==================== block 1
`src/rtl/motoro3_line_pkg.sv`:
```
// Shared types and widths for the motor line PWM sequencer.
package motoro3_line_pkg;
  localparam int LC_STEP_MAX_DEF = 11;
  localparam int DEAD_CYC_DEF    = 4;
  localparam int LEN_W           = 16;
  localparam int PWM_W           = 12;

  typedef enum logic [1:0] {
    IDLE = 2'd0,
    LOAD = 2'd1,
    RUN  = 2'd2
  } line_state_e;
endpackage

```
`src/rtl/motoro3_pwm_period_cnt.sv`:
```
// PWM period counter: counts 0..period-1, flags the wrap and compares against the on-length.
module motoro3_pwm_period_cnt
  import motoro3_line_pkg::*;
(
  input  logic             clk,
  input  logic             rst,
  input  logic             en,
  input  logic [PWM_W-1:0] period,
  input  logic [LEN_W-1:0] pl_lat,
  output logic             pwm_raw,
  output logic             wrap
);
  logic [PWM_W-1:0] pwm_cnt_q, pwm_cnt_d;
  logic             period_nz;

  assign period_nz = (period != '0);
  // >= rather than == so a period lowered below the current count still wraps.
  assign wrap      = en && period_nz && (pwm_cnt_q >= (period - PWM_W'(1)));
  assign pwm_raw   = period_nz && ({{(LEN_W-PWM_W){1'b0}}, pwm_cnt_q} < pl_lat);

  always_comb begin
    pwm_cnt_d = pwm_cnt_q + PWM_W'(1);
    if (!en || !period_nz || wrap) pwm_cnt_d = '0;
  end

  always_ff @(posedge clk or posedge rst) begin
    if (rst) pwm_cnt_q <= '0;
    else     pwm_cnt_q <= pwm_cnt_d;
  end
endmodule

```
`src/rtl/motoro3_line_pwm_sequencer.sv`:
```
// Step sequencer and PWM driver for one motor line; optional dead-time pair
// output is enabled with `define MOTORO3_LINE_DEADTIME_EN.
//
// Handshake: none; slLen/plLen are combinational returns on lcStep/m3LpwmStep and
// are sampled only in the LOAD cycle that follows a step change.
module motoro3_line_pwm_sequencer
  import motoro3_line_pkg::*;
#(
  parameter int LC_STEP_MAX = LC_STEP_MAX_DEF,
  parameter int DEAD_CYC    = DEAD_CYC_DEF
) (
  input  logic             clk,
  input  logic             rst,
  input  logic             m3r_enable,
  input  logic [PWM_W-1:0] m3r_pwmLenWant,
  input  logic [1:0]       m3r_stepSplitMax,
  input  logic [LEN_W-1:0] slLen,
  input  logic [LEN_W-1:0] plLen,
  output logic [3:0]       lcStep,
  output logic [1:0]       m3LpwmStep,
  output logic             pwmOut,
  output logic             pwmOutN,
  output logic             stepPulse,
  output logic             busy,
  output line_state_e      dbg_state
);
  line_state_e      state_q, state_d;
  logic [3:0]       lc_q, lc_d;
  logic [1:0]       sub_q, sub_d;
  logic [LEN_W-1:0] seg_q, seg_d;
  logic [LEN_W-1:0] pl_q, pl_d;
  logic             ideal_q, ideal_d;
  logic             pulse_q, pulse_d;
  logic             busy_q, busy_d;
  logic             cnt_en, pwm_raw, wrap;

  assign cnt_en = (state_q != IDLE) && m3r_enable;

  motoro3_pwm_period_cnt u_period (
    .clk     (clk),
    .rst     (rst),
    .en      (cnt_en),
    .period  (m3r_pwmLenWant),
    .pl_lat  (pl_q),
    .pwm_raw (pwm_raw),
    .wrap    (wrap)
  );

  always_comb begin
    state_d = state_q;
    lc_d    = lc_q;
    sub_d   = sub_q;
    seg_d   = seg_q;
    pl_d    = pl_q;
    ideal_d = 1'b0;
    pulse_d = 1'b0;
    if (!m3r_enable) begin
      state_d = IDLE;
      seg_d   = '0;
    end else begin
      case (state_q)
        IDLE: state_d = LOAD;
        LOAD: begin
          // Compare still uses the previous on-length so the boundary is glitch-free.
          ideal_d = pwm_raw;
          pl_d    = plLen;
          seg_d   = (slLen == '0) ? '0 : slLen - LEN_W'(1);
          state_d = RUN;
        end
        RUN: begin
          ideal_d = pwm_raw;
          if (wrap) begin
            if (seg_q == '0) begin
              state_d = LOAD;
              if (sub_q < m3r_stepSplitMax) begin
                sub_d = sub_q + 2'd1;
              end else begin
                sub_d   = 2'd0;
                lc_d    = (lc_q >= 4'(LC_STEP_MAX)) ? 4'd0 : lc_q + 4'd1;
                pulse_d = 1'b1;
              end
            end else begin
              seg_d = seg_q - LEN_W'(1);
            end
          end
        end
        default: state_d = IDLE;
      endcase
    end
    busy_d = (state_d != IDLE);
  end

  always_ff @(posedge clk or posedge rst) begin
    if (rst) begin
      state_q <= IDLE;
      lc_q    <= '0;
      sub_q   <= '0;
      seg_q   <= '0;
      pl_q    <= '0;
      ideal_q <= 1'b0;
      pulse_q <= 1'b0;
      busy_q  <= 1'b0;
    end else begin
      state_q <= state_d;
      lc_q    <= lc_d;
      sub_q   <= sub_d;
      seg_q   <= seg_d;
      pl_q    <= pl_d;
      ideal_q <= ideal_d;
      pulse_q <= pulse_d;
      busy_q  <= busy_d;
    end
  end

  assign lcStep     = lc_q;
  assign m3LpwmStep = sub_q;
  assign stepPulse  = pulse_q;
  assign busy       = busy_q;
  assign dbg_state  = state_q;

`ifdef MOTORO3_LINE_DEADTIME_EN
  logic       hi_q, hi_d, lo_q, lo_d;
  logic [7:0] dead_q, dead_d;

  // A side may only turn on after both sides have been low for DEAD_CYC cycles.
  always_comb begin
    hi_d   = hi_q;
    lo_d   = lo_q;
    dead_d = dead_q;
    if (!m3r_enable || !busy_q) begin
      hi_d   = 1'b0;
      lo_d   = 1'b0;
      dead_d = '0;
    end else if (hi_q) begin
      hi_d   = ideal_q;
      dead_d = '0;
    end else if (lo_q) begin
      lo_d   = !ideal_q;
      dead_d = '0;
    end else if (dead_q >= 8'(DEAD_CYC)) begin
      hi_d = ideal_q;
      lo_d = !ideal_q;
    end else begin
      dead_d = dead_q + 8'd1;
    end
  end

  always_ff @(posedge clk or posedge rst) begin
    if (rst) begin
      hi_q   <= 1'b0;
      lo_q   <= 1'b0;
      dead_q <= '0;
    end else begin
      hi_q   <= hi_d;
      lo_q   <= lo_d;
      dead_q <= dead_d;
    end
  end

  assign pwmOut  = hi_q;
  assign pwmOutN = lo_q;
`else
  logic unused_dead_cfg;
  assign unused_dead_cfg = (DEAD_CYC < 0);
  assign pwmOut  = ideal_q;
  assign pwmOutN = 1'b0;
`endif
endmodule

```
`config.mk`:
```
export PLATFORM = sky130hd
export DESIGN_NAME = motoro3_line_pwm_sequencer
export DESIGN_NICKNAME = d
export VERILOG_FILES = /design/src/rtl/motoro3_line_pkg.sv /design/src/rtl/motoro3_pwm_period_cnt.sv /design/src/rtl/motoro3_line_pwm_sequencer.sv
export SDC_FILE = /design/constraint.sdc
export NUM_CORES = 1
export LEC_CHECK = 0
export CAP_MARGIN = 0
export CELL_PAD_IN_SITES_DETAIL_PLACEMENT = 0
export CELL_PAD_IN_SITES_GLOBAL_PLACEMENT = 1
export CORE_AREA = 10 10 101 120
export CTS_CLUSTER_DIAMETER = 100
export DETAILED_ROUTE_END_ITERATION = 8
export DIE_AREA = 0 0 111 130
export GPL_ROUTABILITY_DRIVEN = 0
export GPL_TIMING_DRIVEN = 1
export PLACE_DENSITY = 0.84
export SYNTH_ARGS = -nofsm -noshare
export SYNTH_HDL_FRONTEND = slang
export SYNTH_HIERARCHICAL = 1
export SYNTH_SLANG_ARGS = --single-unit
```
`constraint.sdc`:
```
create_clock -name clk -period 3 [get_ports clk]
set_clock_uncertainty 0.15 [all_clocks]
set_input_delay 0.6 -clock clk [delete_from_list [all_inputs] [get_ports clk]]
set_output_delay 0.6 -clock clk [all_outputs]
set_load 0.01 [all_outputs]
```
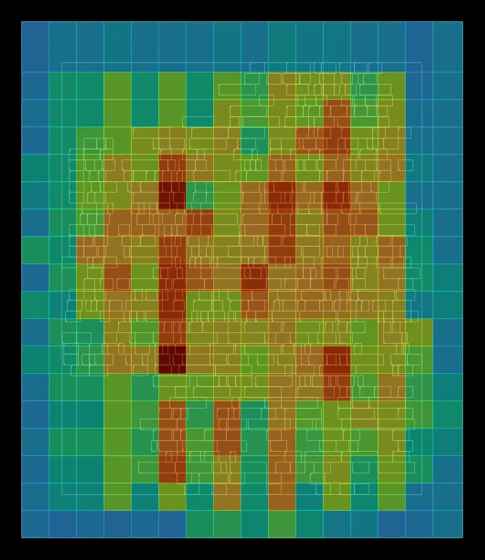
**Above:** block 1 (congestion heat map).
met1 usage: 15.09%
per-cell routed wire length: 16.14 um
GR Util met2: 28.47%
gr busiest metal: met2
post-layout util: 56.46%

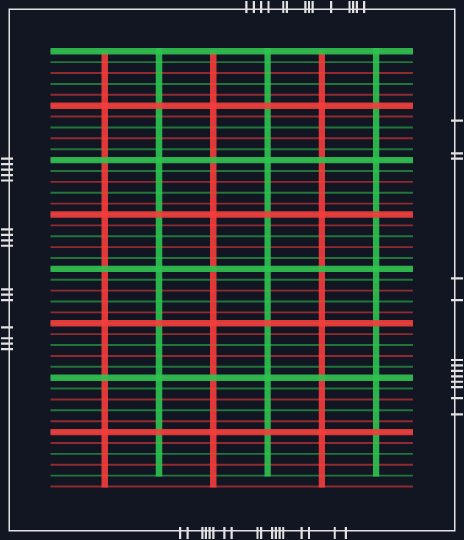
**Above:** block 1 (supply network).
Scale: 4 px per um. Pins as bars on the die edge.
VDD -> green
VSS -> red
met1 rails = 41
met4 straps = 6
signal pins = 61
met5 straps = 8
rows = 40

==> out/metrics.cfg <==
[logic_synthesis]
seq_area_frac_synth_pct=34.36
synth_area_um2=4005
yosys_cells=425
simple_gate_area_share_pct=24.43

[final_timing]
fin_ws_ns=-0.6339
setup_viol=38

[hold_path]
min_path_cells=1

[worst_setup_path]
required_ns=3.03
critPathKind=input port to register

[outcome]
outcome=complete, but fails checks
failed_checks=negative setup slack

[drt]
drtIter0Drc=145

[finish]
comb_area_um2=2715

[power_and_ir_drop]
pwr-share-comb_pct=47.8
vdd_drop_max_v=0.0003592

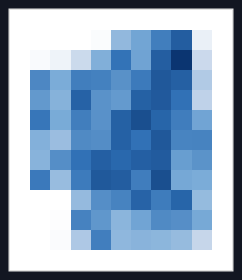
**Above:** block 1 (local utilization).
Scale: 2 px per um. The die is cut into 11 by 13 equal tiles; white is low, dark blue is high, 0 to 100% covered.
fullest tile = 98%
nearly empty tiles = 36%
tiles over 75% full = 15%
mean over tiles = 38%
Core ar.: 9859 um2
starting density of the core: 40.62%


==================== block 2
**src/rtl/crc_buffer_reader.sv**
```systemverilog
// Read-side controller for the CRC fingerprint buffer RAM: issues sequential reads for
// committed entries and streams them through a 2-entry skid FIFO toward the comparator.
module crc_buffer_reader #(
  parameter int CW = 32,
  parameter int RW = 5,
  parameter int RS = 32
) (
  input  logic          clk,
  input  logic          reset_n,
  input  logic          flush,
  input  logic          commit,
  output logic [RW-1:0] rd_addr,
  input  logic [CW-1:0] ram_rdata,
  output logic [CW-1:0] out_data,
  output logic          out_valid,
  input  logic          out_ready,
  output logic [RW:0]   occupancy,
  output logic [RW:0]   free_slots,
  output logic          overflow
);

  localparam logic [RW:0]   RS_C      = (RW+1)'(RS);
  localparam logic [RW:0]   CNT_ONE_C = {{RW{1'b0}}, 1'b1};
  localparam logic [RW-1:0] LAST_C    = RW'(RS - 1);
  localparam logic [RW-1:0] PTR_ONE_C = {{(RW-1){1'b0}}, 1'b1};

  logic [RW-1:0] rd_ptr_r;
  logic [RW:0]   pending_r;
  logic [RW:0]   occ_r;
  logic [RW:0]   free_r;
  logic          inflight_r;
  logic [CW-1:0] skid0_r;
  logic [CW-1:0] skid1_r;
  logic [1:0]    skid_cnt_r;
  logic          out_valid_r;
  logic          overflow_r;

  logic          xfer_s;
  logic          full_s;
  logic          commit_ok_s;
  logic          ovf_hit_s;
  logic [1:0]    cnt_after_s;
  logic          issue_s;
  logic [RW:0]   occ_nxt_s;
  logic [RW:0]   pend_nxt_s;
  logic [RW-1:0] ptr_nxt_s;
  logic [CW-1:0] s0_nxt_s;
  logic [CW-1:0] s1_nxt_s;
  logic [1:0]    cnt_nxt_s;

  // Next-state decode: issue counts the skid slot freed by this cycle's transfer so
  // a continuously ready consumer sees one entry per clock.
  always_comb begin
    xfer_s      = out_valid_r && out_ready;
    full_s      = (occ_r == RS_C);
    commit_ok_s = commit && (!full_s || xfer_s);
    ovf_hit_s   = commit && full_s && !xfer_s;
    cnt_after_s = skid_cnt_r - {1'b0, xfer_s};
    issue_s     = (pending_r != {(RW+1){1'b0}}) &&
                  (({1'b0, inflight_r} + cnt_after_s) < 2'd2);

    case ({commit_ok_s, xfer_s})
      2'b10:   occ_nxt_s = occ_r + CNT_ONE_C;
      2'b01:   occ_nxt_s = occ_r - CNT_ONE_C;
      default: occ_nxt_s = occ_r;
    endcase

    case ({commit_ok_s, issue_s})
      2'b10:   pend_nxt_s = pending_r + CNT_ONE_C;
      2'b01:   pend_nxt_s = pending_r - CNT_ONE_C;
      default: pend_nxt_s = pending_r;
    endcase

    if (!issue_s) begin
      ptr_nxt_s = rd_ptr_r;
    end else if (rd_ptr_r == LAST_C) begin
      ptr_nxt_s = {RW{1'b0}};
    end else begin
      ptr_nxt_s = rd_ptr_r + PTR_ONE_C;
    end

    // Pop shifts slot 1 to the head; the returning RAM word lands in the first free slot.
    s0_nxt_s  = (inflight_r && cnt_after_s == 2'd0) ? ram_rdata :
                (xfer_s ? skid1_r : skid0_r);
    s1_nxt_s  = (inflight_r && cnt_after_s != 2'd0) ? ram_rdata : skid1_r;
    cnt_nxt_s = cnt_after_s + {1'b0, inflight_r};
  end

  // State registers; flush clears everything including data still returning from the RAM.
  always_ff @(posedge clk or negedge reset_n) begin
    if (!reset_n) begin
      rd_ptr_r    <= {RW{1'b0}};
      pending_r   <= {(RW+1){1'b0}};
      occ_r       <= {(RW+1){1'b0}};
      free_r      <= RS_C;
      inflight_r  <= 1'b0;
      skid0_r     <= {CW{1'b0}};
      skid1_r     <= {CW{1'b0}};
      skid_cnt_r  <= 2'd0;
      out_valid_r <= 1'b0;
      overflow_r  <= 1'b0;
    end else if (flush) begin
      rd_ptr_r    <= {RW{1'b0}};
      pending_r   <= {(RW+1){1'b0}};
      occ_r       <= {(RW+1){1'b0}};
      free_r      <= RS_C;
      inflight_r  <= 1'b0;
      skid0_r     <= {CW{1'b0}};
      skid1_r     <= {CW{1'b0}};
      skid_cnt_r  <= 2'd0;
      out_valid_r <= 1'b0;
      overflow_r  <= 1'b0;
    end else begin
      rd_ptr_r    <= ptr_nxt_s;
      pending_r   <= pend_nxt_s;
      occ_r       <= occ_nxt_s;
      free_r      <= RS_C - occ_nxt_s;
      inflight_r  <= issue_s;
      skid0_r     <= s0_nxt_s;
      skid1_r     <= s1_nxt_s;
      skid_cnt_r  <= cnt_nxt_s;
      out_valid_r <= (cnt_nxt_s != 2'd0);
      overflow_r  <= overflow_r | ovf_hit_s;
    end
  end

  assign rd_addr    = rd_ptr_r;
  assign out_data   = skid0_r;
  assign out_valid  = out_valid_r;
  assign occupancy  = occ_r;
  assign free_slots = free_r;
  assign overflow   = overflow_r;

endmodule

```
**config.mk**
```make
export PLATFORM = sky130hd
export DESIGN_NAME = crc_buffer_reader
export DESIGN_NICKNAME = d
export VERILOG_FILES = /design/src/rtl/crc_buffer_reader.sv
export SDC_FILE = /design/constraint.sdc
export NUM_CORES = 1
export LEC_CHECK = 0
export CAP_MARGIN = 20
export CORE_AREA = 2 2 97 99
export CTS_CLUSTER_DIAMETER = 80
export DETAILED_ROUTE_END_ITERATION = 10
export DIE_AREA = 0 0 99 101
export GPL_ROUTABILITY_DRIVEN = 0
export PLACE_DENSITY = 0.77
export SYNTH_ARGS = -nofsm -noshare
export SYNTH_HDL_FRONTEND = slang
export SYNTH_SLANG_ARGS = --single-unit
```
**constraint.sdc**
```tcl
create_clock -name clk -period 4.3 [get_ports clk]
set_input_delay 1.29 -clock clk [delete_from_list [all_inputs] [get_ports clk]]
set_output_delay 1.29 -clock clk [all_outputs]
set_load 0.05 [all_outputs]
```
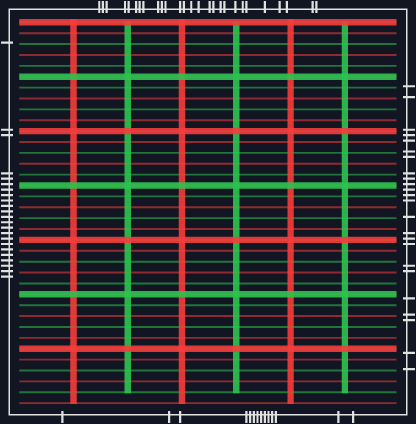
**Above:** block 2 (supply network).
Scale: 4 px per um. Pins as bars on the die edge.
VSS -> red
VDD -> green
rows = 35
met4 straps = 6
met1 rails = 36

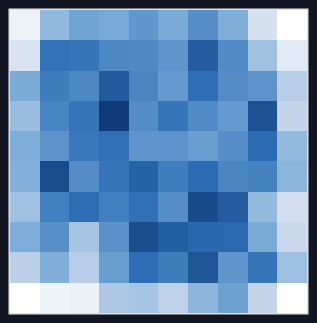
**Above:** block 2 (local utilization).
Scale: 3 px per um. The die is cut into 10 by 10 equal tiles; white is low, dark blue is high, 0 to 100% covered.
nearly empty tiles = 3.0%
tiles over 75% full = 15%
emptiest ninth of the die = south-west
densest ninth of the die = center
Core ar.: 8977 um2
starting density of the core: 49.20%
post-layout util: 62.54%

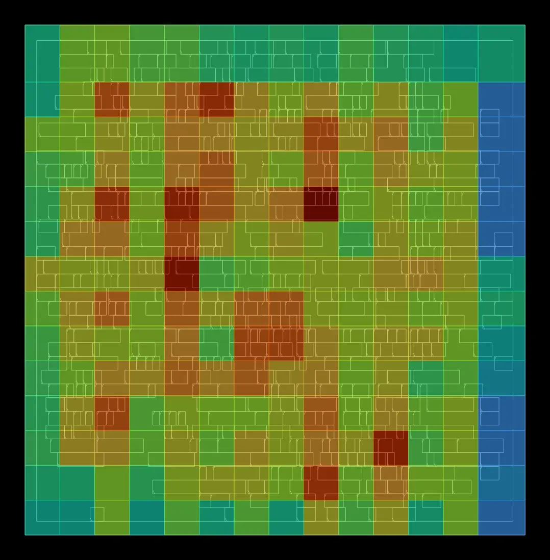
**Above:** block 2 (congestion heat map).
gr busiest metal: met2
gr usage total: 21.65%
met3 usage in global routing: 4.924%

==> out/metrics.cfg <==
[drt]
drt-total-wl_um=10380
drtIter0Drc=322
vias_per_cell=5.531

[cts]
cts.sinks=91

[hold_path]
hold_start=overflow
hp-class=register to register

[die]
die_h_um=101
std_cell_rows=35

[logic_synthesis]
fp_nets=533
synth.most_common_cell=nand2_1
ys_area_um2=4417
synthTopCellsByArea=dfrtp_1, nand2_1, a311oi_1, nor2_1, a21oi_1
topCombFamilyByArea=simple AND/OR/NAND/NOR gates
synth.area.mux_share_pct=0.9065

[final_timing]
skew_ns=0.01073
relSlewSlack_pct=42.84

[placed_design]
place_hpwl_um=6961

[global_route]
first_global_vias=3682

[outcome]
outcome=finished, final reports clean

[finish]
layout-drive-gt1-share_pct=8.551
area_growth_pct=27.11
comb_share_pct=35.70
inverters_excl_clock=2
comb_area_um2=2004

[power_and_ir_drop]
p_sw_mw=1.855


==================== block 3
**Block 3: supply network**

Scale: 4 px per um. Pins as bars on the die edge.
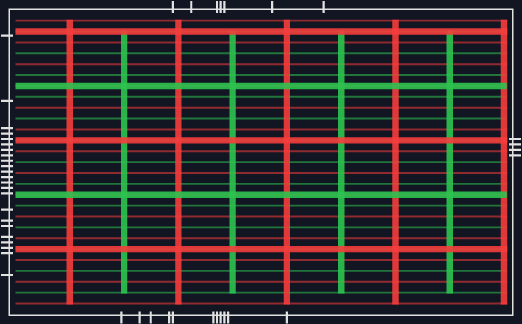
**Block 3: local utilization**

Scale: 3 px per um. The die is cut into 13 by 8 equal tiles; white is low, dark blue is high, 0 to 100% covered.
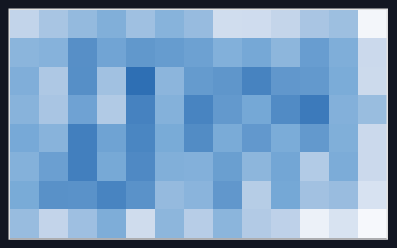
**Block 3: metal layers overlaid**

Scale: 6 px per um. Two of the layers only.
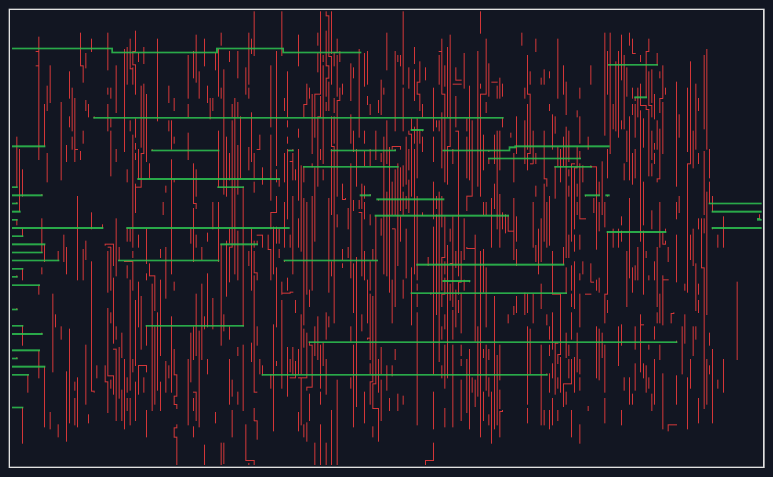
### src/rtl/mul_div_if.sv
// Operand/request and register-file write-back bundle for mul_div_unit.
// master = the issuing datapath, slave = the unit itself.
interface mul_div_if;
    // Handshake: start is honoured only on an edge where busy=0, with no queuing.
    // cancel aborts only while running. RegWrite is a one-cycle strobe, and
    // Write_register/Write_data/div_by_zero are valid while it is high.
    logic       start;
    logic       cancel;
    logic [1:0] op;
    logic [7:0] a;
    logic [7:0] b;
    logic [4:0] dest;
    logic       busy;
    logic       RegWrite;
    logic [4:0] Write_register;
    logic [7:0] Write_data;
    logic       div_by_zero;
    logic [1:0] state_dbg;

    modport master (
        output start, cancel, op, a, b, dest,
        input  busy, RegWrite, Write_register, Write_data, div_by_zero, state_dbg
    );

    modport slave (
        input  start, cancel, op, a, b, dest,
        output busy, RegWrite, Write_register, Write_data, div_by_zero, state_dbg
    );
endinterface

### src/rtl/mul_div_unit.sv
// Iterative 8-bit unsigned multiply (shift-add) / divide (restoring) unit.
// Each operation takes 8 iterations and ends in a one-cycle register-file write.
module mul_div_unit (
    input logic      ph1,
    input logic      reset,
    mul_div_if.slave bus
);
    typedef enum logic [1:0] {
        S_IDLE = 2'd0,
        S_RUN  = 2'd1,
        S_DONE = 2'd2
    } state_e;

    localparam logic [1:0] OP_MUL  = 2'd0;
    localparam logic [1:0] OP_MULH = 2'd1;
    localparam logic [1:0] OP_DIVU = 2'd2;
    localparam logic [1:0] OP_REMU = 2'd3;

    state_e      state_q, state_d;
    logic [2:0]  cnt_q, cnt_d;
    logic [1:0]  op_q, op_d;
    logic [7:0]  a_q, a_d;
    logic [7:0]  b_q, b_d;
    logic [4:0]  dest_q, dest_d;
    logic [15:0] acc_q, acc_d;
    logic [7:0]  rem_q, rem_d;
    logic [7:0]  wdata_q, wdata_d;
    logic [4:0]  wreg_q, wreg_d;
    logic        dbz_q, dbz_d;

    logic        is_div;
    logic [8:0]  mul_sum;
    logic [15:0] acc_step;
    logic [8:0]  div_trial;
    logic [8:0]  div_diff;
    logic        div_ge;
    logic [7:0]  rem_step;
    logic [7:0]  a_step;
    logic [7:0]  result;

    // One iteration of each algorithm. For divide, a_q doubles as the dividend
    // shifter and the quotient collector (quotient bits enter at the LSB).
    always_comb begin
        is_div    = op_q[1];
        mul_sum   = {1'b0, acc_q[15:8]} + (b_q[cnt_q] ? {1'b0, a_q} : 9'd0);
        acc_step  = {mul_sum, acc_q[7:1]};
        div_trial = {rem_q, a_q[7]};
        div_diff  = div_trial - {1'b0, b_q};
        div_ge    = (div_trial >= {1'b0, b_q});
        rem_step  = div_ge ? div_diff[7:0] : div_trial[7:0];
        a_step    = {a_q[6:0], div_ge};
        case (op_q)
            OP_MUL:  result = acc_step[7:0];
            OP_MULH: result = acc_step[15:8];
            OP_DIVU: result = a_step;
            OP_REMU: result = rem_step;
            default: result = 8'h00;
        endcase
    end

    always_comb begin
        state_d = state_q;
        cnt_d   = cnt_q;
        op_d    = op_q;
        a_d     = a_q;
        b_d     = b_q;
        dest_d  = dest_q;
        acc_d   = acc_q;
        rem_d   = rem_q;
        wdata_d = wdata_q;
        wreg_d  = wreg_q;
        dbz_d   = dbz_q;
        case (state_q)
            S_IDLE: begin
                if (bus.start) begin
                    state_d = S_RUN;
                    cnt_d   = 3'd0;
                    op_d    = bus.op;
                    a_d     = bus.a;
                    b_d     = bus.b;
                    dest_d  = bus.dest;
                    acc_d   = 16'h0000;
                    rem_d   = 8'h00;
                end
            end
            S_RUN: begin
                if (bus.cancel) begin
                    state_d = S_IDLE;
                end else begin
                    if (is_div) begin
                        a_d   = a_step;
                        rem_d = rem_step;
                    end else begin
                        acc_d = acc_step;
                    end
                    cnt_d = cnt_q + 3'd1;
                    // Results are taken from this edge's step so DONE can present them at once.
                    if (cnt_q == 3'd7) begin
                        state_d = S_DONE;
                        wdata_d = result;
                        wreg_d  = dest_q;
                        dbz_d   = is_div && (b_q == 8'h00);
                    end
                end
            end
            S_DONE: begin
                state_d = S_IDLE;
            end
            default: begin
                state_d = S_IDLE;
            end
        endcase
    end

    always_ff @(posedge ph1) begin
        if (reset) begin
            state_q <= S_IDLE;
            cnt_q   <= 3'd0;
            op_q    <= 2'd0;
            a_q     <= 8'h00;
            b_q     <= 8'h00;
            dest_q  <= 5'd0;
            acc_q   <= 16'h0000;
            rem_q   <= 8'h00;
            wdata_q <= 8'h00;
            wreg_q  <= 5'd0;
            dbz_q   <= 1'b0;
        end else begin
            state_q <= state_d;
            cnt_q   <= cnt_d;
            op_q    <= op_d;
            a_q     <= a_d;
            b_q     <= b_d;
            dest_q  <= dest_d;
            acc_q   <= acc_d;
            rem_q   <= rem_d;
            wdata_q <= wdata_d;
            wreg_q  <= wreg_d;
            dbz_q   <= dbz_d;
        end
    end

    assign bus.busy           = (state_q != S_IDLE);
    assign bus.RegWrite       = (state_q == S_DONE);
    assign bus.Write_register = wreg_q;
    assign bus.Write_data     = wdata_q;
    assign bus.div_by_zero    = dbz_q;
    assign bus.state_dbg      = state_q;
endmodule
### src/flat_wrapper.sv
// flat-port wrapper written by rule: the top's interface ports become plain ports
module mul_div_unit_flat 
  (ph1, reset, bus_start, bus_cancel, bus_op, bus_a, bus_b, bus_dest, bus_busy, bus_RegWrite, bus_Write_register, bus_Write_data, bus_div_by_zero, bus_state_dbg);
  mul_div_if bus_i ();
  input logic ph1;
  input logic reset;
  input wire logic [$bits(bus_i.start)-1:0] bus_start;
  input wire logic [$bits(bus_i.cancel)-1:0] bus_cancel;
  input wire logic [$bits(bus_i.op)-1:0] bus_op;
  input wire logic [$bits(bus_i.a)-1:0] bus_a;
  input wire logic [$bits(bus_i.b)-1:0] bus_b;
  input wire logic [$bits(bus_i.dest)-1:0] bus_dest;
  output wire logic [$bits(bus_i.busy)-1:0] bus_busy;
  output wire logic [$bits(bus_i.RegWrite)-1:0] bus_RegWrite;
  output wire logic [$bits(bus_i.Write_register)-1:0] bus_Write_register;
  output wire logic [$bits(bus_i.Write_data)-1:0] bus_Write_data;
  output wire logic [$bits(bus_i.div_by_zero)-1:0] bus_div_by_zero;
  output wire logic [$bits(bus_i.state_dbg)-1:0] bus_state_dbg;
  assign bus_i.start = bus_start;
  assign bus_i.cancel = bus_cancel;
  assign bus_i.op = bus_op;
  assign bus_i.a = bus_a;
  assign bus_i.b = bus_b;
  assign bus_i.dest = bus_dest;
  assign bus_busy = bus_i.busy;
  assign bus_RegWrite = bus_i.RegWrite;
  assign bus_Write_register = bus_i.Write_register;
  assign bus_Write_data = bus_i.Write_data;
  assign bus_div_by_zero = bus_i.div_by_zero;
  assign bus_state_dbg = bus_i.state_dbg;
  mul_div_unit u_core (.ph1(ph1), .reset(reset), .bus(bus_i));
endmodule
### config.mk
export PLATFORM = sky130hd
export DESIGN_NAME = mul_div_unit_flat
export DESIGN_NICKNAME = d
export VERILOG_FILES = /design/src/rtl/mul_div_if.sv /design/src/rtl/mul_div_unit.sv /design/src/flat_wrapper.sv
export SDC_FILE = /design/constraint.sdc
export NUM_CORES = 1
export LEC_CHECK = 0
export ABC_AREA = 1
export CAP_MARGIN = 20
export CELL_PAD_IN_SITES_DETAIL_PLACEMENT = 1
export CELL_PAD_IN_SITES_GLOBAL_PLACEMENT = 1
export CORE_ASPECT_RATIO = 0.6
export CORE_UTILIZATION = 40
export DETAILED_ROUTE_END_ITERATION = 16
export PLACE_DENSITY = 0.78
export SLEW_MARGIN = 25
export SYNTH_ARGS = -nofsm -noshare
export SYNTH_HDL_FRONTEND = slang
export SYNTH_SLANG_ARGS = --single-unit
### constraint.sdc
create_clock -name ph1 -period 6.95 [get_ports ph1]
set_input_delay 1.39 -clock ph1 [delete_from_list [all_inputs] [get_ports ph1]]
set_output_delay 1.39 -clock ph1 [all_outputs]
set_load 0.05 [all_outputs]
==> out/metrics.cfg <==
[final_timing]
skew_ns=0.006047
fin_ws_ns=3.659
finalClockPeriodUsage_pct=47.36
timing.hold.ws_ns=0.4666

[logic_synthesis]
syn_avg_cell_area_um2=6.767
seq_area_frac_synth_pct=35.54
yosysTopAreaCell=dfxtp_1
syn_inst=541

[outcome]
failed_checks=design-rule violations
outcome=complete, but fails checks

[hold_path]
holdPathEnd=u_core.bus.Write_data[7]
min_path_cells=2

[drt]
routedWlPerCell_um=16.60
drt-total-wl_um=11580
drc=1
firstDrtPassIters=10
vias=3703

[finish]
largest_class=combinational gates
instances_no_fill=698
largest_reg_flops=15

[cts]
cts_tree=yes

[die]
std_cell_rows=26

## Picture notes: 'supply network' of block 3
VDD -> green
VSS -> red
met5 straps = 5
rows = 26
Die Span X: 125.5 um
Die Ht: 76.11 um
Core ar.: 8686 um2

## Picture notes: 'local utilization' of block 3
densest ninth of the die = center
mean over tiles = 45%
fullest tile = 75%
emptiest ninth of the die = south-east

## Picture notes: 'metal layers overlaid' of block 3
met2 -> red  # wire length 4,800 um
met3 -> green  # wire length 647 um


==================== block 4
===== src/rtl/fios_opsrv_pkg.sv =====
// Shared types and constants for the FIOS operand server.
package fios_opsrv_pkg;

    localparam int WORD_W = 17;

    localparam logic [1:0] SEL_A = 2'd0;
    localparam logic [1:0] SEL_B = 2'd1;
    localparam logic [1:0] SEL_P = 2'd2;

    typedef enum logic [1:0] {
        LOAD  = 2'd0,
        START = 2'd1,
        RUN   = 2'd2,
        DRAIN = 2'd3
    } state_t;

endpackage


===== src/rtl/fios_word_ram.sv =====
// DEPTH x WORD_W register array: one write port, one registered read port.
// The read register is write-first so a same-cycle write to the read address is seen.
module fios_word_ram
    import fios_opsrv_pkg::*;
#(
    parameter int DEPTH = 8,
    parameter int AW    = (DEPTH > 1) ? $clog2(DEPTH) : 1
) (
    input  logic              clock_i,
    input  logic              reset_i,
    input  logic              we_i,
    input  logic [AW-1:0]     waddr_i,
    input  logic [WORD_W-1:0] wdata_i,
    input  logic              re_i,
    input  logic [AW-1:0]     raddr_i,
    output logic [WORD_W-1:0] rdata_o
);

    logic [WORD_W-1:0] r_mem [DEPTH];
    logic [WORD_W-1:0] r_rdata;

    // NOTE: the array has no reset on purpose; only the read register is reset.
    always_ff @(posedge clock_i) begin
        if (we_i)
            r_mem[waddr_i] <= wdata_i;
    end

    always_ff @(posedge clock_i or posedge reset_i) begin
        if (reset_i)
            r_rdata <= '0;
        else if (re_i)
            r_rdata <= (we_i && (waddr_i == raddr_i)) ? wdata_i : r_mem[raddr_i];
    end

    assign rdata_o = r_rdata;

endmodule


===== src/rtl/fios_operand_server.sv =====
// Host-loaded operand/result buffer serving the FIOS multiplier.
// Optional RUN-cycle counter output cycles_o when FIOS_OPSRV_PERF_EN is defined.
module fios_operand_server
    import fios_opsrv_pkg::*;
#(
    parameter int s     = 8,
    parameter int PE_NB = 8
) (
    input  logic                      clock_i,
    input  logic                      reset_i,
    input  logic                      load_valid_i,
    output logic                      load_ready_o,
    input  logic [1:0]                load_sel_i,
    input  logic [WORD_W-1:0]         load_data_i,
    input  logic                      go_i,
    output logic                      start_o,
    output logic [PE_NB*WORD_W-1:0]   a_o,
    input  logic                      a_shift_i,
    output logic [WORD_W-1:0]         b_o,
    input  logic                      b_fetch_i,
    output logic [WORD_W-1:0]         p_o,
    input  logic                      p_fetch_i,
    input  logic [WORD_W-1:0]         res_i,
    input  logic                      res_push_i,
    input  logic                      done_i,
    output logic                      rd_valid_o,
    input  logic                      rd_ready_i,
    output logic [WORD_W-1:0]         rd_data_o,
    output logic                      err_o
`ifdef FIOS_OPSRV_PERF_EN
    ,
    output logic [31:0]               cycles_o
`endif
);

    localparam int AGRP  = (s + PE_NB - 1) / PE_NB;
    localparam int GW    = (AGRP > 1) ? $clog2(AGRP) : 1;
    localparam int AW    = (s > 1) ? $clog2(s) : 1;
    localparam int CNT_W = $clog2(s + 1);

    state_t                  r_state, w_state_nxt;
    logic [CNT_W-1:0]        r_cnt_a, r_cnt_b, r_cnt_p, r_res_cnt, w_sel_cnt, w_res_cnt_eff;
    logic [AW-1:0]           r_b_idx, r_p_idx, r_rd_idx;
    logic [AW-1:0]           w_b_idx_nxt, w_p_idx_nxt, w_rd_idx_nxt;
    logic [GW-1:0]           r_grp, w_grp_nxt;
    logic [WORD_W-1:0]       r_a_mem [s];
    logic [PE_NB*WORD_W-1:0] r_a_o, w_a_grp;
    logic                    r_err;
    logic w_load_acc, w_load_wr, w_load_bad, w_go_ok, w_run, w_start;
    logic w_push_ok, w_push_bad, w_done, w_short, w_rd_hs, w_rd_last;

    // ---------------- decode ----------------
    always_comb begin
        w_sel_cnt = '0;
        case (load_sel_i)
            SEL_A:   w_sel_cnt = r_cnt_a;
            SEL_B:   w_sel_cnt = r_cnt_b;
            SEL_P:   w_sel_cnt = r_cnt_p;
            default: w_sel_cnt = '0;
        endcase
    end

    assign w_load_acc = (r_state == LOAD) && load_valid_i;
    assign w_load_bad = w_load_acc && ((load_sel_i == 2'd3) || (w_sel_cnt == CNT_W'(s)));
    assign w_load_wr  = w_load_acc && !w_load_bad;
    assign w_go_ok    = (r_state == LOAD) && go_i && (r_cnt_a == CNT_W'(s))
                        && (r_cnt_b == CNT_W'(s)) && (r_cnt_p == CNT_W'(s));
    assign w_start    = (r_state == START);
    assign w_run      = (r_state == RUN);

    assign w_push_ok     = w_run && res_push_i && (r_res_cnt != CNT_W'(s));
    assign w_push_bad    = w_run && res_push_i && (r_res_cnt == CNT_W'(s));
    assign w_res_cnt_eff = r_res_cnt + CNT_W'(w_push_ok);
    assign w_done        = w_run && done_i;
    // A push in the same cycle as done counts toward the result length.
    assign w_short       = w_done && (w_res_cnt_eff != CNT_W'(s));

    assign w_rd_hs   = (r_state == DRAIN) && rd_ready_i;
    assign w_rd_last = w_rd_hs && (r_rd_idx == AW'(s - 1));

    assign w_b_idx_nxt  = (r_b_idx  == AW'(s - 1)) ? '0 : r_b_idx  + 1'b1;
    assign w_p_idx_nxt  = (r_p_idx  == AW'(s - 1)) ? '0 : r_p_idx  + 1'b1;
    assign w_rd_idx_nxt = (r_rd_idx == AW'(s - 1)) ? '0 : r_rd_idx + 1'b1;

    // Parallel A group view; words past the end of A read as zero.
    always_comb begin
        w_grp_nxt = '0;
        if (!w_start)
            w_grp_nxt = (r_grp == GW'(AGRP - 1)) ? '0 : r_grp + 1'b1;
        w_a_grp = '0;
        for (int k = 0; k < PE_NB; k++) begin
            if ((int'(w_grp_nxt) * PE_NB + k) < s)
                w_a_grp[k*WORD_W +: WORD_W] = r_a_mem[int'(w_grp_nxt) * PE_NB + k];
        end
    end

    // ---------------- FSM ----------------
    always_ff @(posedge clock_i or posedge reset_i) begin
        if (reset_i)
            r_state <= LOAD;
        else
            r_state <= w_state_nxt;
    end

    // NOTE: every output gets a default first so no latch is inferred.
    always_comb begin
        w_state_nxt  = r_state;
        start_o      = 1'b0;
        load_ready_o = 1'b0;
        rd_valid_o   = 1'b0;
        case (r_state)
            LOAD: begin
                load_ready_o = 1'b1;
                if (w_go_ok)
                    w_state_nxt = START;
            end
            START: begin
                start_o     = 1'b1;
                w_state_nxt = RUN;
            end
            RUN: begin
                if (done_i)
                    w_state_nxt = DRAIN;
            end
            DRAIN: begin
                rd_valid_o = 1'b1;
                if (w_rd_last)
                    w_state_nxt = LOAD;
            end
            default: w_state_nxt = LOAD;
        endcase
    end

    // ---------------- storage ----------------
    always_ff @(posedge clock_i) begin
        if (w_load_wr && (load_sel_i == SEL_A))
            r_a_mem[r_cnt_a[AW-1:0]] <= load_data_i;
    end

    fios_word_ram #(.DEPTH(s), .AW(AW)) u_b_ram (
        .clock_i (clock_i),
        .reset_i (reset_i),
        .we_i    (w_load_wr && (load_sel_i == SEL_B)),
        .waddr_i (r_cnt_b[AW-1:0]),
        .wdata_i (load_data_i),
        .re_i    (w_start || (w_run && b_fetch_i)),
        .raddr_i (w_start ? '0 : w_b_idx_nxt),
        .rdata_o (b_o)
    );

    fios_word_ram #(.DEPTH(s), .AW(AW)) u_p_ram (
        .clock_i (clock_i),
        .reset_i (reset_i),
        .we_i    (w_load_wr && (load_sel_i == SEL_P)),
        .waddr_i (r_cnt_p[AW-1:0]),
        .wdata_i (load_data_i),
        .re_i    (w_start || (w_run && p_fetch_i)),
        .raddr_i (w_start ? '0 : w_p_idx_nxt),
        .rdata_o (p_o)
    );

    fios_word_ram #(.DEPTH(s), .AW(AW)) u_r_ram (
        .clock_i (clock_i),
        .reset_i (reset_i),
        .we_i    (w_push_ok),
        .waddr_i (r_res_cnt[AW-1:0]),
        .wdata_i (res_i),
        .re_i    (w_done || (w_rd_hs && !w_rd_last)),
        .raddr_i (w_done ? '0 : w_rd_idx_nxt),
        .rdata_o (rd_data_o)
    );

    // ---------------- counters, indexes, error ----------------
    // NOTE: state registers use non-blocking assignments only.
    always_ff @(posedge clock_i or posedge reset_i) begin
        if (reset_i) begin
            r_cnt_a   <= '0;
            r_cnt_b   <= '0;
            r_cnt_p   <= '0;
            r_res_cnt <= '0;
            r_b_idx   <= '0;
            r_p_idx   <= '0;
            r_rd_idx  <= '0;
            r_grp     <= '0;
            r_a_o     <= '0;
            r_err     <= 1'b0;
        end else begin
            if (w_load_wr) begin
                case (load_sel_i)
                    SEL_A:   r_cnt_a <= r_cnt_a + 1'b1;
                    SEL_B:   r_cnt_b <= r_cnt_b + 1'b1;
                    default: r_cnt_p <= r_cnt_p + 1'b1;
                endcase
            end
            if (w_start) begin
                r_cnt_a   <= '0;
                r_cnt_b   <= '0;
                r_cnt_p   <= '0;
                r_res_cnt <= '0;
                r_b_idx   <= '0;
                r_p_idx   <= '0;
                r_grp     <= '0;
                r_a_o     <= w_a_grp;
            end
            if (w_run && a_shift_i) begin
                r_grp <= w_grp_nxt;
                r_a_o <= w_a_grp;
            end
            if (w_run && b_fetch_i)
                r_b_idx <= w_b_idx_nxt;
            if (w_run && p_fetch_i)
                r_p_idx <= w_p_idx_nxt;
            if (w_push_ok)
                r_res_cnt <= r_res_cnt + 1'b1;
            if (w_done)
                r_rd_idx <= '0;
            else if (w_rd_hs)
                r_rd_idx <= w_rd_idx_nxt;
            if (w_go_ok)
                r_err <= 1'b0;
            if (w_load_bad || w_push_bad || w_short)
                r_err <= 1'b1;
        end
    end

    assign a_o   = r_a_o;
    assign err_o = r_err;

`ifdef FIOS_OPSRV_PERF_EN
    logic [31:0] r_cycles;

    always_ff @(posedge clock_i or posedge reset_i) begin
        if (reset_i)
            r_cycles <= '0;
        else if (w_start)
            r_cycles <= '0;
        else if (w_run && (r_cycles != 32'hFFFF_FFFF))
            r_cycles <= r_cycles + 32'd1;
    end

    assign cycles_o = r_cycles;
`endif

endmodule

===== config.mk =====
export PLATFORM = sky130hd
export DESIGN_NAME = fios_operand_server
export DESIGN_NICKNAME = d
export VERILOG_FILES = /design/src/rtl/fios_opsrv_pkg.sv /design/src/rtl/fios_word_ram.sv /design/src/rtl/fios_operand_server.sv
export SDC_FILE = /design/constraint.sdc
export NUM_CORES = 1
export LEC_CHECK = 0
export CAP_MARGIN = 10
export CORE_ASPECT_RATIO = 0.8
export CORE_MARGIN = 2
export CORE_UTILIZATION = 55
export CTS_CLUSTER_SIZE = 30
export DETAILED_ROUTE_END_ITERATION = 8
export MAX_ROUTING_LAYER = met4
export PLACE_DENSITY = 0.77
export SLEW_MARGIN = 20
export SYNTH_ARGS = -nofsm -noshare
export SYNTH_HDL_FRONTEND = slang
export SYNTH_SLANG_ARGS = --single-unit

===== constraint.sdc =====
create_clock -name clock_i -period 19.2 [get_ports clock_i]
set_clock_uncertainty 0.05 [all_clocks]
set_input_delay 5.76 -clock clock_i [delete_from_list [all_inputs] [get_ports clock_i]]
set_output_delay 5.76 -clock clock_i [all_outputs]
set_load 0.005 [all_outputs]

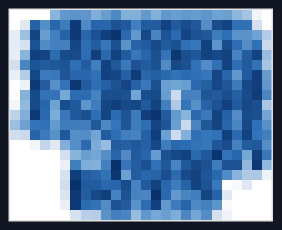
**Above:** block 4 (local utilization).
Scale: 1 px per um. The die is cut into 26 by 21 equal tiles; white is low, dark blue is high, 0 to 100% covered.
tiles over 75% full = 44%
nearly empty tiles = 11%
emptiest ninth of the die = south-west
fullest tile = 100%
mean over tiles = 62%
starting density of the core: 55.63%
Core ar.: 52,460 um2
post-layout util: 66.61%

==> out/metrics.cfg <==
[drt]
drc=0
top_layer=met4

[global_route]
grtUsageTotal_pct=25.96

[worst_setup_path]
crit_fanout=52
cp.depth=6
r2r_cells=8
timing.rr.start=r_p_idx[0]
crit_arrival_ns=8.70
critPathKind=input port to register

[placed_design]
numPortBuffers=236
preCtsSetupSlack_ns=10.08
routabilityCongestion=0.8350

[power_and_ir_drop]
internal_power_mw=3.660
power_mw=5.287

[die]
dieWidth_um=261.5

[cts]
cts_buffers=73
cts_setup_buffers=0
cts_root_buf=clkbuf_16

[finish]
area_growth_pct=19.74
antenna_cells=0
instances_no_fill=2855

[logic_synthesis]
seq_area_frac_synth_pct=74.42
edf_count=544
synth_cell_types=56
yosysTopAreaCell=edfxtp_1

[hold_path]
min_path_cells=1

[outcome]
outcome=finished, final reports clean

[final_timing]
setup_viol=0

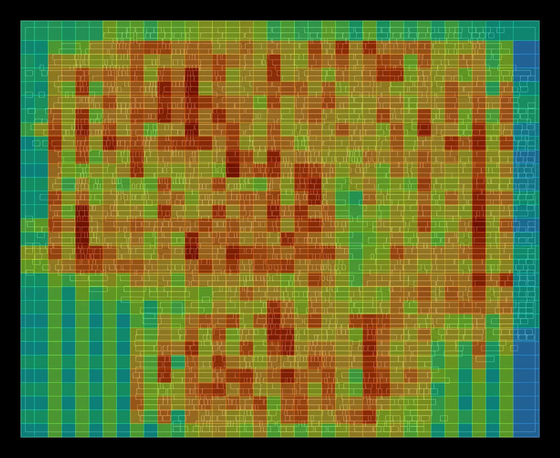
**Above:** block 4 (congestion heat map).
met3 usage in global routing: 5.664%
per-cell routed wire length: 24.15 um
met1 usage: 38.38%


==================== block 5
File: config.mk
export PLATFORM = sky130hd
export DESIGN_NAME = iic_fifo_param
export DESIGN_NICKNAME = d
export VERILOG_FILES = /design/src/rtl/iic_fifo_pkg.sv /design/src/rtl/iic_sync2.sv /design/src/rtl/iic_fifo_param.sv
export SDC_FILE = /design/constraint.sdc
export NUM_CORES = 1
export LEC_CHECK = 0
export ABC_AREA = 0
export CAP_MARGIN = 15
export CORE_MARGIN = 3
export CORE_UTILIZATION = 50
export DETAILED_ROUTE_END_ITERATION = 6
export PLACE_DENSITY = 0.7
export SLEW_MARGIN = 15
export SYNTH_ARGS = -nofsm -noshare
export SYNTH_HDL_FRONTEND = slang
export SYNTH_HIERARCHICAL = 1
export SYNTH_SLANG_ARGS = --single-unit
File: constraint.sdc
create_clock -name clk_i -period 5.7 [get_ports clk_i]
set_input_delay 1.71 -clock clk_i [delete_from_list [all_inputs] [get_ports clk_i]]
set_output_delay 1.71 -clock clk_i [all_outputs]
set_load 0.02 [all_outputs]
File: src/rtl/iic_fifo_pkg.sv
// Shared constants for the parameterised handshake FIFO: write-FSM states
// and the default parameter values used by iic_fifo_param.
package iic_fifo_pkg;

  localparam int DEF_DW           = 16;
  localparam int DEF_DEPTH        = 8;
  localparam int DEF_AFULL_MARGIN = 2;
  localparam int DEF_AEMPTY_TH    = 1;
  localparam int DEF_ASYNC_IN     = 0;

  typedef enum logic {
    IDLE = 1'b0,
    ACK  = 1'b1
  } wr_state_e;

endpackage

File: src/rtl/iic_sync2.sv
// Two-flop synchronizer that brings an asynchronous level into the clk_i domain.
module iic_sync2 (
  input  logic clk_i,
  input  logic rst_i,
  input  logic d_i,
  output logic q_o
);

  logic meta_q;

  always_ff @(posedge clk_i or posedge rst_i) begin
    if (rst_i) begin
      meta_q <= 1'b0;
      q_o    <= 1'b0;
    end else begin
      meta_q <= d_i;
      q_o    <= meta_q;
    end
  end

endmodule

File: src/rtl/iic_fifo_param.sv
// First-word fall-through ring-buffer FIFO with a four-phase write handshake,
// registered status flags, high-water mark, sticky underflow and loopback mode.
module iic_fifo_param
  import iic_fifo_pkg::*;
#(
  parameter int DW        = DEF_DW,
  parameter int DEPTH     = DEF_DEPTH,
  parameter int AFULL_TH  = DEPTH - DEF_AFULL_MARGIN,
  parameter int AEMPTY_TH = DEF_AEMPTY_TH,
  parameter int ASYNC_IN  = DEF_ASYNC_IN
) (
  input  logic                     clk_i,
  input  logic                     rst_i,
  input  logic [DW-1:0]            in_data_i,
  input  logic                     in_rdy_i,
  output logic                     in_ack_o,
  output logic [DW-1:0]            out_data_o,
  input  logic                     out_rd_i,
  output logic                     full_o,
  output logic                     empty_o,
  output logic                     afull_o,
  output logic                     aempty_o,
  output logic [$clog2(DEPTH):0]   level_o,
  output logic [$clog2(DEPTH):0]   hwm_o,
  output logic                     udf_o,
  input  logic                     clr_i,
  input  logic                     tst_loop_i
);

  localparam int AW = $clog2(DEPTH);
  localparam logic [AW:0] FULL_LVL   = (AW+1)'(DEPTH);
  localparam logic [AW:0] AFULL_LVL  = (AW+1)'(AFULL_TH);
  localparam logic [AW:0] AEMPTY_LVL = (AW+1)'(AEMPTY_TH);

  logic            rdy_s;
  logic [DW-1:0]   mem [DEPTH];
  logic [AW:0]     wr_ptr, rd_ptr, wr_ptr_nxt, rd_ptr_nxt, level_nxt;
  logic [DW-1:0]   last_q, head, wr_data;
  logic            fsm_wr, loop_wr, rd_en, wr_en;
  wr_state_e       state_q, state_d;

  generate
    if (ASYNC_IN != 0) begin : g_sync
      iic_sync2 u_sync (
        .clk_i (clk_i),
        .rst_i (rst_i),
        .d_i   (in_rdy_i),
        .q_o   (rdy_s)
      );
    end else begin : g_nosync
      assign rdy_s = in_rdy_i;
    end
  endgenerate

  // The handshake write is gated by the registered full flag, so a pending
  // request lands on the edge after a pop clears full.
  always_comb begin
    state_d = state_q;
    fsm_wr  = 1'b0;
    case (state_q)
      IDLE: begin
        if (rdy_s && !full_o && !tst_loop_i) begin
          fsm_wr  = 1'b1;
          state_d = ACK;
        end
      end
      ACK: begin
        if (!rdy_s) state_d = IDLE;
      end
      default: state_d = IDLE;
    endcase
  end

  always_ff @(posedge clk_i or posedge rst_i) begin
    if (rst_i) state_q <= IDLE;
    else       state_q <= state_d;
  end

  assign in_ack_o   = (state_q == ACK);
  assign rd_en      = out_rd_i && !empty_o;
  assign loop_wr    = tst_loop_i && rd_en;
  assign wr_en      = fsm_wr || loop_wr;
  assign head       = mem[rd_ptr[AW-1:0]];
  assign wr_data    = loop_wr ? head : in_data_i;
  assign out_data_o = empty_o ? last_q : head;

  assign wr_ptr_nxt = wr_ptr + (AW+1)'(wr_en);
  assign rd_ptr_nxt = rd_ptr + (AW+1)'(rd_en);
  assign level_nxt  = wr_ptr_nxt - rd_ptr_nxt;

  always_ff @(posedge clk_i) begin
    if (wr_en) mem[wr_ptr[AW-1:0]] <= wr_data;
  end

  // Flags are derived from the next-state pointers so they always agree
  // with the pointer registers after the edge.
  always_ff @(posedge clk_i or posedge rst_i) begin
    if (rst_i) begin
      wr_ptr   <= '0;
      rd_ptr   <= '0;
      last_q   <= '0;
      level_o  <= '0;
      full_o   <= 1'b0;
      empty_o  <= 1'b1;
      afull_o  <= 1'b0;
      aempty_o <= 1'b1;
    end else begin
      wr_ptr   <= wr_ptr_nxt;
      rd_ptr   <= rd_ptr_nxt;
      if (rd_en) last_q <= head;
      level_o  <= level_nxt;
      full_o   <= (level_nxt == FULL_LVL);
      empty_o  <= (level_nxt == '0);
      afull_o  <= (level_nxt >= AFULL_LVL);
      aempty_o <= (level_nxt <= AEMPTY_LVL);
    end
  end

  always_ff @(posedge clk_i or posedge rst_i) begin
    if (rst_i) begin
      hwm_o <= '0;
      udf_o <= 1'b0;
    end else begin
      if (clr_i)                  hwm_o <= level_nxt;
      else if (level_nxt > hwm_o) hwm_o <= level_nxt;
      if (out_rd_i && empty_o)    udf_o <= 1'b1;
      else if (clr_i)             udf_o <= 1'b0;
    end
  end

endmodule

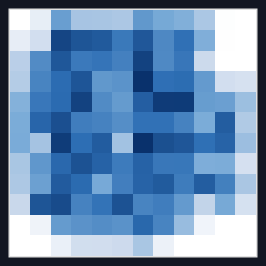
**Above:** block 5 (local utilization).
Scale: 2 px per um. The die is cut into 12 by 12 equal tiles; white is low, dark blue is high, 0 to 100% covered.
fullest tile = 100%
nearly empty tiles = 11%
mean over tiles = 53%
densest ninth of the die = center

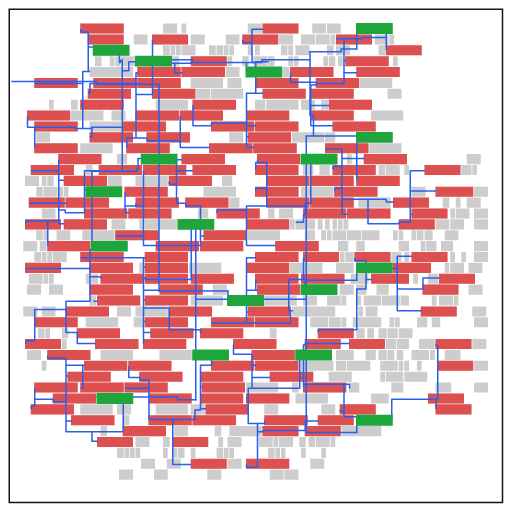
**Above:** block 5 (clock wires, drivers and flops).
Scale: 4 px per um.
flip-flops -> red  # count 166
cells driving clock nets -> green  # count 17
clock wires -> blue  # length 1,830 um
routed clock nets = 18

==> out/metrics.cfg <==
[power_and_ir_drop]
netSwitchingFraction_pct=34.39

[logic_synthesis]
syn_inst=407
fa_ha_area_share_pct=2.122
fp_nets=440

[die]
core_area_um2=13300
tapCellCount=176
die_area_um2=15120
fp_util_pct=51.44

[outcome]
outcome=finished, final reports clean

[finish]
seq_cell_count=166
fill_cells=967
inverters_excl_clock=30

[worst_setup_path]
setup.worst_path.start=tst_loop_i
critPathKind=input port to register
cpMostUsedCell=ha_1

[final_timing]
rsz0062_at_grt=false
worstMarginPinSlew_ns=0.8826
hold_viol_final=0

[placed_design]
place_hpwl_um=8190

[run]
log.warning_count=26
drv_cap=0

[cts]
clk_pin_slew_ns=0.06

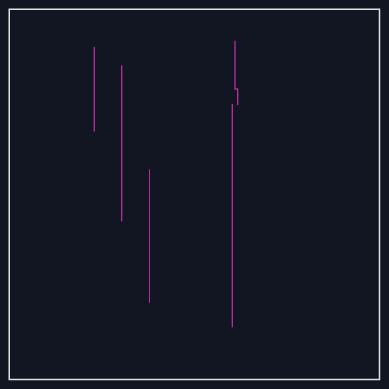
**Above:** block 5 (met4 routing).
Scale: 3 px per um.
wire length on this layer = 220 um
main direction = vertical
routed vias: 3,607
final WL: 13,140 um


==================== block 6
**Block 6: clock wires, drivers and flops**

Scale: 6 px per um.
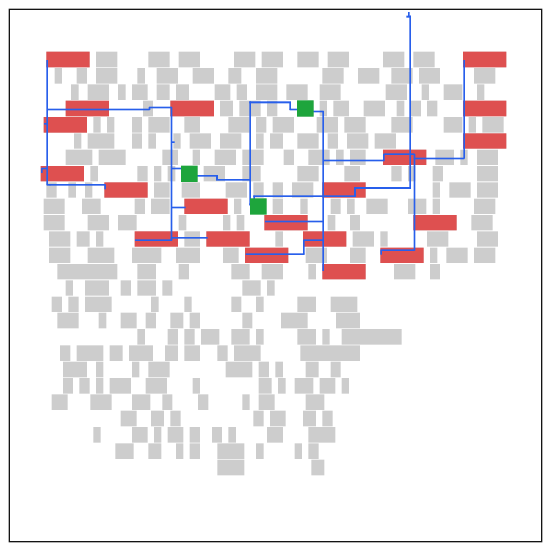
**Block 6: local utilization**

Scale: 3 px per um. The die is cut into 9 by 9 equal tiles; white is low, dark blue is high, 0 to 100% covered.
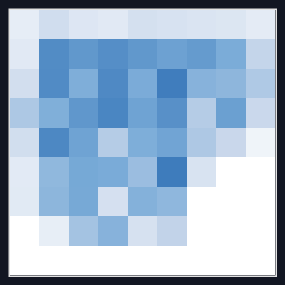
**src/rtl/spi_tx_arbiter_if.sv**
```systemverilog
// Bundles the per-source streams and the SPI-side byte port of spi_tx_arbiter.
// The master modport is the arbiter; the slave modport is the sources plus the SPI slave.
interface spi_tx_arbiter_if #(
  parameter int WIDTH   = 8,
  parameter int NUM_SRC = 3
);
  logic [NUM_SRC*WIDTH-1:0] s_data;
  logic [NUM_SRC-1:0]       s_vld;
  logic [NUM_SRC-1:0]       s_last;
  logic [NUM_SRC-1:0]       s_rdy;
  logic [WIDTH-1:0]         m_data;
  logic                     m_vld;
  logic                     m_last;
  logic                     m_rdy;
  logic [3:0]               grant_id;
  logic                     busy;

  modport master (
    input  s_data, s_vld, s_last, m_rdy,
    output s_rdy, m_data, m_vld, m_last, grant_id, busy
  );

  modport slave (
    output s_data, s_vld, s_last, m_rdy,
    input  s_rdy, m_data, m_vld, m_last, grant_id, busy
  );
endinterface

```
**src/rtl/spi_tx_arbiter.sv**
```systemverilog
// Packet-level round-robin arbiter feeding the SPI slave write port through a
// single registered output stage, with an optional per-packet source header.
module spi_tx_arbiter #(
  parameter int             WIDTH    = 8,
  parameter int             NUM_SRC  = 3,
  parameter bit             HDR_EN   = 1'b1,
  parameter logic [WIDTH-1:0] HDR_BASE = WIDTH'(8'hF0)
) (
  input  logic             clk,
  input  logic             reset,
  spi_tx_arbiter_if.master bus
);

  localparam int IW = (NUM_SRC > 1) ? $clog2(NUM_SRC) : 1;

  typedef enum logic [1:0] {IDLE, HEADER, DATA} state_e;

  state_e           state_q, state_d;
  logic [3:0]       rr_q, rr_d;
  logic [3:0]       grant_q, grant_d;
  logic [WIDTH-1:0] m_data_q, m_data_d;
  logic             m_vld_q, m_vld_d;
  logic             m_last_q, m_last_d;
  logic [NUM_SRC-1:0] s_rdy;
  logic             out_free;
  logic             found;
  logic [4:0]       cand;
  logic [IW-1:0]    gsel;

  assign out_free = ~m_vld_q | bus.m_rdy;

  always_comb begin
    state_d  = state_q;
    rr_d     = rr_q;
    grant_d  = grant_q;
    m_data_d = m_data_q;
    m_last_d = m_last_q;
    m_vld_d  = m_vld_q & ~bus.m_rdy;
    s_rdy    = '0;
    found    = 1'b0;
    cand     = '0;
    gsel     = grant_q[IW-1:0];

    unique case (state_q)
      IDLE: begin
        // Search rr+1, rr+2, ... with wrap; the first requester found wins.
        for (int unsigned i = 1; i <= NUM_SRC; i++) begin
          cand = {1'b0, rr_q} + 5'(i);
          if (cand >= 5'(NUM_SRC)) cand = cand - 5'(NUM_SRC);
          if (!found && bus.s_vld[cand[IW-1:0]]) begin
            found   = 1'b1;
            grant_d = cand[3:0];
          end
        end
        if (found) state_d = HDR_EN ? HEADER : DATA;
      end

      HEADER: begin
        if (out_free) begin
          m_data_d = HDR_BASE | WIDTH'(grant_q);
          m_vld_d  = 1'b1;
          m_last_d = 1'b0;
          state_d  = DATA;
        end
      end

      DATA: begin
        s_rdy[gsel] = out_free;
        if (out_free && bus.s_vld[gsel]) begin
          m_data_d = bus.s_data[gsel*WIDTH +: WIDTH];
          m_vld_d  = 1'b1;
          m_last_d = bus.s_last[gsel];
          if (bus.s_last[gsel]) begin
            rr_d    = grant_q;
            state_d = IDLE;
          end
        end
      end

      default: state_d = IDLE;
    endcase
  end

  always_ff @(posedge clk) begin
    if (reset) begin
      state_q  <= IDLE;
      rr_q     <= 4'(NUM_SRC - 1);
      grant_q  <= '0;
      m_data_q <= '0;
      m_vld_q  <= 1'b0;
      m_last_q <= 1'b0;
    end else begin
      state_q  <= state_d;
      rr_q     <= rr_d;
      grant_q  <= grant_d;
      m_data_q <= m_data_d;
      m_vld_q  <= m_vld_d;
      m_last_q <= m_last_d;
    end
  end

  assign bus.s_rdy    = s_rdy;
  assign bus.m_data   = m_data_q;
  assign bus.m_vld    = m_vld_q;
  assign bus.m_last   = m_last_q;
  assign bus.grant_id = grant_q;
  assign bus.busy     = (state_q != IDLE);

endmodule

```
**src/flat_wrapper.sv**
```systemverilog
// flat-port wrapper written by rule: the top's interface ports become plain ports
module spi_tx_arbiter_flat 
#(
  parameter int             WIDTH    = 8,
  parameter int             NUM_SRC  = 3,
  parameter bit             HDR_EN   = 1'b1,
  parameter logic [WIDTH-1:0] HDR_BASE = WIDTH'(8'hF0)
)
  (clk, reset, bus_s_data, bus_s_vld, bus_s_last, bus_m_rdy, bus_s_rdy, bus_m_data, bus_m_vld, bus_m_last, bus_grant_id, bus_busy);
  spi_tx_arbiter_if #(.WIDTH(WIDTH), .NUM_SRC(NUM_SRC)) bus_i ();
  input  logic clk;
  input  logic reset;
  input wire logic [$bits(bus_i.s_data)-1:0] bus_s_data;
  input wire logic [$bits(bus_i.s_vld)-1:0] bus_s_vld;
  input wire logic [$bits(bus_i.s_last)-1:0] bus_s_last;
  input wire logic [$bits(bus_i.m_rdy)-1:0] bus_m_rdy;
  output wire logic [$bits(bus_i.s_rdy)-1:0] bus_s_rdy;
  output wire logic [$bits(bus_i.m_data)-1:0] bus_m_data;
  output wire logic [$bits(bus_i.m_vld)-1:0] bus_m_vld;
  output wire logic [$bits(bus_i.m_last)-1:0] bus_m_last;
  output wire logic [$bits(bus_i.grant_id)-1:0] bus_grant_id;
  output wire logic [$bits(bus_i.busy)-1:0] bus_busy;
  assign bus_i.s_data = bus_s_data;
  assign bus_i.s_vld = bus_s_vld;
  assign bus_i.s_last = bus_s_last;
  assign bus_i.m_rdy = bus_m_rdy;
  assign bus_s_rdy = bus_i.s_rdy;
  assign bus_m_data = bus_i.m_data;
  assign bus_m_vld = bus_i.m_vld;
  assign bus_m_last = bus_i.m_last;
  assign bus_grant_id = bus_i.grant_id;
  assign bus_busy = bus_i.busy;
  spi_tx_arbiter #(.WIDTH(WIDTH), .NUM_SRC(NUM_SRC), .HDR_EN(HDR_EN), .HDR_BASE(HDR_BASE)) u_core (.clk(clk), .reset(reset), .bus(bus_i));
endmodule
```
**config.mk**
```make
export PLATFORM = sky130hd
export DESIGN_NAME = spi_tx_arbiter_flat
export DESIGN_NICKNAME = d
export VERILOG_FILES = /design/src/rtl/spi_tx_arbiter_if.sv /design/src/rtl/spi_tx_arbiter.sv /design/src/flat_wrapper.sv
export SDC_FILE = /design/constraint.sdc
export NUM_CORES = 1
export LEC_CHECK = 0
export CAP_MARGIN = 20
export CELL_PAD_IN_SITES_DETAIL_PLACEMENT = 1
export CELL_PAD_IN_SITES_GLOBAL_PLACEMENT = 2
export CORE_MARGIN = 5
export CORE_UTILIZATION = 30
export CTS_BUF_LIST = sky130_fd_sc_hd__clkbuf_4
export DETAILED_ROUTE_END_ITERATION = 6
export PLACE_DENSITY = 0.94
export SLEW_MARGIN = 10
export SYNTH_ARGS = -nofsm -noshare
export SYNTH_HDL_FRONTEND = slang
export SYNTH_SLANG_ARGS = --single-unit
export TNS_END_PERCENT = 100
```
**constraint.sdc**
```tcl
create_clock -name clk -period 4.95 [get_ports clk]
set_input_delay 1.2375 -clock clk [delete_from_list [all_inputs] [get_ports clk]]
set_output_delay 1.2375 -clock clk [all_outputs]
set_load 0.05 [all_outputs]
```
==> out/metrics.cfg <==
[cts]
cts_root_buf=clkbuf_4
cts_hold_buffers=0
cts_buffers=3
cts.sinks=20

[final_timing]
skew_ns=0.004370
setup_viol=0
relSlewSlack_pct=37.83

[placed_design]
placed_cells=351
placed_area_um2=2401
routabilityCongestion=0.8324

[global_route]
use_met3_pct=2.142

[worst_setup_path]
critPathCapture=bus_s_rdy[2]
crit_chain=clkdlybuf4s50_1, nor2b_1, nand2b_1, nor3_1, clkdlybuf4s50_1
timing.rr.start=u_core.rr_q[2]

[finish]
seq_area_share_pct=16.49
stdcell_area_um2=2427
n_clock_buffer=3
seq_cell_count=20
num-nonclk-buffers=54

[logic_synthesis]
simple_gate_area_share_pct=21.39
seq_area_frac_synth_pct=21.67
synth-main-ff-cell=dfxtp_1

[power_and_ir_drop]
seq-power_mw=0.230

[outcome]
outcome=finished, final reports clean

[die]
ios=51

Notes on 'clock wires, drivers and flops' of block 6 above:
clock wires -> blue  # length 309 um
cells driving clock nets -> green  # count 3
flip-flops -> red  # count 20
routed clock nets = 4

Notes on 'local utilization' of block 6 above:
emptiest ninth of the die = south-east
fullest tile = 69%
nearly empty tiles = 22%


==================== block 7
**Block 7: congestion heat map**

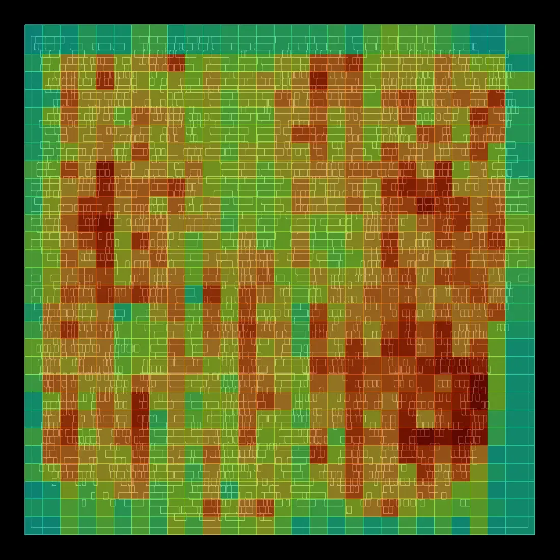
### config.mk
export PLATFORM = sky130hd
export DESIGN_NAME = fadd_pipe
export DESIGN_NICKNAME = d
export VERILOG_FILES = /design/src/rtl/fadd_pipe.sv
export SDC_FILE = /design/constraint.sdc
export NUM_CORES = 1
export LEC_CHECK = 0
export ABC_AREA = 1
export CORE_MARGIN = 2
export CORE_UTILIZATION = 40
export DETAILED_ROUTE_END_ITERATION = 12
export GPL_TIMING_DRIVEN = 0
export SETUP_SLACK_MARGIN = 0.05
export SYNTH_ARGS = -nofsm -noshare
export SYNTH_HDL_FRONTEND = slang
export SYNTH_SLANG_ARGS = --single-unit
### constraint.sdc
create_clock -name clk -period 14.86 [get_ports clk]
set_input_delay 1.486 -clock clk [delete_from_list [all_inputs] [get_ports clk]]
set_output_delay 1.486 -clock clk [all_outputs]
set_load 0.05 [all_outputs]
### src/rtl/fadd_pipe.sv
// fadd_pipe: three-stage pipelined IEEE-754 binary floating-point adder/subtractor.
// Stage 1 unpacks, classifies, swaps and aligns; stage 2 adds or subtracts the
// magnitudes; stage 3 normalises, rounds and merges special cases into the output.
// Optional macro FADD_RM_EN: when defined the rm input selects the rounding mode,
// otherwise rounding is fixed to round-to-nearest-even and rm is ignored.
module fadd_pipe #(
    parameter int EXP_W = 8,
    parameter int MAN_W = 23,
    localparam int W = 1 + EXP_W + MAN_W
) (
    input  logic         clk,
    input  logic         reset,
    input  logic         req,
    input  logic         sub,
    input  logic [2:0]   rm,
    input  logic [W-1:0] x,
    input  logic [W-1:0] y,
    output logic         ack,
    output logic [W-1:0] rslt,
    output logic [4:0]   flag
);
    // MW: {hidden, fraction, G, R, S}; SW adds the carry-out bit above it
    localparam int MW  = MAN_W + 4;
    localparam int SW  = MAN_W + 5;
    localparam int EW  = EXP_W + 2;
    localparam int MRW = MAN_W + 2;
    localparam logic [2:0] RM_RNE = 3'd0;
    localparam logic [2:0] RM_RTZ = 3'd1;
    localparam logic [2:0] RM_RDN = 3'd2;
    localparam logic [2:0] RM_RUP = 3'd3;
    localparam logic [2:0] RM_RMM = 3'd4;
    localparam logic [EW-1:0] EXP_MAX = EW'((1 << EXP_W) - 1);

    logic [2:0] rm_n;
`ifdef FADD_RM_EN
    assign rm_n = (rm > RM_RMM) ? RM_RNE : rm;
`else
    logic unused_rm;
    assign unused_rm = ^rm;
    assign rm_n = RM_RNE;
`endif

    // ---------------- stage 1: unpack / swap / align ----------------
    logic             sx, sy, s_big, s_sml, x_big;
    logic [EXP_W-1:0] ex, ey, eex, eey, e_big, e_sml, d;
    logic [MAN_W-1:0] fx, fy;
    logic             nan_x, nan_y, snan_x, snan_y, inf_x, inf_y, invalid, special;
    logic [MAN_W:0]   m_big, m_sml;
    logic [2*MW-1:0]  wide;
    logic [31:0]      dsat;
    logic [W-1:0]     spec_r;

    // classify operands, pick the larger magnitude and align the smaller one
    always_comb begin
        sx     = x[W-1];
        ex     = x[W-2:MAN_W];
        fx     = x[MAN_W-1:0];
        sy     = y[W-1] ^ sub;
        ey     = y[W-2:MAN_W];
        fy     = y[MAN_W-1:0];
        nan_x  = (&ex) & (|fx);
        nan_y  = (&ey) & (|fy);
        snan_x = nan_x & ~fx[MAN_W-1];
        snan_y = nan_y & ~fy[MAN_W-1];
        inf_x  = (&ex) & ~(|fx);
        inf_y  = (&ey) & ~(|fy);
        eex    = (|ex) ? ex : EXP_W'(1);
        eey    = (|ey) ? ey : EXP_W'(1);
        x_big  = {ex, fx} >= {ey, fy};
        if (x_big) begin
            e_big = eex; e_sml = eey; s_big = sx; s_sml = sy;
            m_big = {|ex, fx}; m_sml = {|ey, fy};
        end else begin
            e_big = eey; e_sml = eex; s_big = sy; s_sml = sx;
            m_big = {|ey, fy}; m_sml = {|ex, fx};
        end
        d    = e_big - e_sml;
        dsat = (32'(d) > 32'(MW)) ? 32'(MW) : 32'(d);
        // bits falling into the lower half are the shifted-out ones
        wide = {m_sml, 3'b000, {MW{1'b0}}} >> dsat;

        invalid = snan_x | snan_y | (inf_x & inf_y & (sx ^ sy));
        special = invalid | nan_x | nan_y | inf_x | inf_y;
        if (invalid)
            spec_r = {1'b1, {EXP_W{1'b1}}, 1'b1, {(MAN_W-1){1'b0}}};
        else if (nan_x)
            spec_r = {sx, ex, 1'b1, fx[MAN_W-2:0]};
        else if (nan_y)
            spec_r = {y[W-1], ey, 1'b1, fy[MAN_W-2:0]};
        else if (inf_x)
            spec_r = x;
        else
            spec_r = {sy, ey, fy};
    end

    logic             v1, spec1, nv1, sb1, ss1;
    logic [W-1:0]     sr1;
    logic [EXP_W-1:0] e1;
    logic [MW-1:0]    mb1, ms1;
    logic [2:0]       rm1;

    // stage 1 register; only the valid bit is reset
    always_ff @(posedge clk) begin
        if (reset) v1 <= 1'b0;
        else       v1 <= req;
        spec1 <= special;
        nv1   <= invalid;
        sr1   <= spec_r;
        sb1   <= s_big;
        ss1   <= s_sml;
        e1    <= e_big;
        mb1   <= {m_big, 3'b000};
        ms1   <= {wide[2*MW-1:MW+1], wide[MW] | (|wide[MW-1:0])};
        rm1   <= rm_n;
    end

    // ---------------- stage 2: magnitude add / subtract ----------------
    logic          eff_sub, sgn_s2;
    logic [SW-1:0] sum;

    // effective operation, signed-zero rule for an exact zero sum
    always_comb begin
        eff_sub = sb1 ^ ss1;
        sum     = eff_sub ? ({1'b0, mb1} - {1'b0, ms1}) : ({1'b0, mb1} + {1'b0, ms1});
        sgn_s2  = sb1;
        if (sum == '0)
            sgn_s2 = eff_sub ? (rm1 == RM_RDN) : sb1;
    end

    logic             v2, spec2, nv2, sg2, zero2;
    logic [W-1:0]     sr2;
    logic [EXP_W-1:0] e2;
    logic [SW-1:0]    sum2;
    logic [2:0]       rm2;

    // stage 2 register
    always_ff @(posedge clk) begin
        if (reset) v2 <= 1'b0;
        else       v2 <= v1;
        spec2 <= spec1;
        nv2   <= nv1;
        sr2   <= sr1;
        sg2   <= sgn_s2;
        zero2 <= (sum == '0);
        e2    <= e1;
        sum2  <= sum;
        rm2   <= rm1;
    end

    // ---------------- stage 3: normalise / round / special ----------------
    logic [EW-1:0]    e_w, en, ef;
    logic [31:0]      lz, lim, shamt;
    logic [MW-1:0]    m;
    logic [MRW-1:0]   mr;
    logic [MAN_W-1:0] fr;
    logic             tiny, inexact, inc, ovf, to_inf;
    logic [W-1:0]     r3;
    logic [4:0]       f3;

    // normalise (left shift stops at exponent 1), round, then pick the result
    always_comb begin
        e_w = {2'b00, e2};
        lz  = 32'(MW);
        for (int i = 0; i < MW; i++)
            if (sum2[i]) lz = 32'(MW - 1 - i);
        lim   = 32'(e_w) - 32'd1;
        shamt = (lz < lim) ? lz : lim;
        if (sum2[SW-1]) begin
            m  = {sum2[SW-1:2], sum2[1] | sum2[0]};
            en = e_w + EW'(1);
        end else begin
            m  = sum2[MW-1:0] << shamt;
            en = e_w - EW'(shamt);
        end
        tiny    = ~m[MW-1];
        inexact = |m[2:0];
        case (rm2)
            RM_RNE:  inc = m[2] & (m[1] | m[0] | m[3]);
            RM_RTZ:  inc = 1'b0;
            RM_RDN:  inc = sg2 & inexact;
            RM_RUP:  inc = ~sg2 & inexact;
            RM_RMM:  inc = m[2];
            default: inc = m[2] & (m[1] | m[0] | m[3]);
        endcase
        mr = {1'b0, m[MW-1:3]} + MRW'(inc);
        if (mr[MAN_W+1]) begin
            ef = en + EW'(1);
            fr = mr[MAN_W:1];
        end else begin
            ef = mr[MAN_W] ? en : '0;
            fr = mr[MAN_W-1:0];
        end
        ovf    = ef >= EXP_MAX;
        to_inf = (rm2 == RM_RNE) || (rm2 == RM_RMM) ||
                 ((rm2 == RM_RDN) && sg2) || ((rm2 == RM_RUP) && !sg2);

        r3 = {sg2, ef[EXP_W-1:0], fr};
        f3 = {3'b000, tiny & inexact, inexact};
        if (spec2) begin
            r3 = sr2;
            f3 = {nv2, 4'b0000};
        end else if (zero2) begin
            r3 = {sg2, {(W-1){1'b0}}};
            f3 = 5'b00000;
        end else if (ovf) begin
            r3 = to_inf ? {sg2, {EXP_W{1'b1}}, {MAN_W{1'b0}}}
                        : {sg2, {(EXP_W-1){1'b1}}, 1'b0, {MAN_W{1'b1}}};
            f3 = 5'b00101;
        end
    end

    // output register; result and flags hold while no op completes
    always_ff @(posedge clk) begin
        if (reset) begin
            ack  <= 1'b0;
            rslt <= '0;
            flag <= '0;
        end else begin
            ack <= v2;
            if (v2) begin
                rslt <= r3;
                flag <= f3;
            end
        end
    end

endmodule

==> out/metrics.cfg <==
[outcome]
outcome=finished, final reports clean

[power_and_ir_drop]
p_sw_mw=1.597
p_comb_mw=1.87

[worst_setup_path]
r2r_cells=44
setup.worst_path.start=x[1]
critPathCapture=ms1[0]

[run]
log.warning_count=54

[die]
die_h_um=197.5
core_area_um2=36700
die_area_um2=39000

[global_route]
grt_pass1_wl_um=84810

[logic_synthesis]
yosys_cells=2285
yosysTopAreaCellShare_pct=27.54

[finish]
antenna_cells=0
num-nonclk-buffers=206

[final_timing]
tns_ns=0

[cts]
clk_pin_slew_ns=0.06
clk_path_buf_depth=3

[drt]
ant_nets=0

About 'congestion heat map' of block 7:
met3 usage in global routing: 2.339%
per-cell routed wire length: 18.99 um


==================== block 8
$ cat config.mk
export PLATFORM = sky130hd
export DESIGN_NAME = imem_loader
export DESIGN_NICKNAME = d
export VERILOG_FILES = /design/src/rtl/loader_pkg.sv /design/src/rtl/imem_loader.sv
export SDC_FILE = /design/constraint.sdc
export NUM_CORES = 1
export LEC_CHECK = 0
export CORE_UTILIZATION = 50
export DETAILED_ROUTE_END_ITERATION = 12
export GPL_TIMING_DRIVEN = 0
export PLACE_DENSITY = 0.84
export SETUP_SLACK_MARGIN = 0.15
export SKIP_CTS_REPAIR_TIMING = 1
export SKIP_LAST_GASP = 1
export SLEW_MARGIN = 0
export SYNTH_ARGS = -nofsm -noshare
export SYNTH_HDL_FRONTEND = slang
export SYNTH_SLANG_ARGS = --single-unit
$ cat constraint.sdc
create_clock -name clk -period 6.6 [get_ports clk]
set_input_delay 0.99 -clock clk [delete_from_list [all_inputs] [get_ports clk]]
set_output_delay 0.99 -clock clk [all_outputs]
set_load 0.1 [all_outputs]
$ cat src/rtl/loader_pkg.sv
// Shared constants for the imem loader.
// State encodings and instruction word width.
package loader_pkg;

  localparam logic [2:0] S_IDLE   = 3'd0;
  localparam logic [2:0] S_LEN_HI = 3'd1;
  localparam logic [2:0] S_LEN_LO = 3'd2;
  localparam logic [2:0] S_W_HI   = 3'd3;
  localparam logic [2:0] S_W_LO   = 3'd4;
  localparam logic [2:0] S_CKSUM  = 3'd5;
  localparam logic [2:0] S_DONE   = 3'd6;
  localparam logic [2:0] S_ERR    = 3'd7;

  localparam int INSN_W = 16;

endpackage

$ cat src/rtl/imem_loader.sv
// Byte-stream imem loader: length, word pairs, XOR checksum.
// Holds the CPU until a verified image has been written.
module imem_loader
  import loader_pkg::*;
#(
  parameter int DEPTH  = 256,
  parameter int ADDR_W = 8
) (
  input  logic              clk,
  input  logic              rst,
  input  logic              start,
  input  logic              in_valid,
  input  logic [7:0]        in_data,
  output logic              in_ready,
  output logic              imem_we,
  output logic [ADDR_W-1:0] imem_addr,
  output logic [INSN_W-1:0] imem_wdata,
  output logic              cpu_hold,
  output logic              done,
  output logic              error
);

  logic [2:0]        state_q, state_d;
  logic [ADDR_W:0]   cnt_q, cnt_d;
  logic [ADDR_W:0]   cnt_inc;
  logic [7:0]        xor_q, xor_d;
  logic [15:0]       len_q, len_d;
  logic [7:0]        hi_q, hi_d;
  logic              we_q, we_d;
  logic [ADDR_W-1:0] addr_q, addr_d;
  logic [INSN_W-1:0] wdata_q, wdata_d;
  logic [15:0]       n_val;
  logic              accept;

  assign cnt_inc = cnt_q + 1'b1;
  assign accept  = in_valid & in_ready;

  // Stream-facing status decoded straight from the state register
  always_comb begin
    in_ready = 1'b0;
    cpu_hold = 1'b1;
    done     = 1'b0;
    error    = 1'b0;
    case (state_q)
      S_LEN_HI,
      S_LEN_LO,
      S_W_HI,
      S_W_LO,
      S_CKSUM: in_ready = 1'b1;
      S_DONE: begin
        cpu_hold = 1'b0;
        done     = 1'b1;
      end
      S_ERR:   error = 1'b1;
      default: in_ready = 1'b0;
    endcase
  end

  // Next-state, accumulator and write-port logic
  always_comb begin
    state_d = state_q;
    cnt_d   = cnt_q;
    xor_d   = xor_q;
    len_d   = len_q;
    hi_d    = hi_q;
    we_d    = 1'b0;
    addr_d  = addr_q;
    wdata_d = wdata_q;
    n_val   = {len_q[15:8], in_data};
    case (state_q)
      S_IDLE,
      S_DONE,
      S_ERR: begin
        if (start) begin
          state_d = S_LEN_HI;
          cnt_d   = '0;
          xor_d   = '0;
        end
      end
      S_LEN_HI: begin
        if (accept) begin
          len_d[15:8] = in_data;
          xor_d       = xor_q ^ in_data;
          state_d     = S_LEN_LO;
        end
      end
      S_LEN_LO: begin
        if (accept) begin
          len_d = n_val;
          xor_d = xor_q ^ in_data;
          if (n_val > 16'(DEPTH))
            state_d = S_ERR;
          else if (n_val == 16'd0)
            state_d = S_CKSUM;
          else
            state_d = S_W_HI;
        end
      end
      S_W_HI: begin
        if (accept) begin
          hi_d    = in_data;
          xor_d   = xor_q ^ in_data;
          state_d = S_W_LO;
        end
      end
      S_W_LO: begin
        if (accept) begin
          we_d    = 1'b1;
          addr_d  = cnt_q[ADDR_W-1:0];
          wdata_d = {hi_q, in_data};
          cnt_d   = cnt_inc;
          xor_d   = xor_q ^ in_data;
          if (16'(cnt_inc) == len_q)
            state_d = S_CKSUM;
          else
            state_d = S_W_HI;
        end
      end
      S_CKSUM: begin
        if (accept) begin
          if (in_data == xor_q)
            state_d = S_DONE;
          else
            state_d = S_ERR;
        end
      end
      default: state_d = S_IDLE;
    endcase
  end

  // State and output registers, synchronous reset
  always_ff @(posedge clk) begin
    if (rst) begin
      state_q <= S_IDLE;
      cnt_q   <= '0;
      xor_q   <= '0;
      len_q   <= '0;
      hi_q    <= '0;
      we_q    <= 1'b0;
      addr_q  <= '0;
      wdata_q <= '0;
    end else begin
      state_q <= state_d;
      cnt_q   <= cnt_d;
      xor_q   <= xor_d;
      len_q   <= len_d;
      hi_q    <= hi_d;
      we_q    <= we_d;
      addr_q  <= addr_d;
      wdata_q <= wdata_d;
    end
  end

  assign imem_we    = we_q;
  assign imem_addr  = addr_q;
  assign imem_wdata = wdata_q;

endmodule

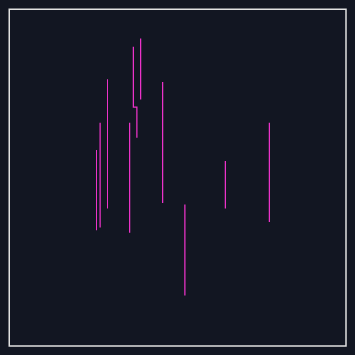
**Above:** block 8 (met4 routing).
Scale: 4 px per um.
longest straight run = 32.0 um
main direction = vertical
share of all routed wire = 2.7%
nets with wire on the layer = 10
final WL: 8494 um
routed vias: 3,231

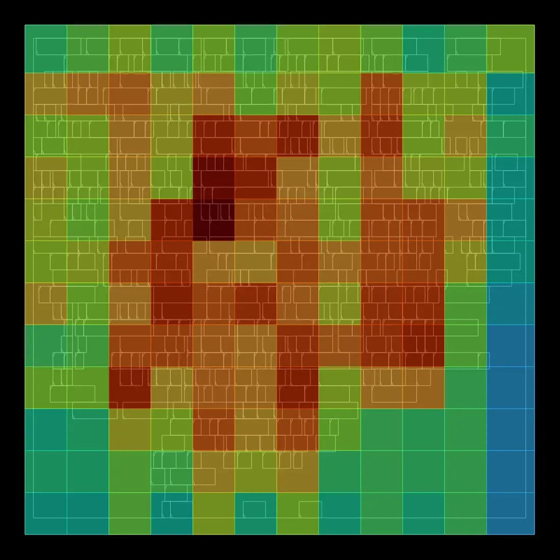
**Above:** block 8 (congestion heat map).
met1 usage: 30.64%
GR Util met2: 42.79%

==> out/metrics.cfg <==
[final_timing]
hold_viol_final=0

[logic_synthesis]
syn_inst=428
synth.most_common_cell=nand2_1
topCombFamilyByArea=simple AND/OR/NAND/NOR gates
synth-main-ff-cell=dfxtp_1
synth.area.mux_share_pct=3.068
synth_flops=69
syn_avg_cell_area_um2=7.814

[worst_setup_path]
end_kind=output port
crit_arrival_ns=2.80
critPathKind=register to output port

[power_and_ir_drop]
internal_power_mw=0.6746
power_leader=sequential cells

[global_route]
overflow=0

[finish]
fin_util_pct=62.26
layout_top_cell=nand2_1
seq_area_share_pct=34.74

[die]
std_cell_rows=29
core_area_um2=6386
die_area_um2=7020

[cts]
cts-htree-levels=3

[drt]
ant_nets=0
wl_met2_um=4174

[outcome]
outcome=finished, final reports clean

[placed_design]
placed_cells=536


==================== block 9
--- config.mk ---
export PLATFORM = sky130hd
export DESIGN_NAME = mem_access_unit
export DESIGN_NICKNAME = d
export VERILOG_FILES = /design/src/rtl/mem_access_pkg.sv /design/src/rtl/mem_load_ext.sv /design/src/rtl/mem_access_unit.sv
export SDC_FILE = /design/constraint.sdc
export NUM_CORES = 1
export LEC_CHECK = 0
export ABC_AREA = 1
export CORE_AREA = 2 2 205 207
export CTS_BUF_LIST = sky130_fd_sc_hd__clkbuf_2
export CTS_CLUSTER_DIAMETER = 60
export DETAILED_ROUTE_END_ITERATION = 8
export DIE_AREA = 0 0 207 209
export GPL_ROUTABILITY_DRIVEN = 0
export SLEW_MARGIN = 20
export SYNTH_ARGS = -nofsm -noshare
export SYNTH_HDL_FRONTEND = slang
export SYNTH_SLANG_ARGS = --single-unit
export TNS_END_PERCENT = 20
--- constraint.sdc ---
create_clock -name clock -period 2.1 [get_ports clock]
set_input_delay 0.42 -clock clock [delete_from_list [all_inputs] [get_ports clock]]
set_output_delay 0.42 -clock clock [all_outputs]
set_load 0.02 [all_outputs]
--- src/rtl/mem_access_pkg.sv ---
// rtl/mem_access_pkg.sv - size encodings, FSM states and mask helpers for mem_access_unit
package mem_access_pkg;

  localparam logic [1:0] SZ_B = 2'd0;
  localparam logic [1:0] SZ_H = 2'd1;
  localparam logic [1:0] SZ_W = 2'd2;
  localparam logic [1:0] SZ_D = 2'd3;

  typedef enum logic [1:0] {
    IDLE   = 2'd0,
    ACCESS = 2'd1,
    RESP   = 2'd2
  } state_e;

  function automatic logic [7:0] size_to_mask(input logic [1:0] size);
    logic [7:0] mask;
    case (size)
      SZ_B:    mask = 8'h01;
      SZ_H:    mask = 8'h03;
      SZ_W:    mask = 8'h0F;
      default: mask = 8'hFF;
    endcase
    return mask;
  endfunction

  // Expands a byte-enable mask to a 64-bit bit mask.
  function automatic logic [63:0] mask_to_bits(input logic [7:0] mask);
    logic [63:0] bits;
    for (int i = 0; i < 8; i++) begin
      bits[i*8 +: 8] = {8{mask[i]}};
    end
    return bits;
  endfunction

endpackage

--- src/rtl/mem_load_ext.sv ---
// rtl/mem_load_ext.sv - combinational size/sign extender for load data
module mem_load_ext
  import mem_access_pkg::*;
(
  input  logic [63:0] data,
  input  logic [1:0]  size,
  input  logic        is_unsigned,
  output logic [63:0] ext
);

  always_comb begin
    ext = data;
    case (size)
      SZ_B:    ext = {{56{data[7]  & ~is_unsigned}}, data[7:0]};
      SZ_H:    ext = {{48{data[15] & ~is_unsigned}}, data[15:0]};
      SZ_W:    ext = {{32{data[31] & ~is_unsigned}}, data[31:0]};
      default: ext = data;
    endcase
  end

endmodule

--- src/rtl/mem_access_unit.sv ---
// rtl/mem_access_unit.sv - single-outstanding load/store sequencer to the memory model
// Optional misalignment trap: MEM_ACCESS_MISALIGN_TRAP_EN
module mem_access_unit
  import mem_access_pkg::*;
#(
  parameter int CNT_W = 32
) (
  input  logic             clock,
  input  logic             reset,
  input  logic             req_valid,
  output logic             req_ready,
  input  logic             req_wen,
  input  logic [63:0]      req_addr,
  input  logic [63:0]      req_wdata,
  input  logic [1:0]       req_size,
  input  logic             req_unsigned,
  output logic             resp_valid,
  input  logic             resp_ready,
  output logic [63:0]      resp_rdata,
  output logic             resp_err,
  output logic             mem_rd_en,
  output logic [63:0]      mem_rd_addr,
  input  logic [63:0]      mem_rd_data,
  output logic             mem_we_en,
  output logic [63:0]      mem_we_addr,
  output logic [63:0]      mem_we_data,
  output logic [7:0]       mem_we_mask,
  output logic [CNT_W-1:0] rd_cnt,
  output logic [CNT_W-1:0] wr_cnt
);

  state_e             state_q, state_d;
  logic               wen_q, wen_d;
  logic [63:0]        addr_q, addr_d;
  logic [63:0]        wdata_q, wdata_d;
  logic [1:0]         size_q, size_d;
  logic               uns_q, uns_d;
  logic [63:0]        rdata_q, rdata_d;
  logic               err_q, err_d;
  logic [CNT_W-1:0]   rd_cnt_q, rd_cnt_d;
  logic [CNT_W-1:0]   wr_cnt_q, wr_cnt_d;

  logic               trap;
  logic               do_rd;
  logic               do_wr;
  logic [63:0]        ext;

  mem_load_ext u_load_ext (
    .data        (mem_rd_data),
    .size        (size_q),
    .is_unsigned (uns_q),
    .ext         (ext)
  );

`ifdef MEM_ACCESS_MISALIGN_TRAP_EN
  logic [2:0] low_mask;
  assign low_mask = 3'((4'd1 << size_q) - 4'd1);
  assign trap     = |(addr_q[2:0] & low_mask);
`else
  assign trap = 1'b0;
`endif

  // A trapped access still walks ACCESS/RESP but never touches memory.
  assign do_rd = (state_q == ACCESS) && !wen_q && !trap;
  assign do_wr = (state_q == ACCESS) &&  wen_q && !trap;

  always_ff @(posedge clock) begin
    if (reset) begin
      state_q <= IDLE;
    end else begin
      state_q <= state_d;
    end
  end

  always_comb begin
    state_d = state_q;
    case (state_q)
      IDLE:    if (req_valid) state_d = ACCESS;
      ACCESS:  state_d = RESP;
      RESP:    if (resp_ready) state_d = IDLE;
      default: state_d = IDLE;
    endcase
  end

  always_comb begin
    req_ready   = 1'b0;
    resp_valid  = 1'b0;
    mem_rd_en   = 1'b0;
    mem_rd_addr = 64'h0;
    mem_we_en   = 1'b0;
    mem_we_addr = 64'h0;
    mem_we_data = 64'h0;
    mem_we_mask = 8'h00;
    case (state_q)
      IDLE: req_ready = 1'b1;
      ACCESS: begin
        if (do_rd) begin
          mem_rd_en   = 1'b1;
          mem_rd_addr = addr_q;
        end
        if (do_wr) begin
          mem_we_en   = 1'b1;
          mem_we_addr = addr_q;
          mem_we_mask = size_to_mask(size_q);
          mem_we_data = wdata_q & mask_to_bits(size_to_mask(size_q));
        end
      end
      RESP: resp_valid = 1'b1;
      default: ;
    endcase
  end

  always_comb begin
    wen_d    = wen_q;
    addr_d   = addr_q;
    wdata_d  = wdata_q;
    size_d   = size_q;
    uns_d    = uns_q;
    rdata_d  = rdata_q;
    err_d    = err_q;
    rd_cnt_d = rd_cnt_q + (do_rd ? CNT_W'(1) : CNT_W'(0));
    wr_cnt_d = wr_cnt_q + (do_wr ? CNT_W'(1) : CNT_W'(0));
    if (state_q == IDLE && req_valid) begin
      wen_d   = req_wen;
      addr_d  = req_addr;
      wdata_d = req_wdata;
      size_d  = req_size;
      uns_d   = req_unsigned;
    end
    if (state_q == ACCESS) begin
      rdata_d = do_rd ? ext : 64'h0;
      err_d   = trap;
    end
  end

  always_ff @(posedge clock) begin
    if (reset) begin
      wen_q    <= 1'b0;
      addr_q   <= 64'h0;
      wdata_q  <= 64'h0;
      size_q   <= SZ_B;
      uns_q    <= 1'b0;
      rdata_q  <= 64'h0;
      err_q    <= 1'b0;
      rd_cnt_q <= '0;
      wr_cnt_q <= '0;
    end else begin
      wen_q    <= wen_d;
      addr_q   <= addr_d;
      wdata_q  <= wdata_d;
      size_q   <= size_d;
      uns_q    <= uns_d;
      rdata_q  <= rdata_d;
      err_q    <= err_d;
      rd_cnt_q <= rd_cnt_d;
      wr_cnt_q <= wr_cnt_d;
    end
  end

  assign resp_rdata = rdata_q;
  assign resp_err   = err_q;
  assign rd_cnt     = rd_cnt_q;
  assign wr_cnt     = wr_cnt_q;

endmodule

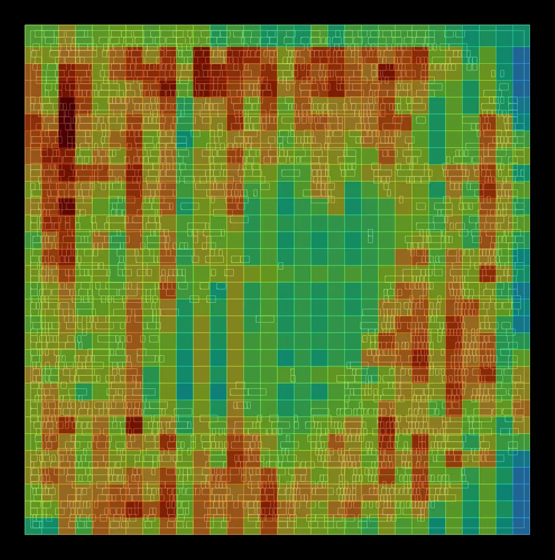
**Above:** block 9 (congestion heat map).
gr usage total: 22.59%
post-layout util: 46.57%
GR Util met2: 40.22%
met1 usage: 25.76%

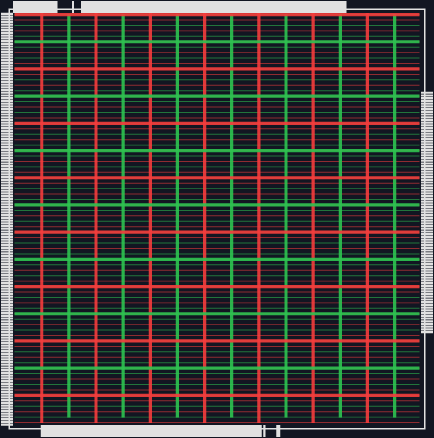
**Above:** block 9 (supply network).
Scale: 2 px per um. Pins as bars on the die edge.
VDD -> green
VSS -> red
rows = 75
signal pins = 533
Die Span X: 207 um
Core ar.: 41,290 um2
VDD IR-drop max: 0.0002714 V

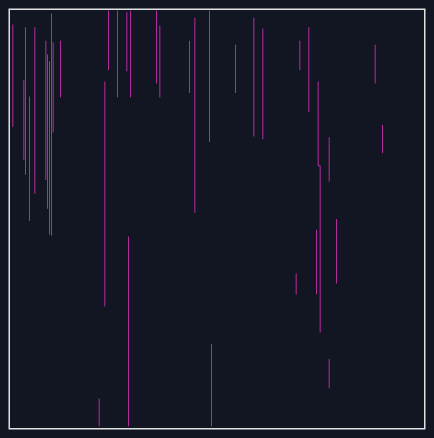
**Above:** block 9 (met4 routing).
Scale: 2 px per um.
longest straight run = 112 um
share of all routed wire = 3.5%
nets with wire on the layer = 31
main direction = vertical
wire length on this layer = 1,850 um

==> out/metrics.cfg <==
[global_route]
overflow=0
grt_max_degree=114

[final_timing]
fin_ws_ns=-0.6837
setup_viol=339

[finish]
seq_cell_count=262
flop_area_um2=5246
comb_cells=1235
comb_share_pct=30.45
area_growth_pct=61.95

[run]
log.warning_count=33

[logic_synthesis]
ys_warn_count=0
yosysTopAreaCellShare_pct=44.18
ys_area_um2=11870

[worst_setup_path]
critPathKind=register to output port
cpPeakStageDelay_ns=0.35
r2r_cells=13
start_kind=register

[cts]
clk_path_buf_depth=3

[outcome]
failed_checks=negative setup slack
outcome=complete, but fails checks

[power_and_ir_drop]
netSwitchingFraction_pct=31.49

[placed_design]
placed_area_um2=17900


==================== block 10
**src/rtl/demux1_2_wide_reg.sv**
```systemverilog
// ---------------------------------------------------------------------------
// demux1_2_wide_reg
//
// Purpose:
//   1-to-2 demultiplexer with one single-entry register buffer per
//   destination. A word offered on the input (valid/ready handshake) is
//   steered by sel into buffer[sel]. Each buffer presents its word on
//   out_data[k] with out_valid[k] until destination k takes it with
//   out_ready[k]. The two buffers are fully independent. A full buffer
//   stalls only words aimed at it.
//
// Ports:
//   clk         in   1            single clock, rising edge
//   reset       in   1            asynchronous reset, active low
//   in_data     in   WIDTH        word offered by the upstream producer
//   in_valid    in   1            in_data holds a word
//   sel         in   1            destination index for the offered word
//   in_ready    out  1            offered word is accepted this cycle
//   out_data    out  WIDTH x[0:1] buffered word per destination
//   out_valid   out  2            out_data[k] holds an undelivered word
//   out_ready   in   2            destination k consumes out_data[k]
//   xfer_count  out  16 x[0:1]    output transfer count per destination
//                                 (only with DEMUX_XFER_COUNT_EN)
//
// Configuration:
//   DEMUX_XFER_COUNT_EN  when defined, adds the xfer_count output and one
//                        wrapping 16-bit output-transfer counter per
//                        destination. Undefined by default.
// ---------------------------------------------------------------------------
module demux1_2_wide_reg #(
    parameter int WIDTH = 64
) (
    input  logic             clk,
    input  logic             reset,
    input  logic [WIDTH-1:0] in_data,
    input  logic             in_valid,
    input  logic             sel,
    output logic             in_ready,
    output logic [WIDTH-1:0] out_data [0:1],
    output logic [1:0]       out_valid,
    input  logic [1:0]       out_ready
`ifdef DEMUX_XFER_COUNT_EN
    ,
    output logic [15:0]      xfer_count [0:1]
`endif
);

    logic [1:0] load;
    logic [1:0] drain;

    // The targeted buffer can take a word if it is empty, or if it is being
    // drained on this same edge (pass-through with no bubble). in_valid is
    // deliberately not part of this term.
    assign in_ready = ~out_valid[sel] | out_ready[sel];

    always_comb begin
        load     = 2'b00;
        load[0]  = in_valid & in_ready & ~sel;
        load[1]  = in_valid & in_ready & sel;
    end

    assign drain = out_valid & out_ready;

    // A load takes priority over a drain: when both hit the same buffer the
    // new word replaces the delivered one and out_valid stays high.
    // out_data is only written on a load, so it holds after a drain.
    always_ff @(posedge clk or negedge reset) begin
        if (!reset) begin
            out_valid   <= 2'b00;
            out_data[0] <= '0;
            out_data[1] <= '0;
        end else begin
            for (int k = 0; k < 2; k++) begin
                if (load[k]) begin
                    out_data[k]  <= in_data;
                    out_valid[k] <= 1'b1;
                end else if (drain[k]) begin
                    out_valid[k] <= 1'b0;
                end
            end
        end
    end

`ifdef DEMUX_XFER_COUNT_EN
    // Free-running counters; natural 16-bit overflow gives the FFFF->0000 wrap.
    always_ff @(posedge clk or negedge reset) begin
        if (!reset) begin
            xfer_count[0] <= '0;
            xfer_count[1] <= '0;
        end else begin
            for (int k = 0; k < 2; k++) begin
                if (drain[k]) begin
                    xfer_count[k] <= xfer_count[k] + 16'd1;
                end
            end
        end
    end
`endif

endmodule

```
**config.mk**
```make
export PLATFORM = sky130hd
export DESIGN_NAME = demux1_2_wide_reg
export DESIGN_NICKNAME = d
export VERILOG_FILES = /design/src/rtl/demux1_2_wide_reg.sv
export SDC_FILE = /design/constraint.sdc
export NUM_CORES = 1
export LEC_CHECK = 0
export CAP_MARGIN = 10
export CORE_MARGIN = 5
export CORE_UTILIZATION = 43
export DETAILED_ROUTE_END_ITERATION = 7
export PLACE_DENSITY_LB_ADDON = 0.15
export RECOVER_POWER = 25
export SLEW_MARGIN = 10
export SYNTH_ARGS = -nofsm -noshare
export SYNTH_HDL_FRONTEND = slang
export SYNTH_SLANG_ARGS = --single-unit
```
**constraint.sdc**
```tcl
create_clock -name clk -period 1.8 [get_ports clk]
set_clock_uncertainty 0.1 [all_clocks]
set_input_delay 0.36 -clock clk [delete_from_list [all_inputs] [get_ports clk]]
set_output_delay 0.36 -clock clk [all_outputs]
set_load 0.02 [all_outputs]
```
==> out/metrics.cfg <==
[outcome]
outcome=finished, final reports clean

[logic_synthesis]
yosysTopAreaCellShare_pct=65.84
synth-main-ff-cell=dfrtp_1
synth_cell_types=15

[drt]
wl_met3_um=1463
wl_met2_um=6012
drtIter0Drc=126

[die]
dieWidth_um=117.2

[hold_path]
hp-class=input port to asynchronous set/reset pin

[finish]
largest_class=flip-flops and latches
layout_top_cell=dlygate4sd2_1
layout-drive-gt1-share_pct=33.59

[run]
drv_cap=0

[final_timing]
slew_violations=0
timing.hold.ws_ns=0.3539
fmax_ghz=0.5746

[power_and_ir_drop]
netSwitchingFraction_pct=28.26
p_leak_nw=3.448

[global_route]
use_met3_pct=9.254
use_met2_pct=30.66

[cts]
cts.sinks=130
cts_buffers=17

[worst_setup_path]
setup.worst_path.start=sel

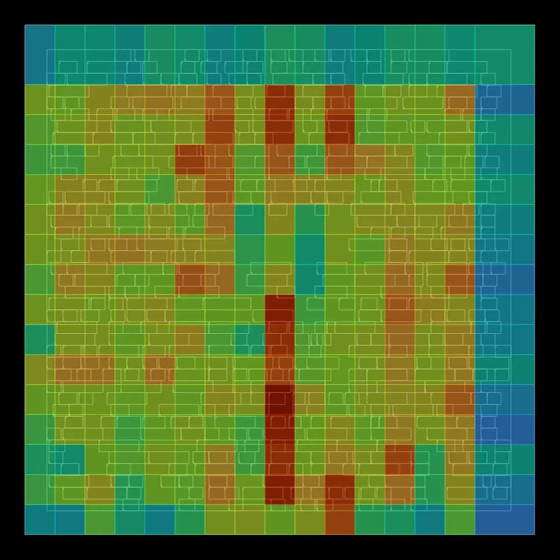
**Above:** block 10 (congestion heat map).
met1 usage: 21.04%
post-layout util: 67.30%


==================== block 11
**Block 11: clock wires, drivers and flops**

Scale: 6 px per um.
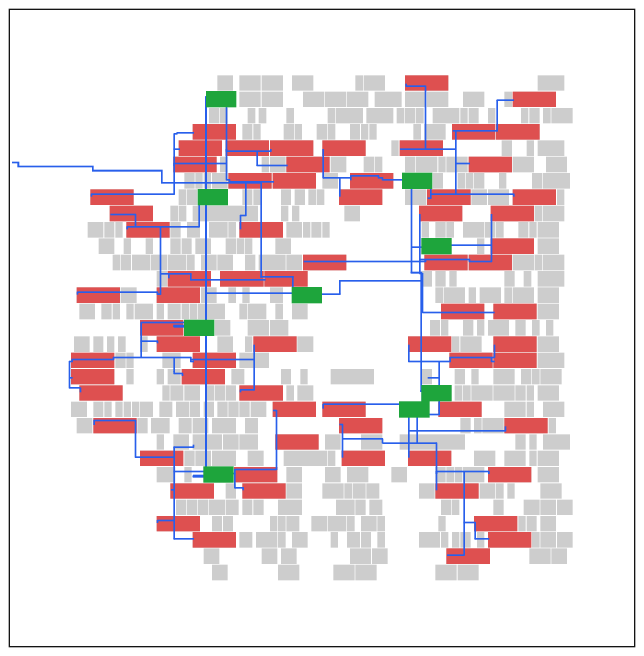
**Block 11: local utilization**

Scale: 2 px per um. The die is cut into 10 by 11 equal tiles; white is low, dark blue is high, 0 to 100% covered.
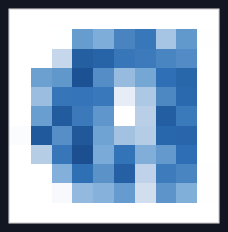
==> src/rtl/sram_ctrl_pkg.sv <==
// Shared definitions for the SRAM ping-pong capture writer:
// controller states and the bit layout of the sram_flag status word.
package sram_ctrl_pkg;

    typedef enum logic [1:0] {
        ST_IDLE = 2'd0,
        ST_FILL = 2'd1,
        ST_WAIT = 2'd2
    } state_t;

    localparam int FLAG_W      = 6;
    localparam int FLAG_FULL0  = 0;
    localparam int FLAG_FULL1  = 1;
    localparam int FLAG_OVF    = 2;
    localparam int FLAG_ACTIVE = 3;
    localparam int FLAG_SEQ_LO = 4;
    localparam int FLAG_SEQ_HI = 5;

    function automatic logic [FLAG_W-1:0] pack_flag(
        input logic [1:0] full,
        input logic       ovf,
        input logic       active,
        input logic [1:0] seq
    );
        logic [FLAG_W-1:0] f;
        f                          = '0;
        f[FLAG_FULL0]              = full[0];
        f[FLAG_FULL1]              = full[1];
        f[FLAG_OVF]                = ovf;
        f[FLAG_ACTIVE]             = active;
        f[FLAG_SEQ_HI:FLAG_SEQ_LO] = seq;
        return f;
    endfunction

endpackage

==> src/rtl/sram_pingpong_writer.sv <==
// Streams LVDS words into two alternating SRAM banks; the HPS releases a bank
// once it has read it, and words arriving while both banks are full are dropped.
module sram_pingpong_writer
    import sram_ctrl_pkg::*;
#(
    parameter int BANK_WORDS = 8192,
    parameter int ADDR_W     = 14
) (
    input  logic              clk,
    input  logic              reset,
    input  logic              en,
    input  logic              s_valid,
    input  logic [31:0]       s_data,
    input  logic [1:0]        bank_release,
    output logic [ADDR_W-1:0] sram_address,
    output logic              sram_chipselect,
    output logic              sram_clken,
    output logic              sram_write,
    output logic [31:0]       sram_writedata,
    output logic [3:0]        sram_byteenable,
    output logic [5:0]        sram_flag
);

    localparam int OFF_W = ADDR_W - 1;

    state_t             r_state;
    state_t             w_state_next;
    logic               r_en_d;
    logic               r_bank;
    logic [OFF_W-1:0]   r_offset;
    logic [1:0]         r_full;
    logic               r_ovf;
    logic [1:0]         r_seq;
    logic [ADDR_W-1:0]  r_addr;
    logic [31:0]        r_wdata;
    logic               r_wr;

    logic               w_en_rise;
    logic               w_other;
    logic               w_last;
    logic               w_accept;
    logic               w_drop;
    logic [1:0]         w_full_next;
    logic [FLAG_W-1:0]  w_flag;

    assign w_en_rise = en & ~r_en_d;
    assign w_other   = ~r_bank;
    assign w_last    = (r_offset == OFF_W'(BANK_WORDS - 1));

    // State register
    always_ff @(posedge clk) begin
        if (reset) begin
            r_state <= ST_IDLE;
        end else begin
            r_state <= w_state_next;
        end
    end

    // Next-state logic; a bank landing on a still-full partner parks in WAIT
    always_comb begin
        w_state_next = r_state;
        case (r_state)
            ST_IDLE: begin
                if (w_en_rise) begin
                    w_state_next = ST_FILL;
                end
            end
            ST_FILL: begin
                if (!en) begin
                    w_state_next = ST_IDLE;
                end else if (w_accept && w_last && r_full[w_other] && !bank_release[w_other]) begin
                    w_state_next = ST_WAIT;
                end
            end
            ST_WAIT: begin
                if (!en) begin
                    w_state_next = ST_IDLE;
                end else if (bank_release[r_bank] && r_full[r_bank]) begin
                    w_state_next = ST_FILL;
                end
            end
            default: w_state_next = ST_IDLE;
        endcase
    end

    // Output / qualifier logic; completing a bank overrides a same-cycle release
    always_comb begin
        w_accept    = (r_state == ST_FILL) && s_valid;
        w_drop      = (r_state == ST_WAIT) && s_valid;
        w_full_next = r_full;
        for (int unsigned b = 0; b < 2; b++) begin
            if (w_accept && w_last && (r_bank == b[0])) begin
                w_full_next[b] = 1'b1;
            end else if (bank_release[b] && r_full[b]) begin
                w_full_next[b] = 1'b0;
            end
        end
        w_flag = pack_flag(r_full, r_ovf, (r_state != ST_IDLE), r_seq);
    end

    always_ff @(posedge clk) begin
        if (reset) begin
            r_en_d   <= 1'b0;
            r_bank   <= 1'b0;
            r_offset <= '0;
            r_full   <= '0;
            r_ovf    <= 1'b0;
            r_seq    <= '0;
            r_addr   <= '0;
            r_wdata  <= '0;
            r_wr     <= 1'b0;
        end else begin
            r_en_d <= en;
            r_wr   <= w_accept;
            if (w_accept) begin
                r_addr  <= {r_bank, r_offset};
                r_wdata <= s_data;
            end
            if ((r_state == ST_IDLE) && w_en_rise) begin
                r_full   <= '0;
                r_ovf    <= 1'b0;
                r_seq    <= '0;
                r_bank   <= 1'b0;
                r_offset <= '0;
            end else begin
                r_full <= w_full_next;
                if (w_drop) begin
                    r_ovf <= 1'b1;
                end
                if (w_accept) begin
                    if (w_last) begin
                        r_offset <= '0;
                        r_bank   <= w_other;
                        r_seq    <= r_seq + 2'd1;
                    end else begin
                        r_offset <= r_offset + 1'b1;
                    end
                end
            end
        end
    end

    assign sram_address    = r_addr;
    assign sram_writedata  = r_wdata;
    assign sram_write      = r_wr;
    assign sram_chipselect = r_wr;
    assign sram_clken      = r_wr;
    assign sram_byteenable = {4{r_wr}};
    assign sram_flag       = w_flag;

endmodule
==> config.mk <==
export PLATFORM = sky130hd
export DESIGN_NAME = sram_pingpong_writer
export DESIGN_NICKNAME = d
export VERILOG_FILES = /design/src/rtl/sram_ctrl_pkg.sv /design/src/rtl/sram_pingpong_writer.sv
export SDC_FILE = /design/constraint.sdc
export NUM_CORES = 1
export LEC_CHECK = 0
export CORE_AREA = 10 10 94 96
export CTS_CLUSTER_SIZE = 8
export DETAILED_ROUTE_END_ITERATION = 7
export DIE_AREA = 0 0 104 106
export PLACE_DENSITY = 0.74
export SLEW_MARGIN = 40
export SYNTH_ARGS = -nofsm -noshare
export SYNTH_HDL_FRONTEND = slang
export SYNTH_SLANG_ARGS = --single-unit
==> constraint.sdc <==
create_clock -name clk -period 1.8 [get_ports clk]
set_input_delay 0.27 -clock clk [delete_from_list [all_inputs] [get_ports clk]]
set_output_delay 0.27 -clock clk [all_outputs]
set_load 0.05 [all_outputs]
==> out/metrics.cfg <==
[placed_design]
preCtsSetupSlack_ns=-0.2603
placed_cells=524

[worst_setup_path]
crit_arrival_ns=1.50
cpPeakStageDelay_ns=0.82

[die]
die_h_um=106
std_cell_rows=31

[finish]
num-nonclk-buffers=118
layout_top_cell=nand2_1
comb_area_um2=1174

[logic_synthesis]
async_reset_ff_share_pct=0
ys_area_um2=2708

[drt]
drt-total-wl_um=7467

[cts]
cts_tree=yes
cts-htree-levels=3

[power_and_ir_drop]
power_density_nw_per_um2=840.6
power_leader=sequential cells

[global_route]
overflow=0

[outcome]
outcome=finished, final reports clean

[hold_path]
hold_start=reset

Notes on 'clock wires, drivers and flops' of block 11 above:
flip-flops -> red  # count 69
cells driving clock nets -> green  # count 9
clock wires -> blue  # length 857 um
routed clock nets = 10
P_clk: 1.41 mW
Clk pwr share: 41.7%
clk latency of the worst-skew pair: 0.33 ns
Fin Clk Skew: 0.004129 ns

Notes on 'local utilization' of block 11 above:
fullest tile = 88%
tiles over 75% full = 13%
mean over tiles = 35%
nearly empty tiles = 40%
post-layout util: 56.88%
Core ar.: 7059 um2
starting density of the core: 38.36%


==================== block 12
**Block 12: supply network**

Scale: 4 px per um. Pins as bars on the die edge.
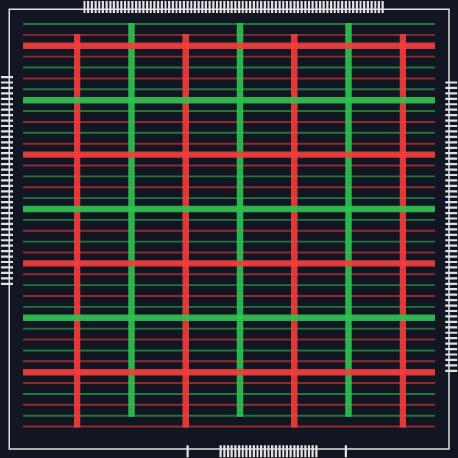
**Block 12: local utilization**

Scale: 2 px per um. The die is cut into 11 by 11 equal tiles; white is low, dark blue is high, 0 to 100% covered.
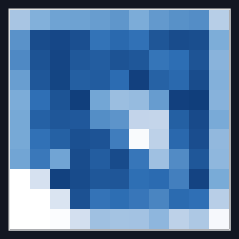
$ cat config.mk
export PLATFORM = sky130hd
export DESIGN_NAME = apb_master_flat
export DESIGN_NICKNAME = d
export VERILOG_FILES = /design/src/rtl/apb_master_if.sv /design/src/rtl/apb_master.sv /design/src/flat_wrapper.sv
export SDC_FILE = /design/constraint.sdc
export NUM_CORES = 1
export LEC_CHECK = 0
export CORE_MARGIN = 3
export CORE_UTILIZATION = 46
export CTS_CLUSTER_SIZE = 10
export DETAILED_ROUTE_END_ITERATION = 8
export PLACE_DENSITY = 0.92
export SLEW_MARGIN = 20
export SYNTH_ARGS = -nofsm -noshare
export SYNTH_HDL_FRONTEND = slang
export SYNTH_SLANG_ARGS = --single-unit
$ cat constraint.sdc
create_clock -name I_PCLK -period 6.2 [get_ports I_PCLK]
set_input_delay 0.93 -clock I_PCLK [delete_from_list [all_inputs] [get_ports I_PCLK]]
set_output_delay 0.93 -clock I_PCLK [all_outputs]
set_load 0.05 [all_outputs]
$ cat src/rtl/apb_master_if.sv
// apb_master_if: command/response and APB3 signals between the requester, apb_master and the register file.
interface apb_master_if #(
    parameter int ADDR_W = 32,
    parameter int DATA_W = 32
);
    logic              I_CMD_VALID;
    logic              I_CMD_WRITE;
    logic [ADDR_W-1:0] I_CMD_ADDR;
    logic [DATA_W-1:0] I_CMD_WDATA;
    logic              O_CMD_READY;
    logic              O_RSP_VALID;
    logic [DATA_W-1:0] O_RSP_RDATA;
    logic              O_RSP_ERR;
    logic              O_PSEL;
    logic              O_PENABLE;
    logic              O_PWRITE;
    logic [ADDR_W-1:0] O_PADDR;
    logic [DATA_W-1:0] O_PWDATA;
    logic [DATA_W-1:0] I_PRDATA;
    logic              I_PREADY;
    logic              I_PSLVERR;
    modport master (
        input  I_CMD_VALID, I_CMD_WRITE, I_CMD_ADDR, I_CMD_WDATA, I_PRDATA, I_PREADY, I_PSLVERR,
        output O_CMD_READY, O_RSP_VALID, O_RSP_RDATA, O_RSP_ERR,
        output O_PSEL, O_PENABLE, O_PWRITE, O_PADDR, O_PWDATA
    );
    modport slave (
        output I_CMD_VALID, I_CMD_WRITE, I_CMD_ADDR, I_CMD_WDATA, I_PRDATA, I_PREADY, I_PSLVERR,
        input  O_CMD_READY, O_RSP_VALID, O_RSP_RDATA, O_RSP_ERR,
        input  O_PSEL, O_PENABLE, O_PWRITE, O_PADDR, O_PWDATA
    );
endinterface

$ cat src/rtl/apb_master.sv
// apb_master: turns single-beat commands into APB3 transfers, with a wait-state timeout
// so a hung target cannot stall the requester.
module apb_master #(
    parameter int ADDR_W  = 32,
    parameter int DATA_W  = 32,
    parameter int TIMEOUT = 16
) (
    input logic          I_PCLK,
    input logic          I_PRESET_N,
    apb_master_if.master bus
);
    typedef enum logic [1:0] {IDLE, SETUP, ACCESS} state_e;
    state_e            state_q, state_d;
    logic [15:0]       cnt_q, cnt_d;
    logic              pwrite_q, pwrite_d;
    logic [ADDR_W-1:0] paddr_q, paddr_d;
    logic [DATA_W-1:0] pwdata_q, pwdata_d;
    logic              rsp_valid_q, rsp_valid_d;
    logic              rsp_err_q, rsp_err_d;
    logic [DATA_W-1:0] rsp_rdata_q, rsp_rdata_d;
    logic              timeout_hit;
    // The count is compared after this cycle's increment, so the Nth low-ready cycle aborts.
    assign timeout_hit = (TIMEOUT != 0) && (({1'b0, cnt_q} + 17'd1) == 17'(TIMEOUT));
    always_comb begin
        state_d     = state_q;
        cnt_d       = cnt_q;
        pwrite_d    = pwrite_q;
        paddr_d     = paddr_q;
        pwdata_d    = pwdata_q;
        rsp_valid_d = 1'b0;
        rsp_err_d   = rsp_err_q;
        rsp_rdata_d = rsp_rdata_q;
        case (state_q)
            IDLE: if (bus.I_CMD_VALID) begin
                state_d  = SETUP;
                pwrite_d = bus.I_CMD_WRITE;
                paddr_d  = bus.I_CMD_ADDR;
                pwdata_d = bus.I_CMD_WDATA;
            end
            SETUP: begin
                state_d = ACCESS;
                cnt_d   = '0;
            end
            ACCESS: if (bus.I_PREADY) begin
                state_d     = IDLE;
                rsp_valid_d = 1'b1;
                rsp_err_d   = bus.I_PSLVERR;
                rsp_rdata_d = pwrite_q ? '0 : bus.I_PRDATA;
            end else begin
                cnt_d = (&cnt_q) ? cnt_q : cnt_q + 16'd1;
                if (timeout_hit) begin
                    state_d     = IDLE;
                    rsp_valid_d = 1'b1;
                    rsp_err_d   = 1'b1;
                    rsp_rdata_d = '0;
                end
            end
            default: state_d = IDLE;
        endcase
    end
    always_ff @(posedge I_PCLK or negedge I_PRESET_N) begin
        if (!I_PRESET_N) begin
            state_q     <= IDLE;
            cnt_q       <= '0;
            pwrite_q    <= 1'b0;
            paddr_q     <= '0;
            pwdata_q    <= '0;
            rsp_valid_q <= 1'b0;
            rsp_err_q   <= 1'b0;
            rsp_rdata_q <= '0;
        end else begin
            state_q     <= state_d;
            cnt_q       <= cnt_d;
            pwrite_q    <= pwrite_d;
            paddr_q     <= paddr_d;
            pwdata_q    <= pwdata_d;
            rsp_valid_q <= rsp_valid_d;
            rsp_err_q   <= rsp_err_d;
            rsp_rdata_q <= rsp_rdata_d;
        end
    end
    assign bus.O_CMD_READY = state_q == IDLE;
    assign bus.O_PSEL      = state_q != IDLE;
    assign bus.O_PENABLE   = state_q == ACCESS;
    assign bus.O_PWRITE    = pwrite_q;
    assign bus.O_PADDR     = paddr_q;
    assign bus.O_PWDATA    = pwdata_q;
    assign bus.O_RSP_VALID = rsp_valid_q;
    assign bus.O_RSP_ERR   = rsp_err_q;
    assign bus.O_RSP_RDATA = rsp_rdata_q;
endmodule

$ cat src/flat_wrapper.sv
// flat-port wrapper written by rule: the top's interface ports become plain ports
module apb_master_flat 
#(
    parameter int ADDR_W  = 32,
    parameter int DATA_W  = 32,
    parameter int TIMEOUT = 16
)
  (I_PCLK, I_PRESET_N, bus_I_CMD_VALID, bus_I_CMD_WRITE, bus_I_CMD_ADDR, bus_I_CMD_WDATA, bus_I_PRDATA, bus_I_PREADY, bus_I_PSLVERR, bus_O_CMD_READY, bus_O_RSP_VALID, bus_O_RSP_RDATA, bus_O_RSP_ERR, bus_O_PSEL, bus_O_PENABLE, bus_O_PWRITE, bus_O_PADDR, bus_O_PWDATA);
  apb_master_if #(.ADDR_W(ADDR_W), .DATA_W(DATA_W)) bus_i ();
  input logic I_PCLK;
  input logic I_PRESET_N;
  input wire logic [$bits(bus_i.I_CMD_VALID)-1:0] bus_I_CMD_VALID;
  input wire logic [$bits(bus_i.I_CMD_WRITE)-1:0] bus_I_CMD_WRITE;
  input wire logic [$bits(bus_i.I_CMD_ADDR)-1:0] bus_I_CMD_ADDR;
  input wire logic [$bits(bus_i.I_CMD_WDATA)-1:0] bus_I_CMD_WDATA;
  input wire logic [$bits(bus_i.I_PRDATA)-1:0] bus_I_PRDATA;
  input wire logic [$bits(bus_i.I_PREADY)-1:0] bus_I_PREADY;
  input wire logic [$bits(bus_i.I_PSLVERR)-1:0] bus_I_PSLVERR;
  output wire logic [$bits(bus_i.O_CMD_READY)-1:0] bus_O_CMD_READY;
  output wire logic [$bits(bus_i.O_RSP_VALID)-1:0] bus_O_RSP_VALID;
  output wire logic [$bits(bus_i.O_RSP_RDATA)-1:0] bus_O_RSP_RDATA;
  output wire logic [$bits(bus_i.O_RSP_ERR)-1:0] bus_O_RSP_ERR;
  output wire logic [$bits(bus_i.O_PSEL)-1:0] bus_O_PSEL;
  output wire logic [$bits(bus_i.O_PENABLE)-1:0] bus_O_PENABLE;
  output wire logic [$bits(bus_i.O_PWRITE)-1:0] bus_O_PWRITE;
  output wire logic [$bits(bus_i.O_PADDR)-1:0] bus_O_PADDR;
  output wire logic [$bits(bus_i.O_PWDATA)-1:0] bus_O_PWDATA;
  assign bus_i.I_CMD_VALID = bus_I_CMD_VALID;
  assign bus_i.I_CMD_WRITE = bus_I_CMD_WRITE;
  assign bus_i.I_CMD_ADDR = bus_I_CMD_ADDR;
  assign bus_i.I_CMD_WDATA = bus_I_CMD_WDATA;
  assign bus_i.I_PRDATA = bus_I_PRDATA;
  assign bus_i.I_PREADY = bus_I_PREADY;
  assign bus_i.I_PSLVERR = bus_I_PSLVERR;
  assign bus_O_CMD_READY = bus_i.O_CMD_READY;
  assign bus_O_RSP_VALID = bus_i.O_RSP_VALID;
  assign bus_O_RSP_RDATA = bus_i.O_RSP_RDATA;
  assign bus_O_RSP_ERR = bus_i.O_RSP_ERR;
  assign bus_O_PSEL = bus_i.O_PSEL;
  assign bus_O_PENABLE = bus_i.O_PENABLE;
  assign bus_O_PWRITE = bus_i.O_PWRITE;
  assign bus_O_PADDR = bus_i.O_PADDR;
  assign bus_O_PWDATA = bus_i.O_PWDATA;
  apb_master #(.ADDR_W(ADDR_W), .DATA_W(DATA_W), .TIMEOUT(TIMEOUT)) u_core (.I_PCLK(I_PCLK), .I_PRESET_N(I_PRESET_N), .bus(bus_i));
endmodule
==> out/metrics.cfg <==
[drt]
drtIter0Drc=335

[worst_setup_path]
crit_fanout=16
worstReg2RegEnd=u_core.cnt_q[12]
critPathCapture=bus_O_PENABLE

[finish]
clock_cell_area_share_pct=7.783
comb_share_pct=24.29
seq_area_share_pct=38.42
stdcell_area_um2=7620
n_clock_buffer=24

[logic_synthesis]
syn_inst=374
ys_area_um2=4936

[power_and_ir_drop]
p_clk_mw=0.978

[die]
std_cell_rows=37

[outcome]
outcome=finished, final reports clean

[cts]
cts_tree=yes
cts-htree-levels=4

[final_timing]
skew_ns=0.008311

About 'supply network' of block 12:
VSS -> red
VDD -> green
signal pins = 204
met1 rails = 38
rows = 37
VDD IR-drop max: 0.0004359 V
Die Ht: 109.6 um

About 'local utilization' of block 12:
mean over tiles = 62%
tiles over 75% full = 41%
nearly empty tiles = 5.0%
emptiest ninth of the die = south-west



==> gallery <==
Supply network.
(a)
Scale: 4 px per um. Pins as bars on the die edge.
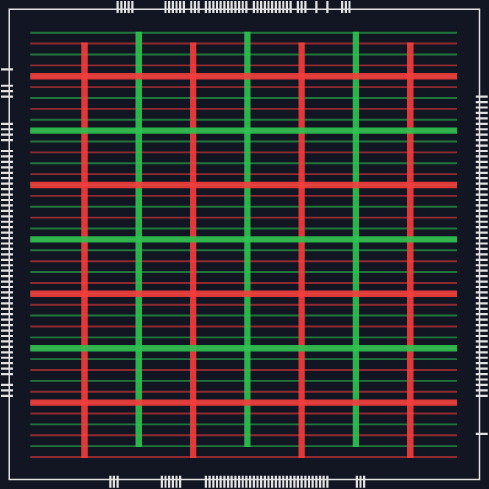
(b)
Scale: 4 px per um. Pins as bars on the die edge.
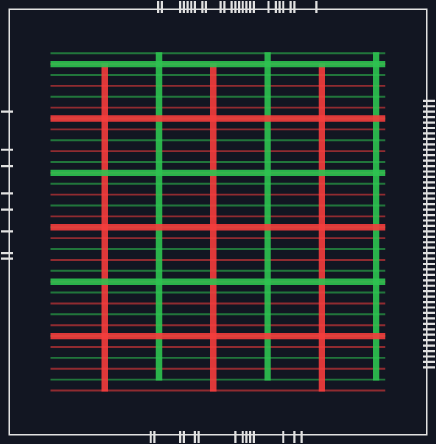
(c)
Scale: 6 px per um. Pins as bars on the die edge.
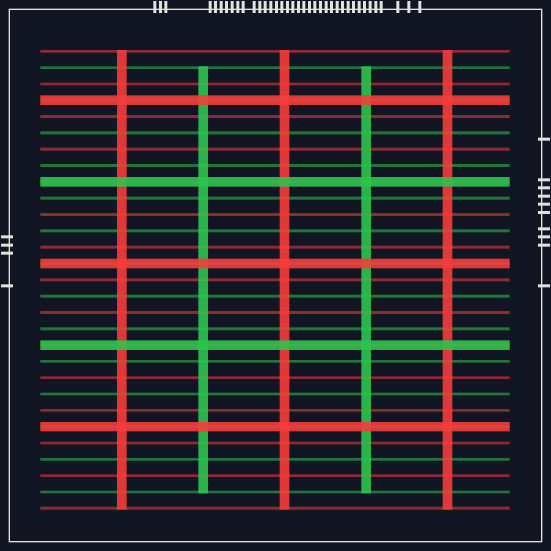
(d)
Scale: 2 px per um. Pins as bars on the die edge.
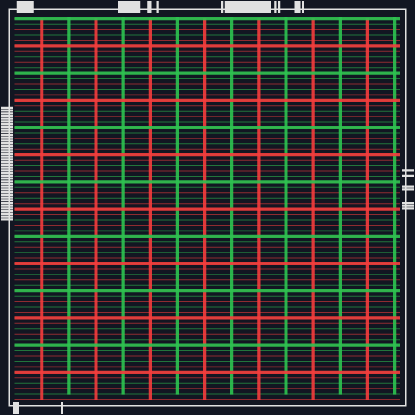
(e)
Scale: 6 px per um. Pins as bars on the die edge.
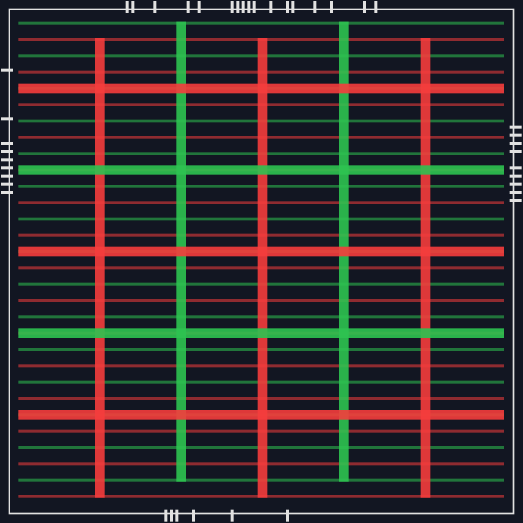
(f)
Scale: 4 px per um. Pins as bars on the die edge.
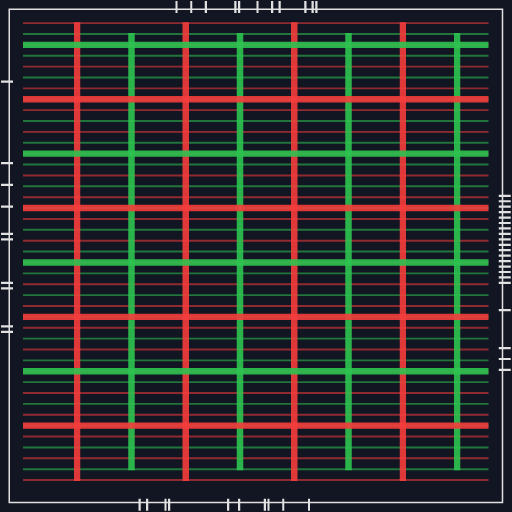
(d) -> block 7
(c) -> block 6
(f) -> block 5
(e) -> block 8
(b) -> block 11
(a) -> block 10
- most pins: (a)
- largest die: (d)

Key to (a):
VDD -> green
VSS -> red
met4 straps = 7
met5 straps = 7
met1 rails = 40


==> gallery <==
Local utilization.
panel A
Scale: 1.5 px per um. The die is cut into 21 by 21 equal tiles; white is low, dark blue is high, 0 to 100% covered.
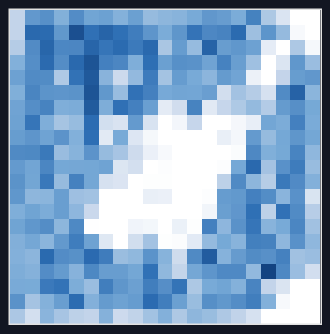
panel B
Scale: 3 px per um. The die is cut into 8 by 8 equal tiles; white is low, dark blue is high, 0 to 100% covered.
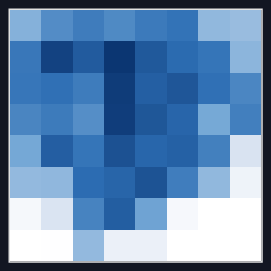
panel C
Scale: 1.5 px per um. The die is cut into 20 by 20 equal tiles; white is low, dark blue is high, 0 to 100% covered.
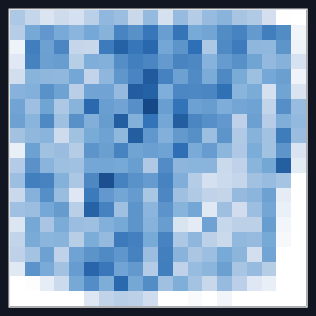
panel D
Scale: 2 px per um. The die is cut into 12 by 12 equal tiles; white is low, dark blue is high, 0 to 100% covered.
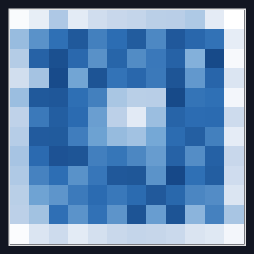
| picture | from |
|---|---|
| panel B | block 8 |
| panel C | block 7 |
| panel A | block 9 |
| panel D | block 10 |

Key to panel B:
tiles over 75% full = 30%
emptiest ninth of the die = south-east
mean over tiles = 55%
fullest tile = 98%

Power and IR drop assume default switching activity.
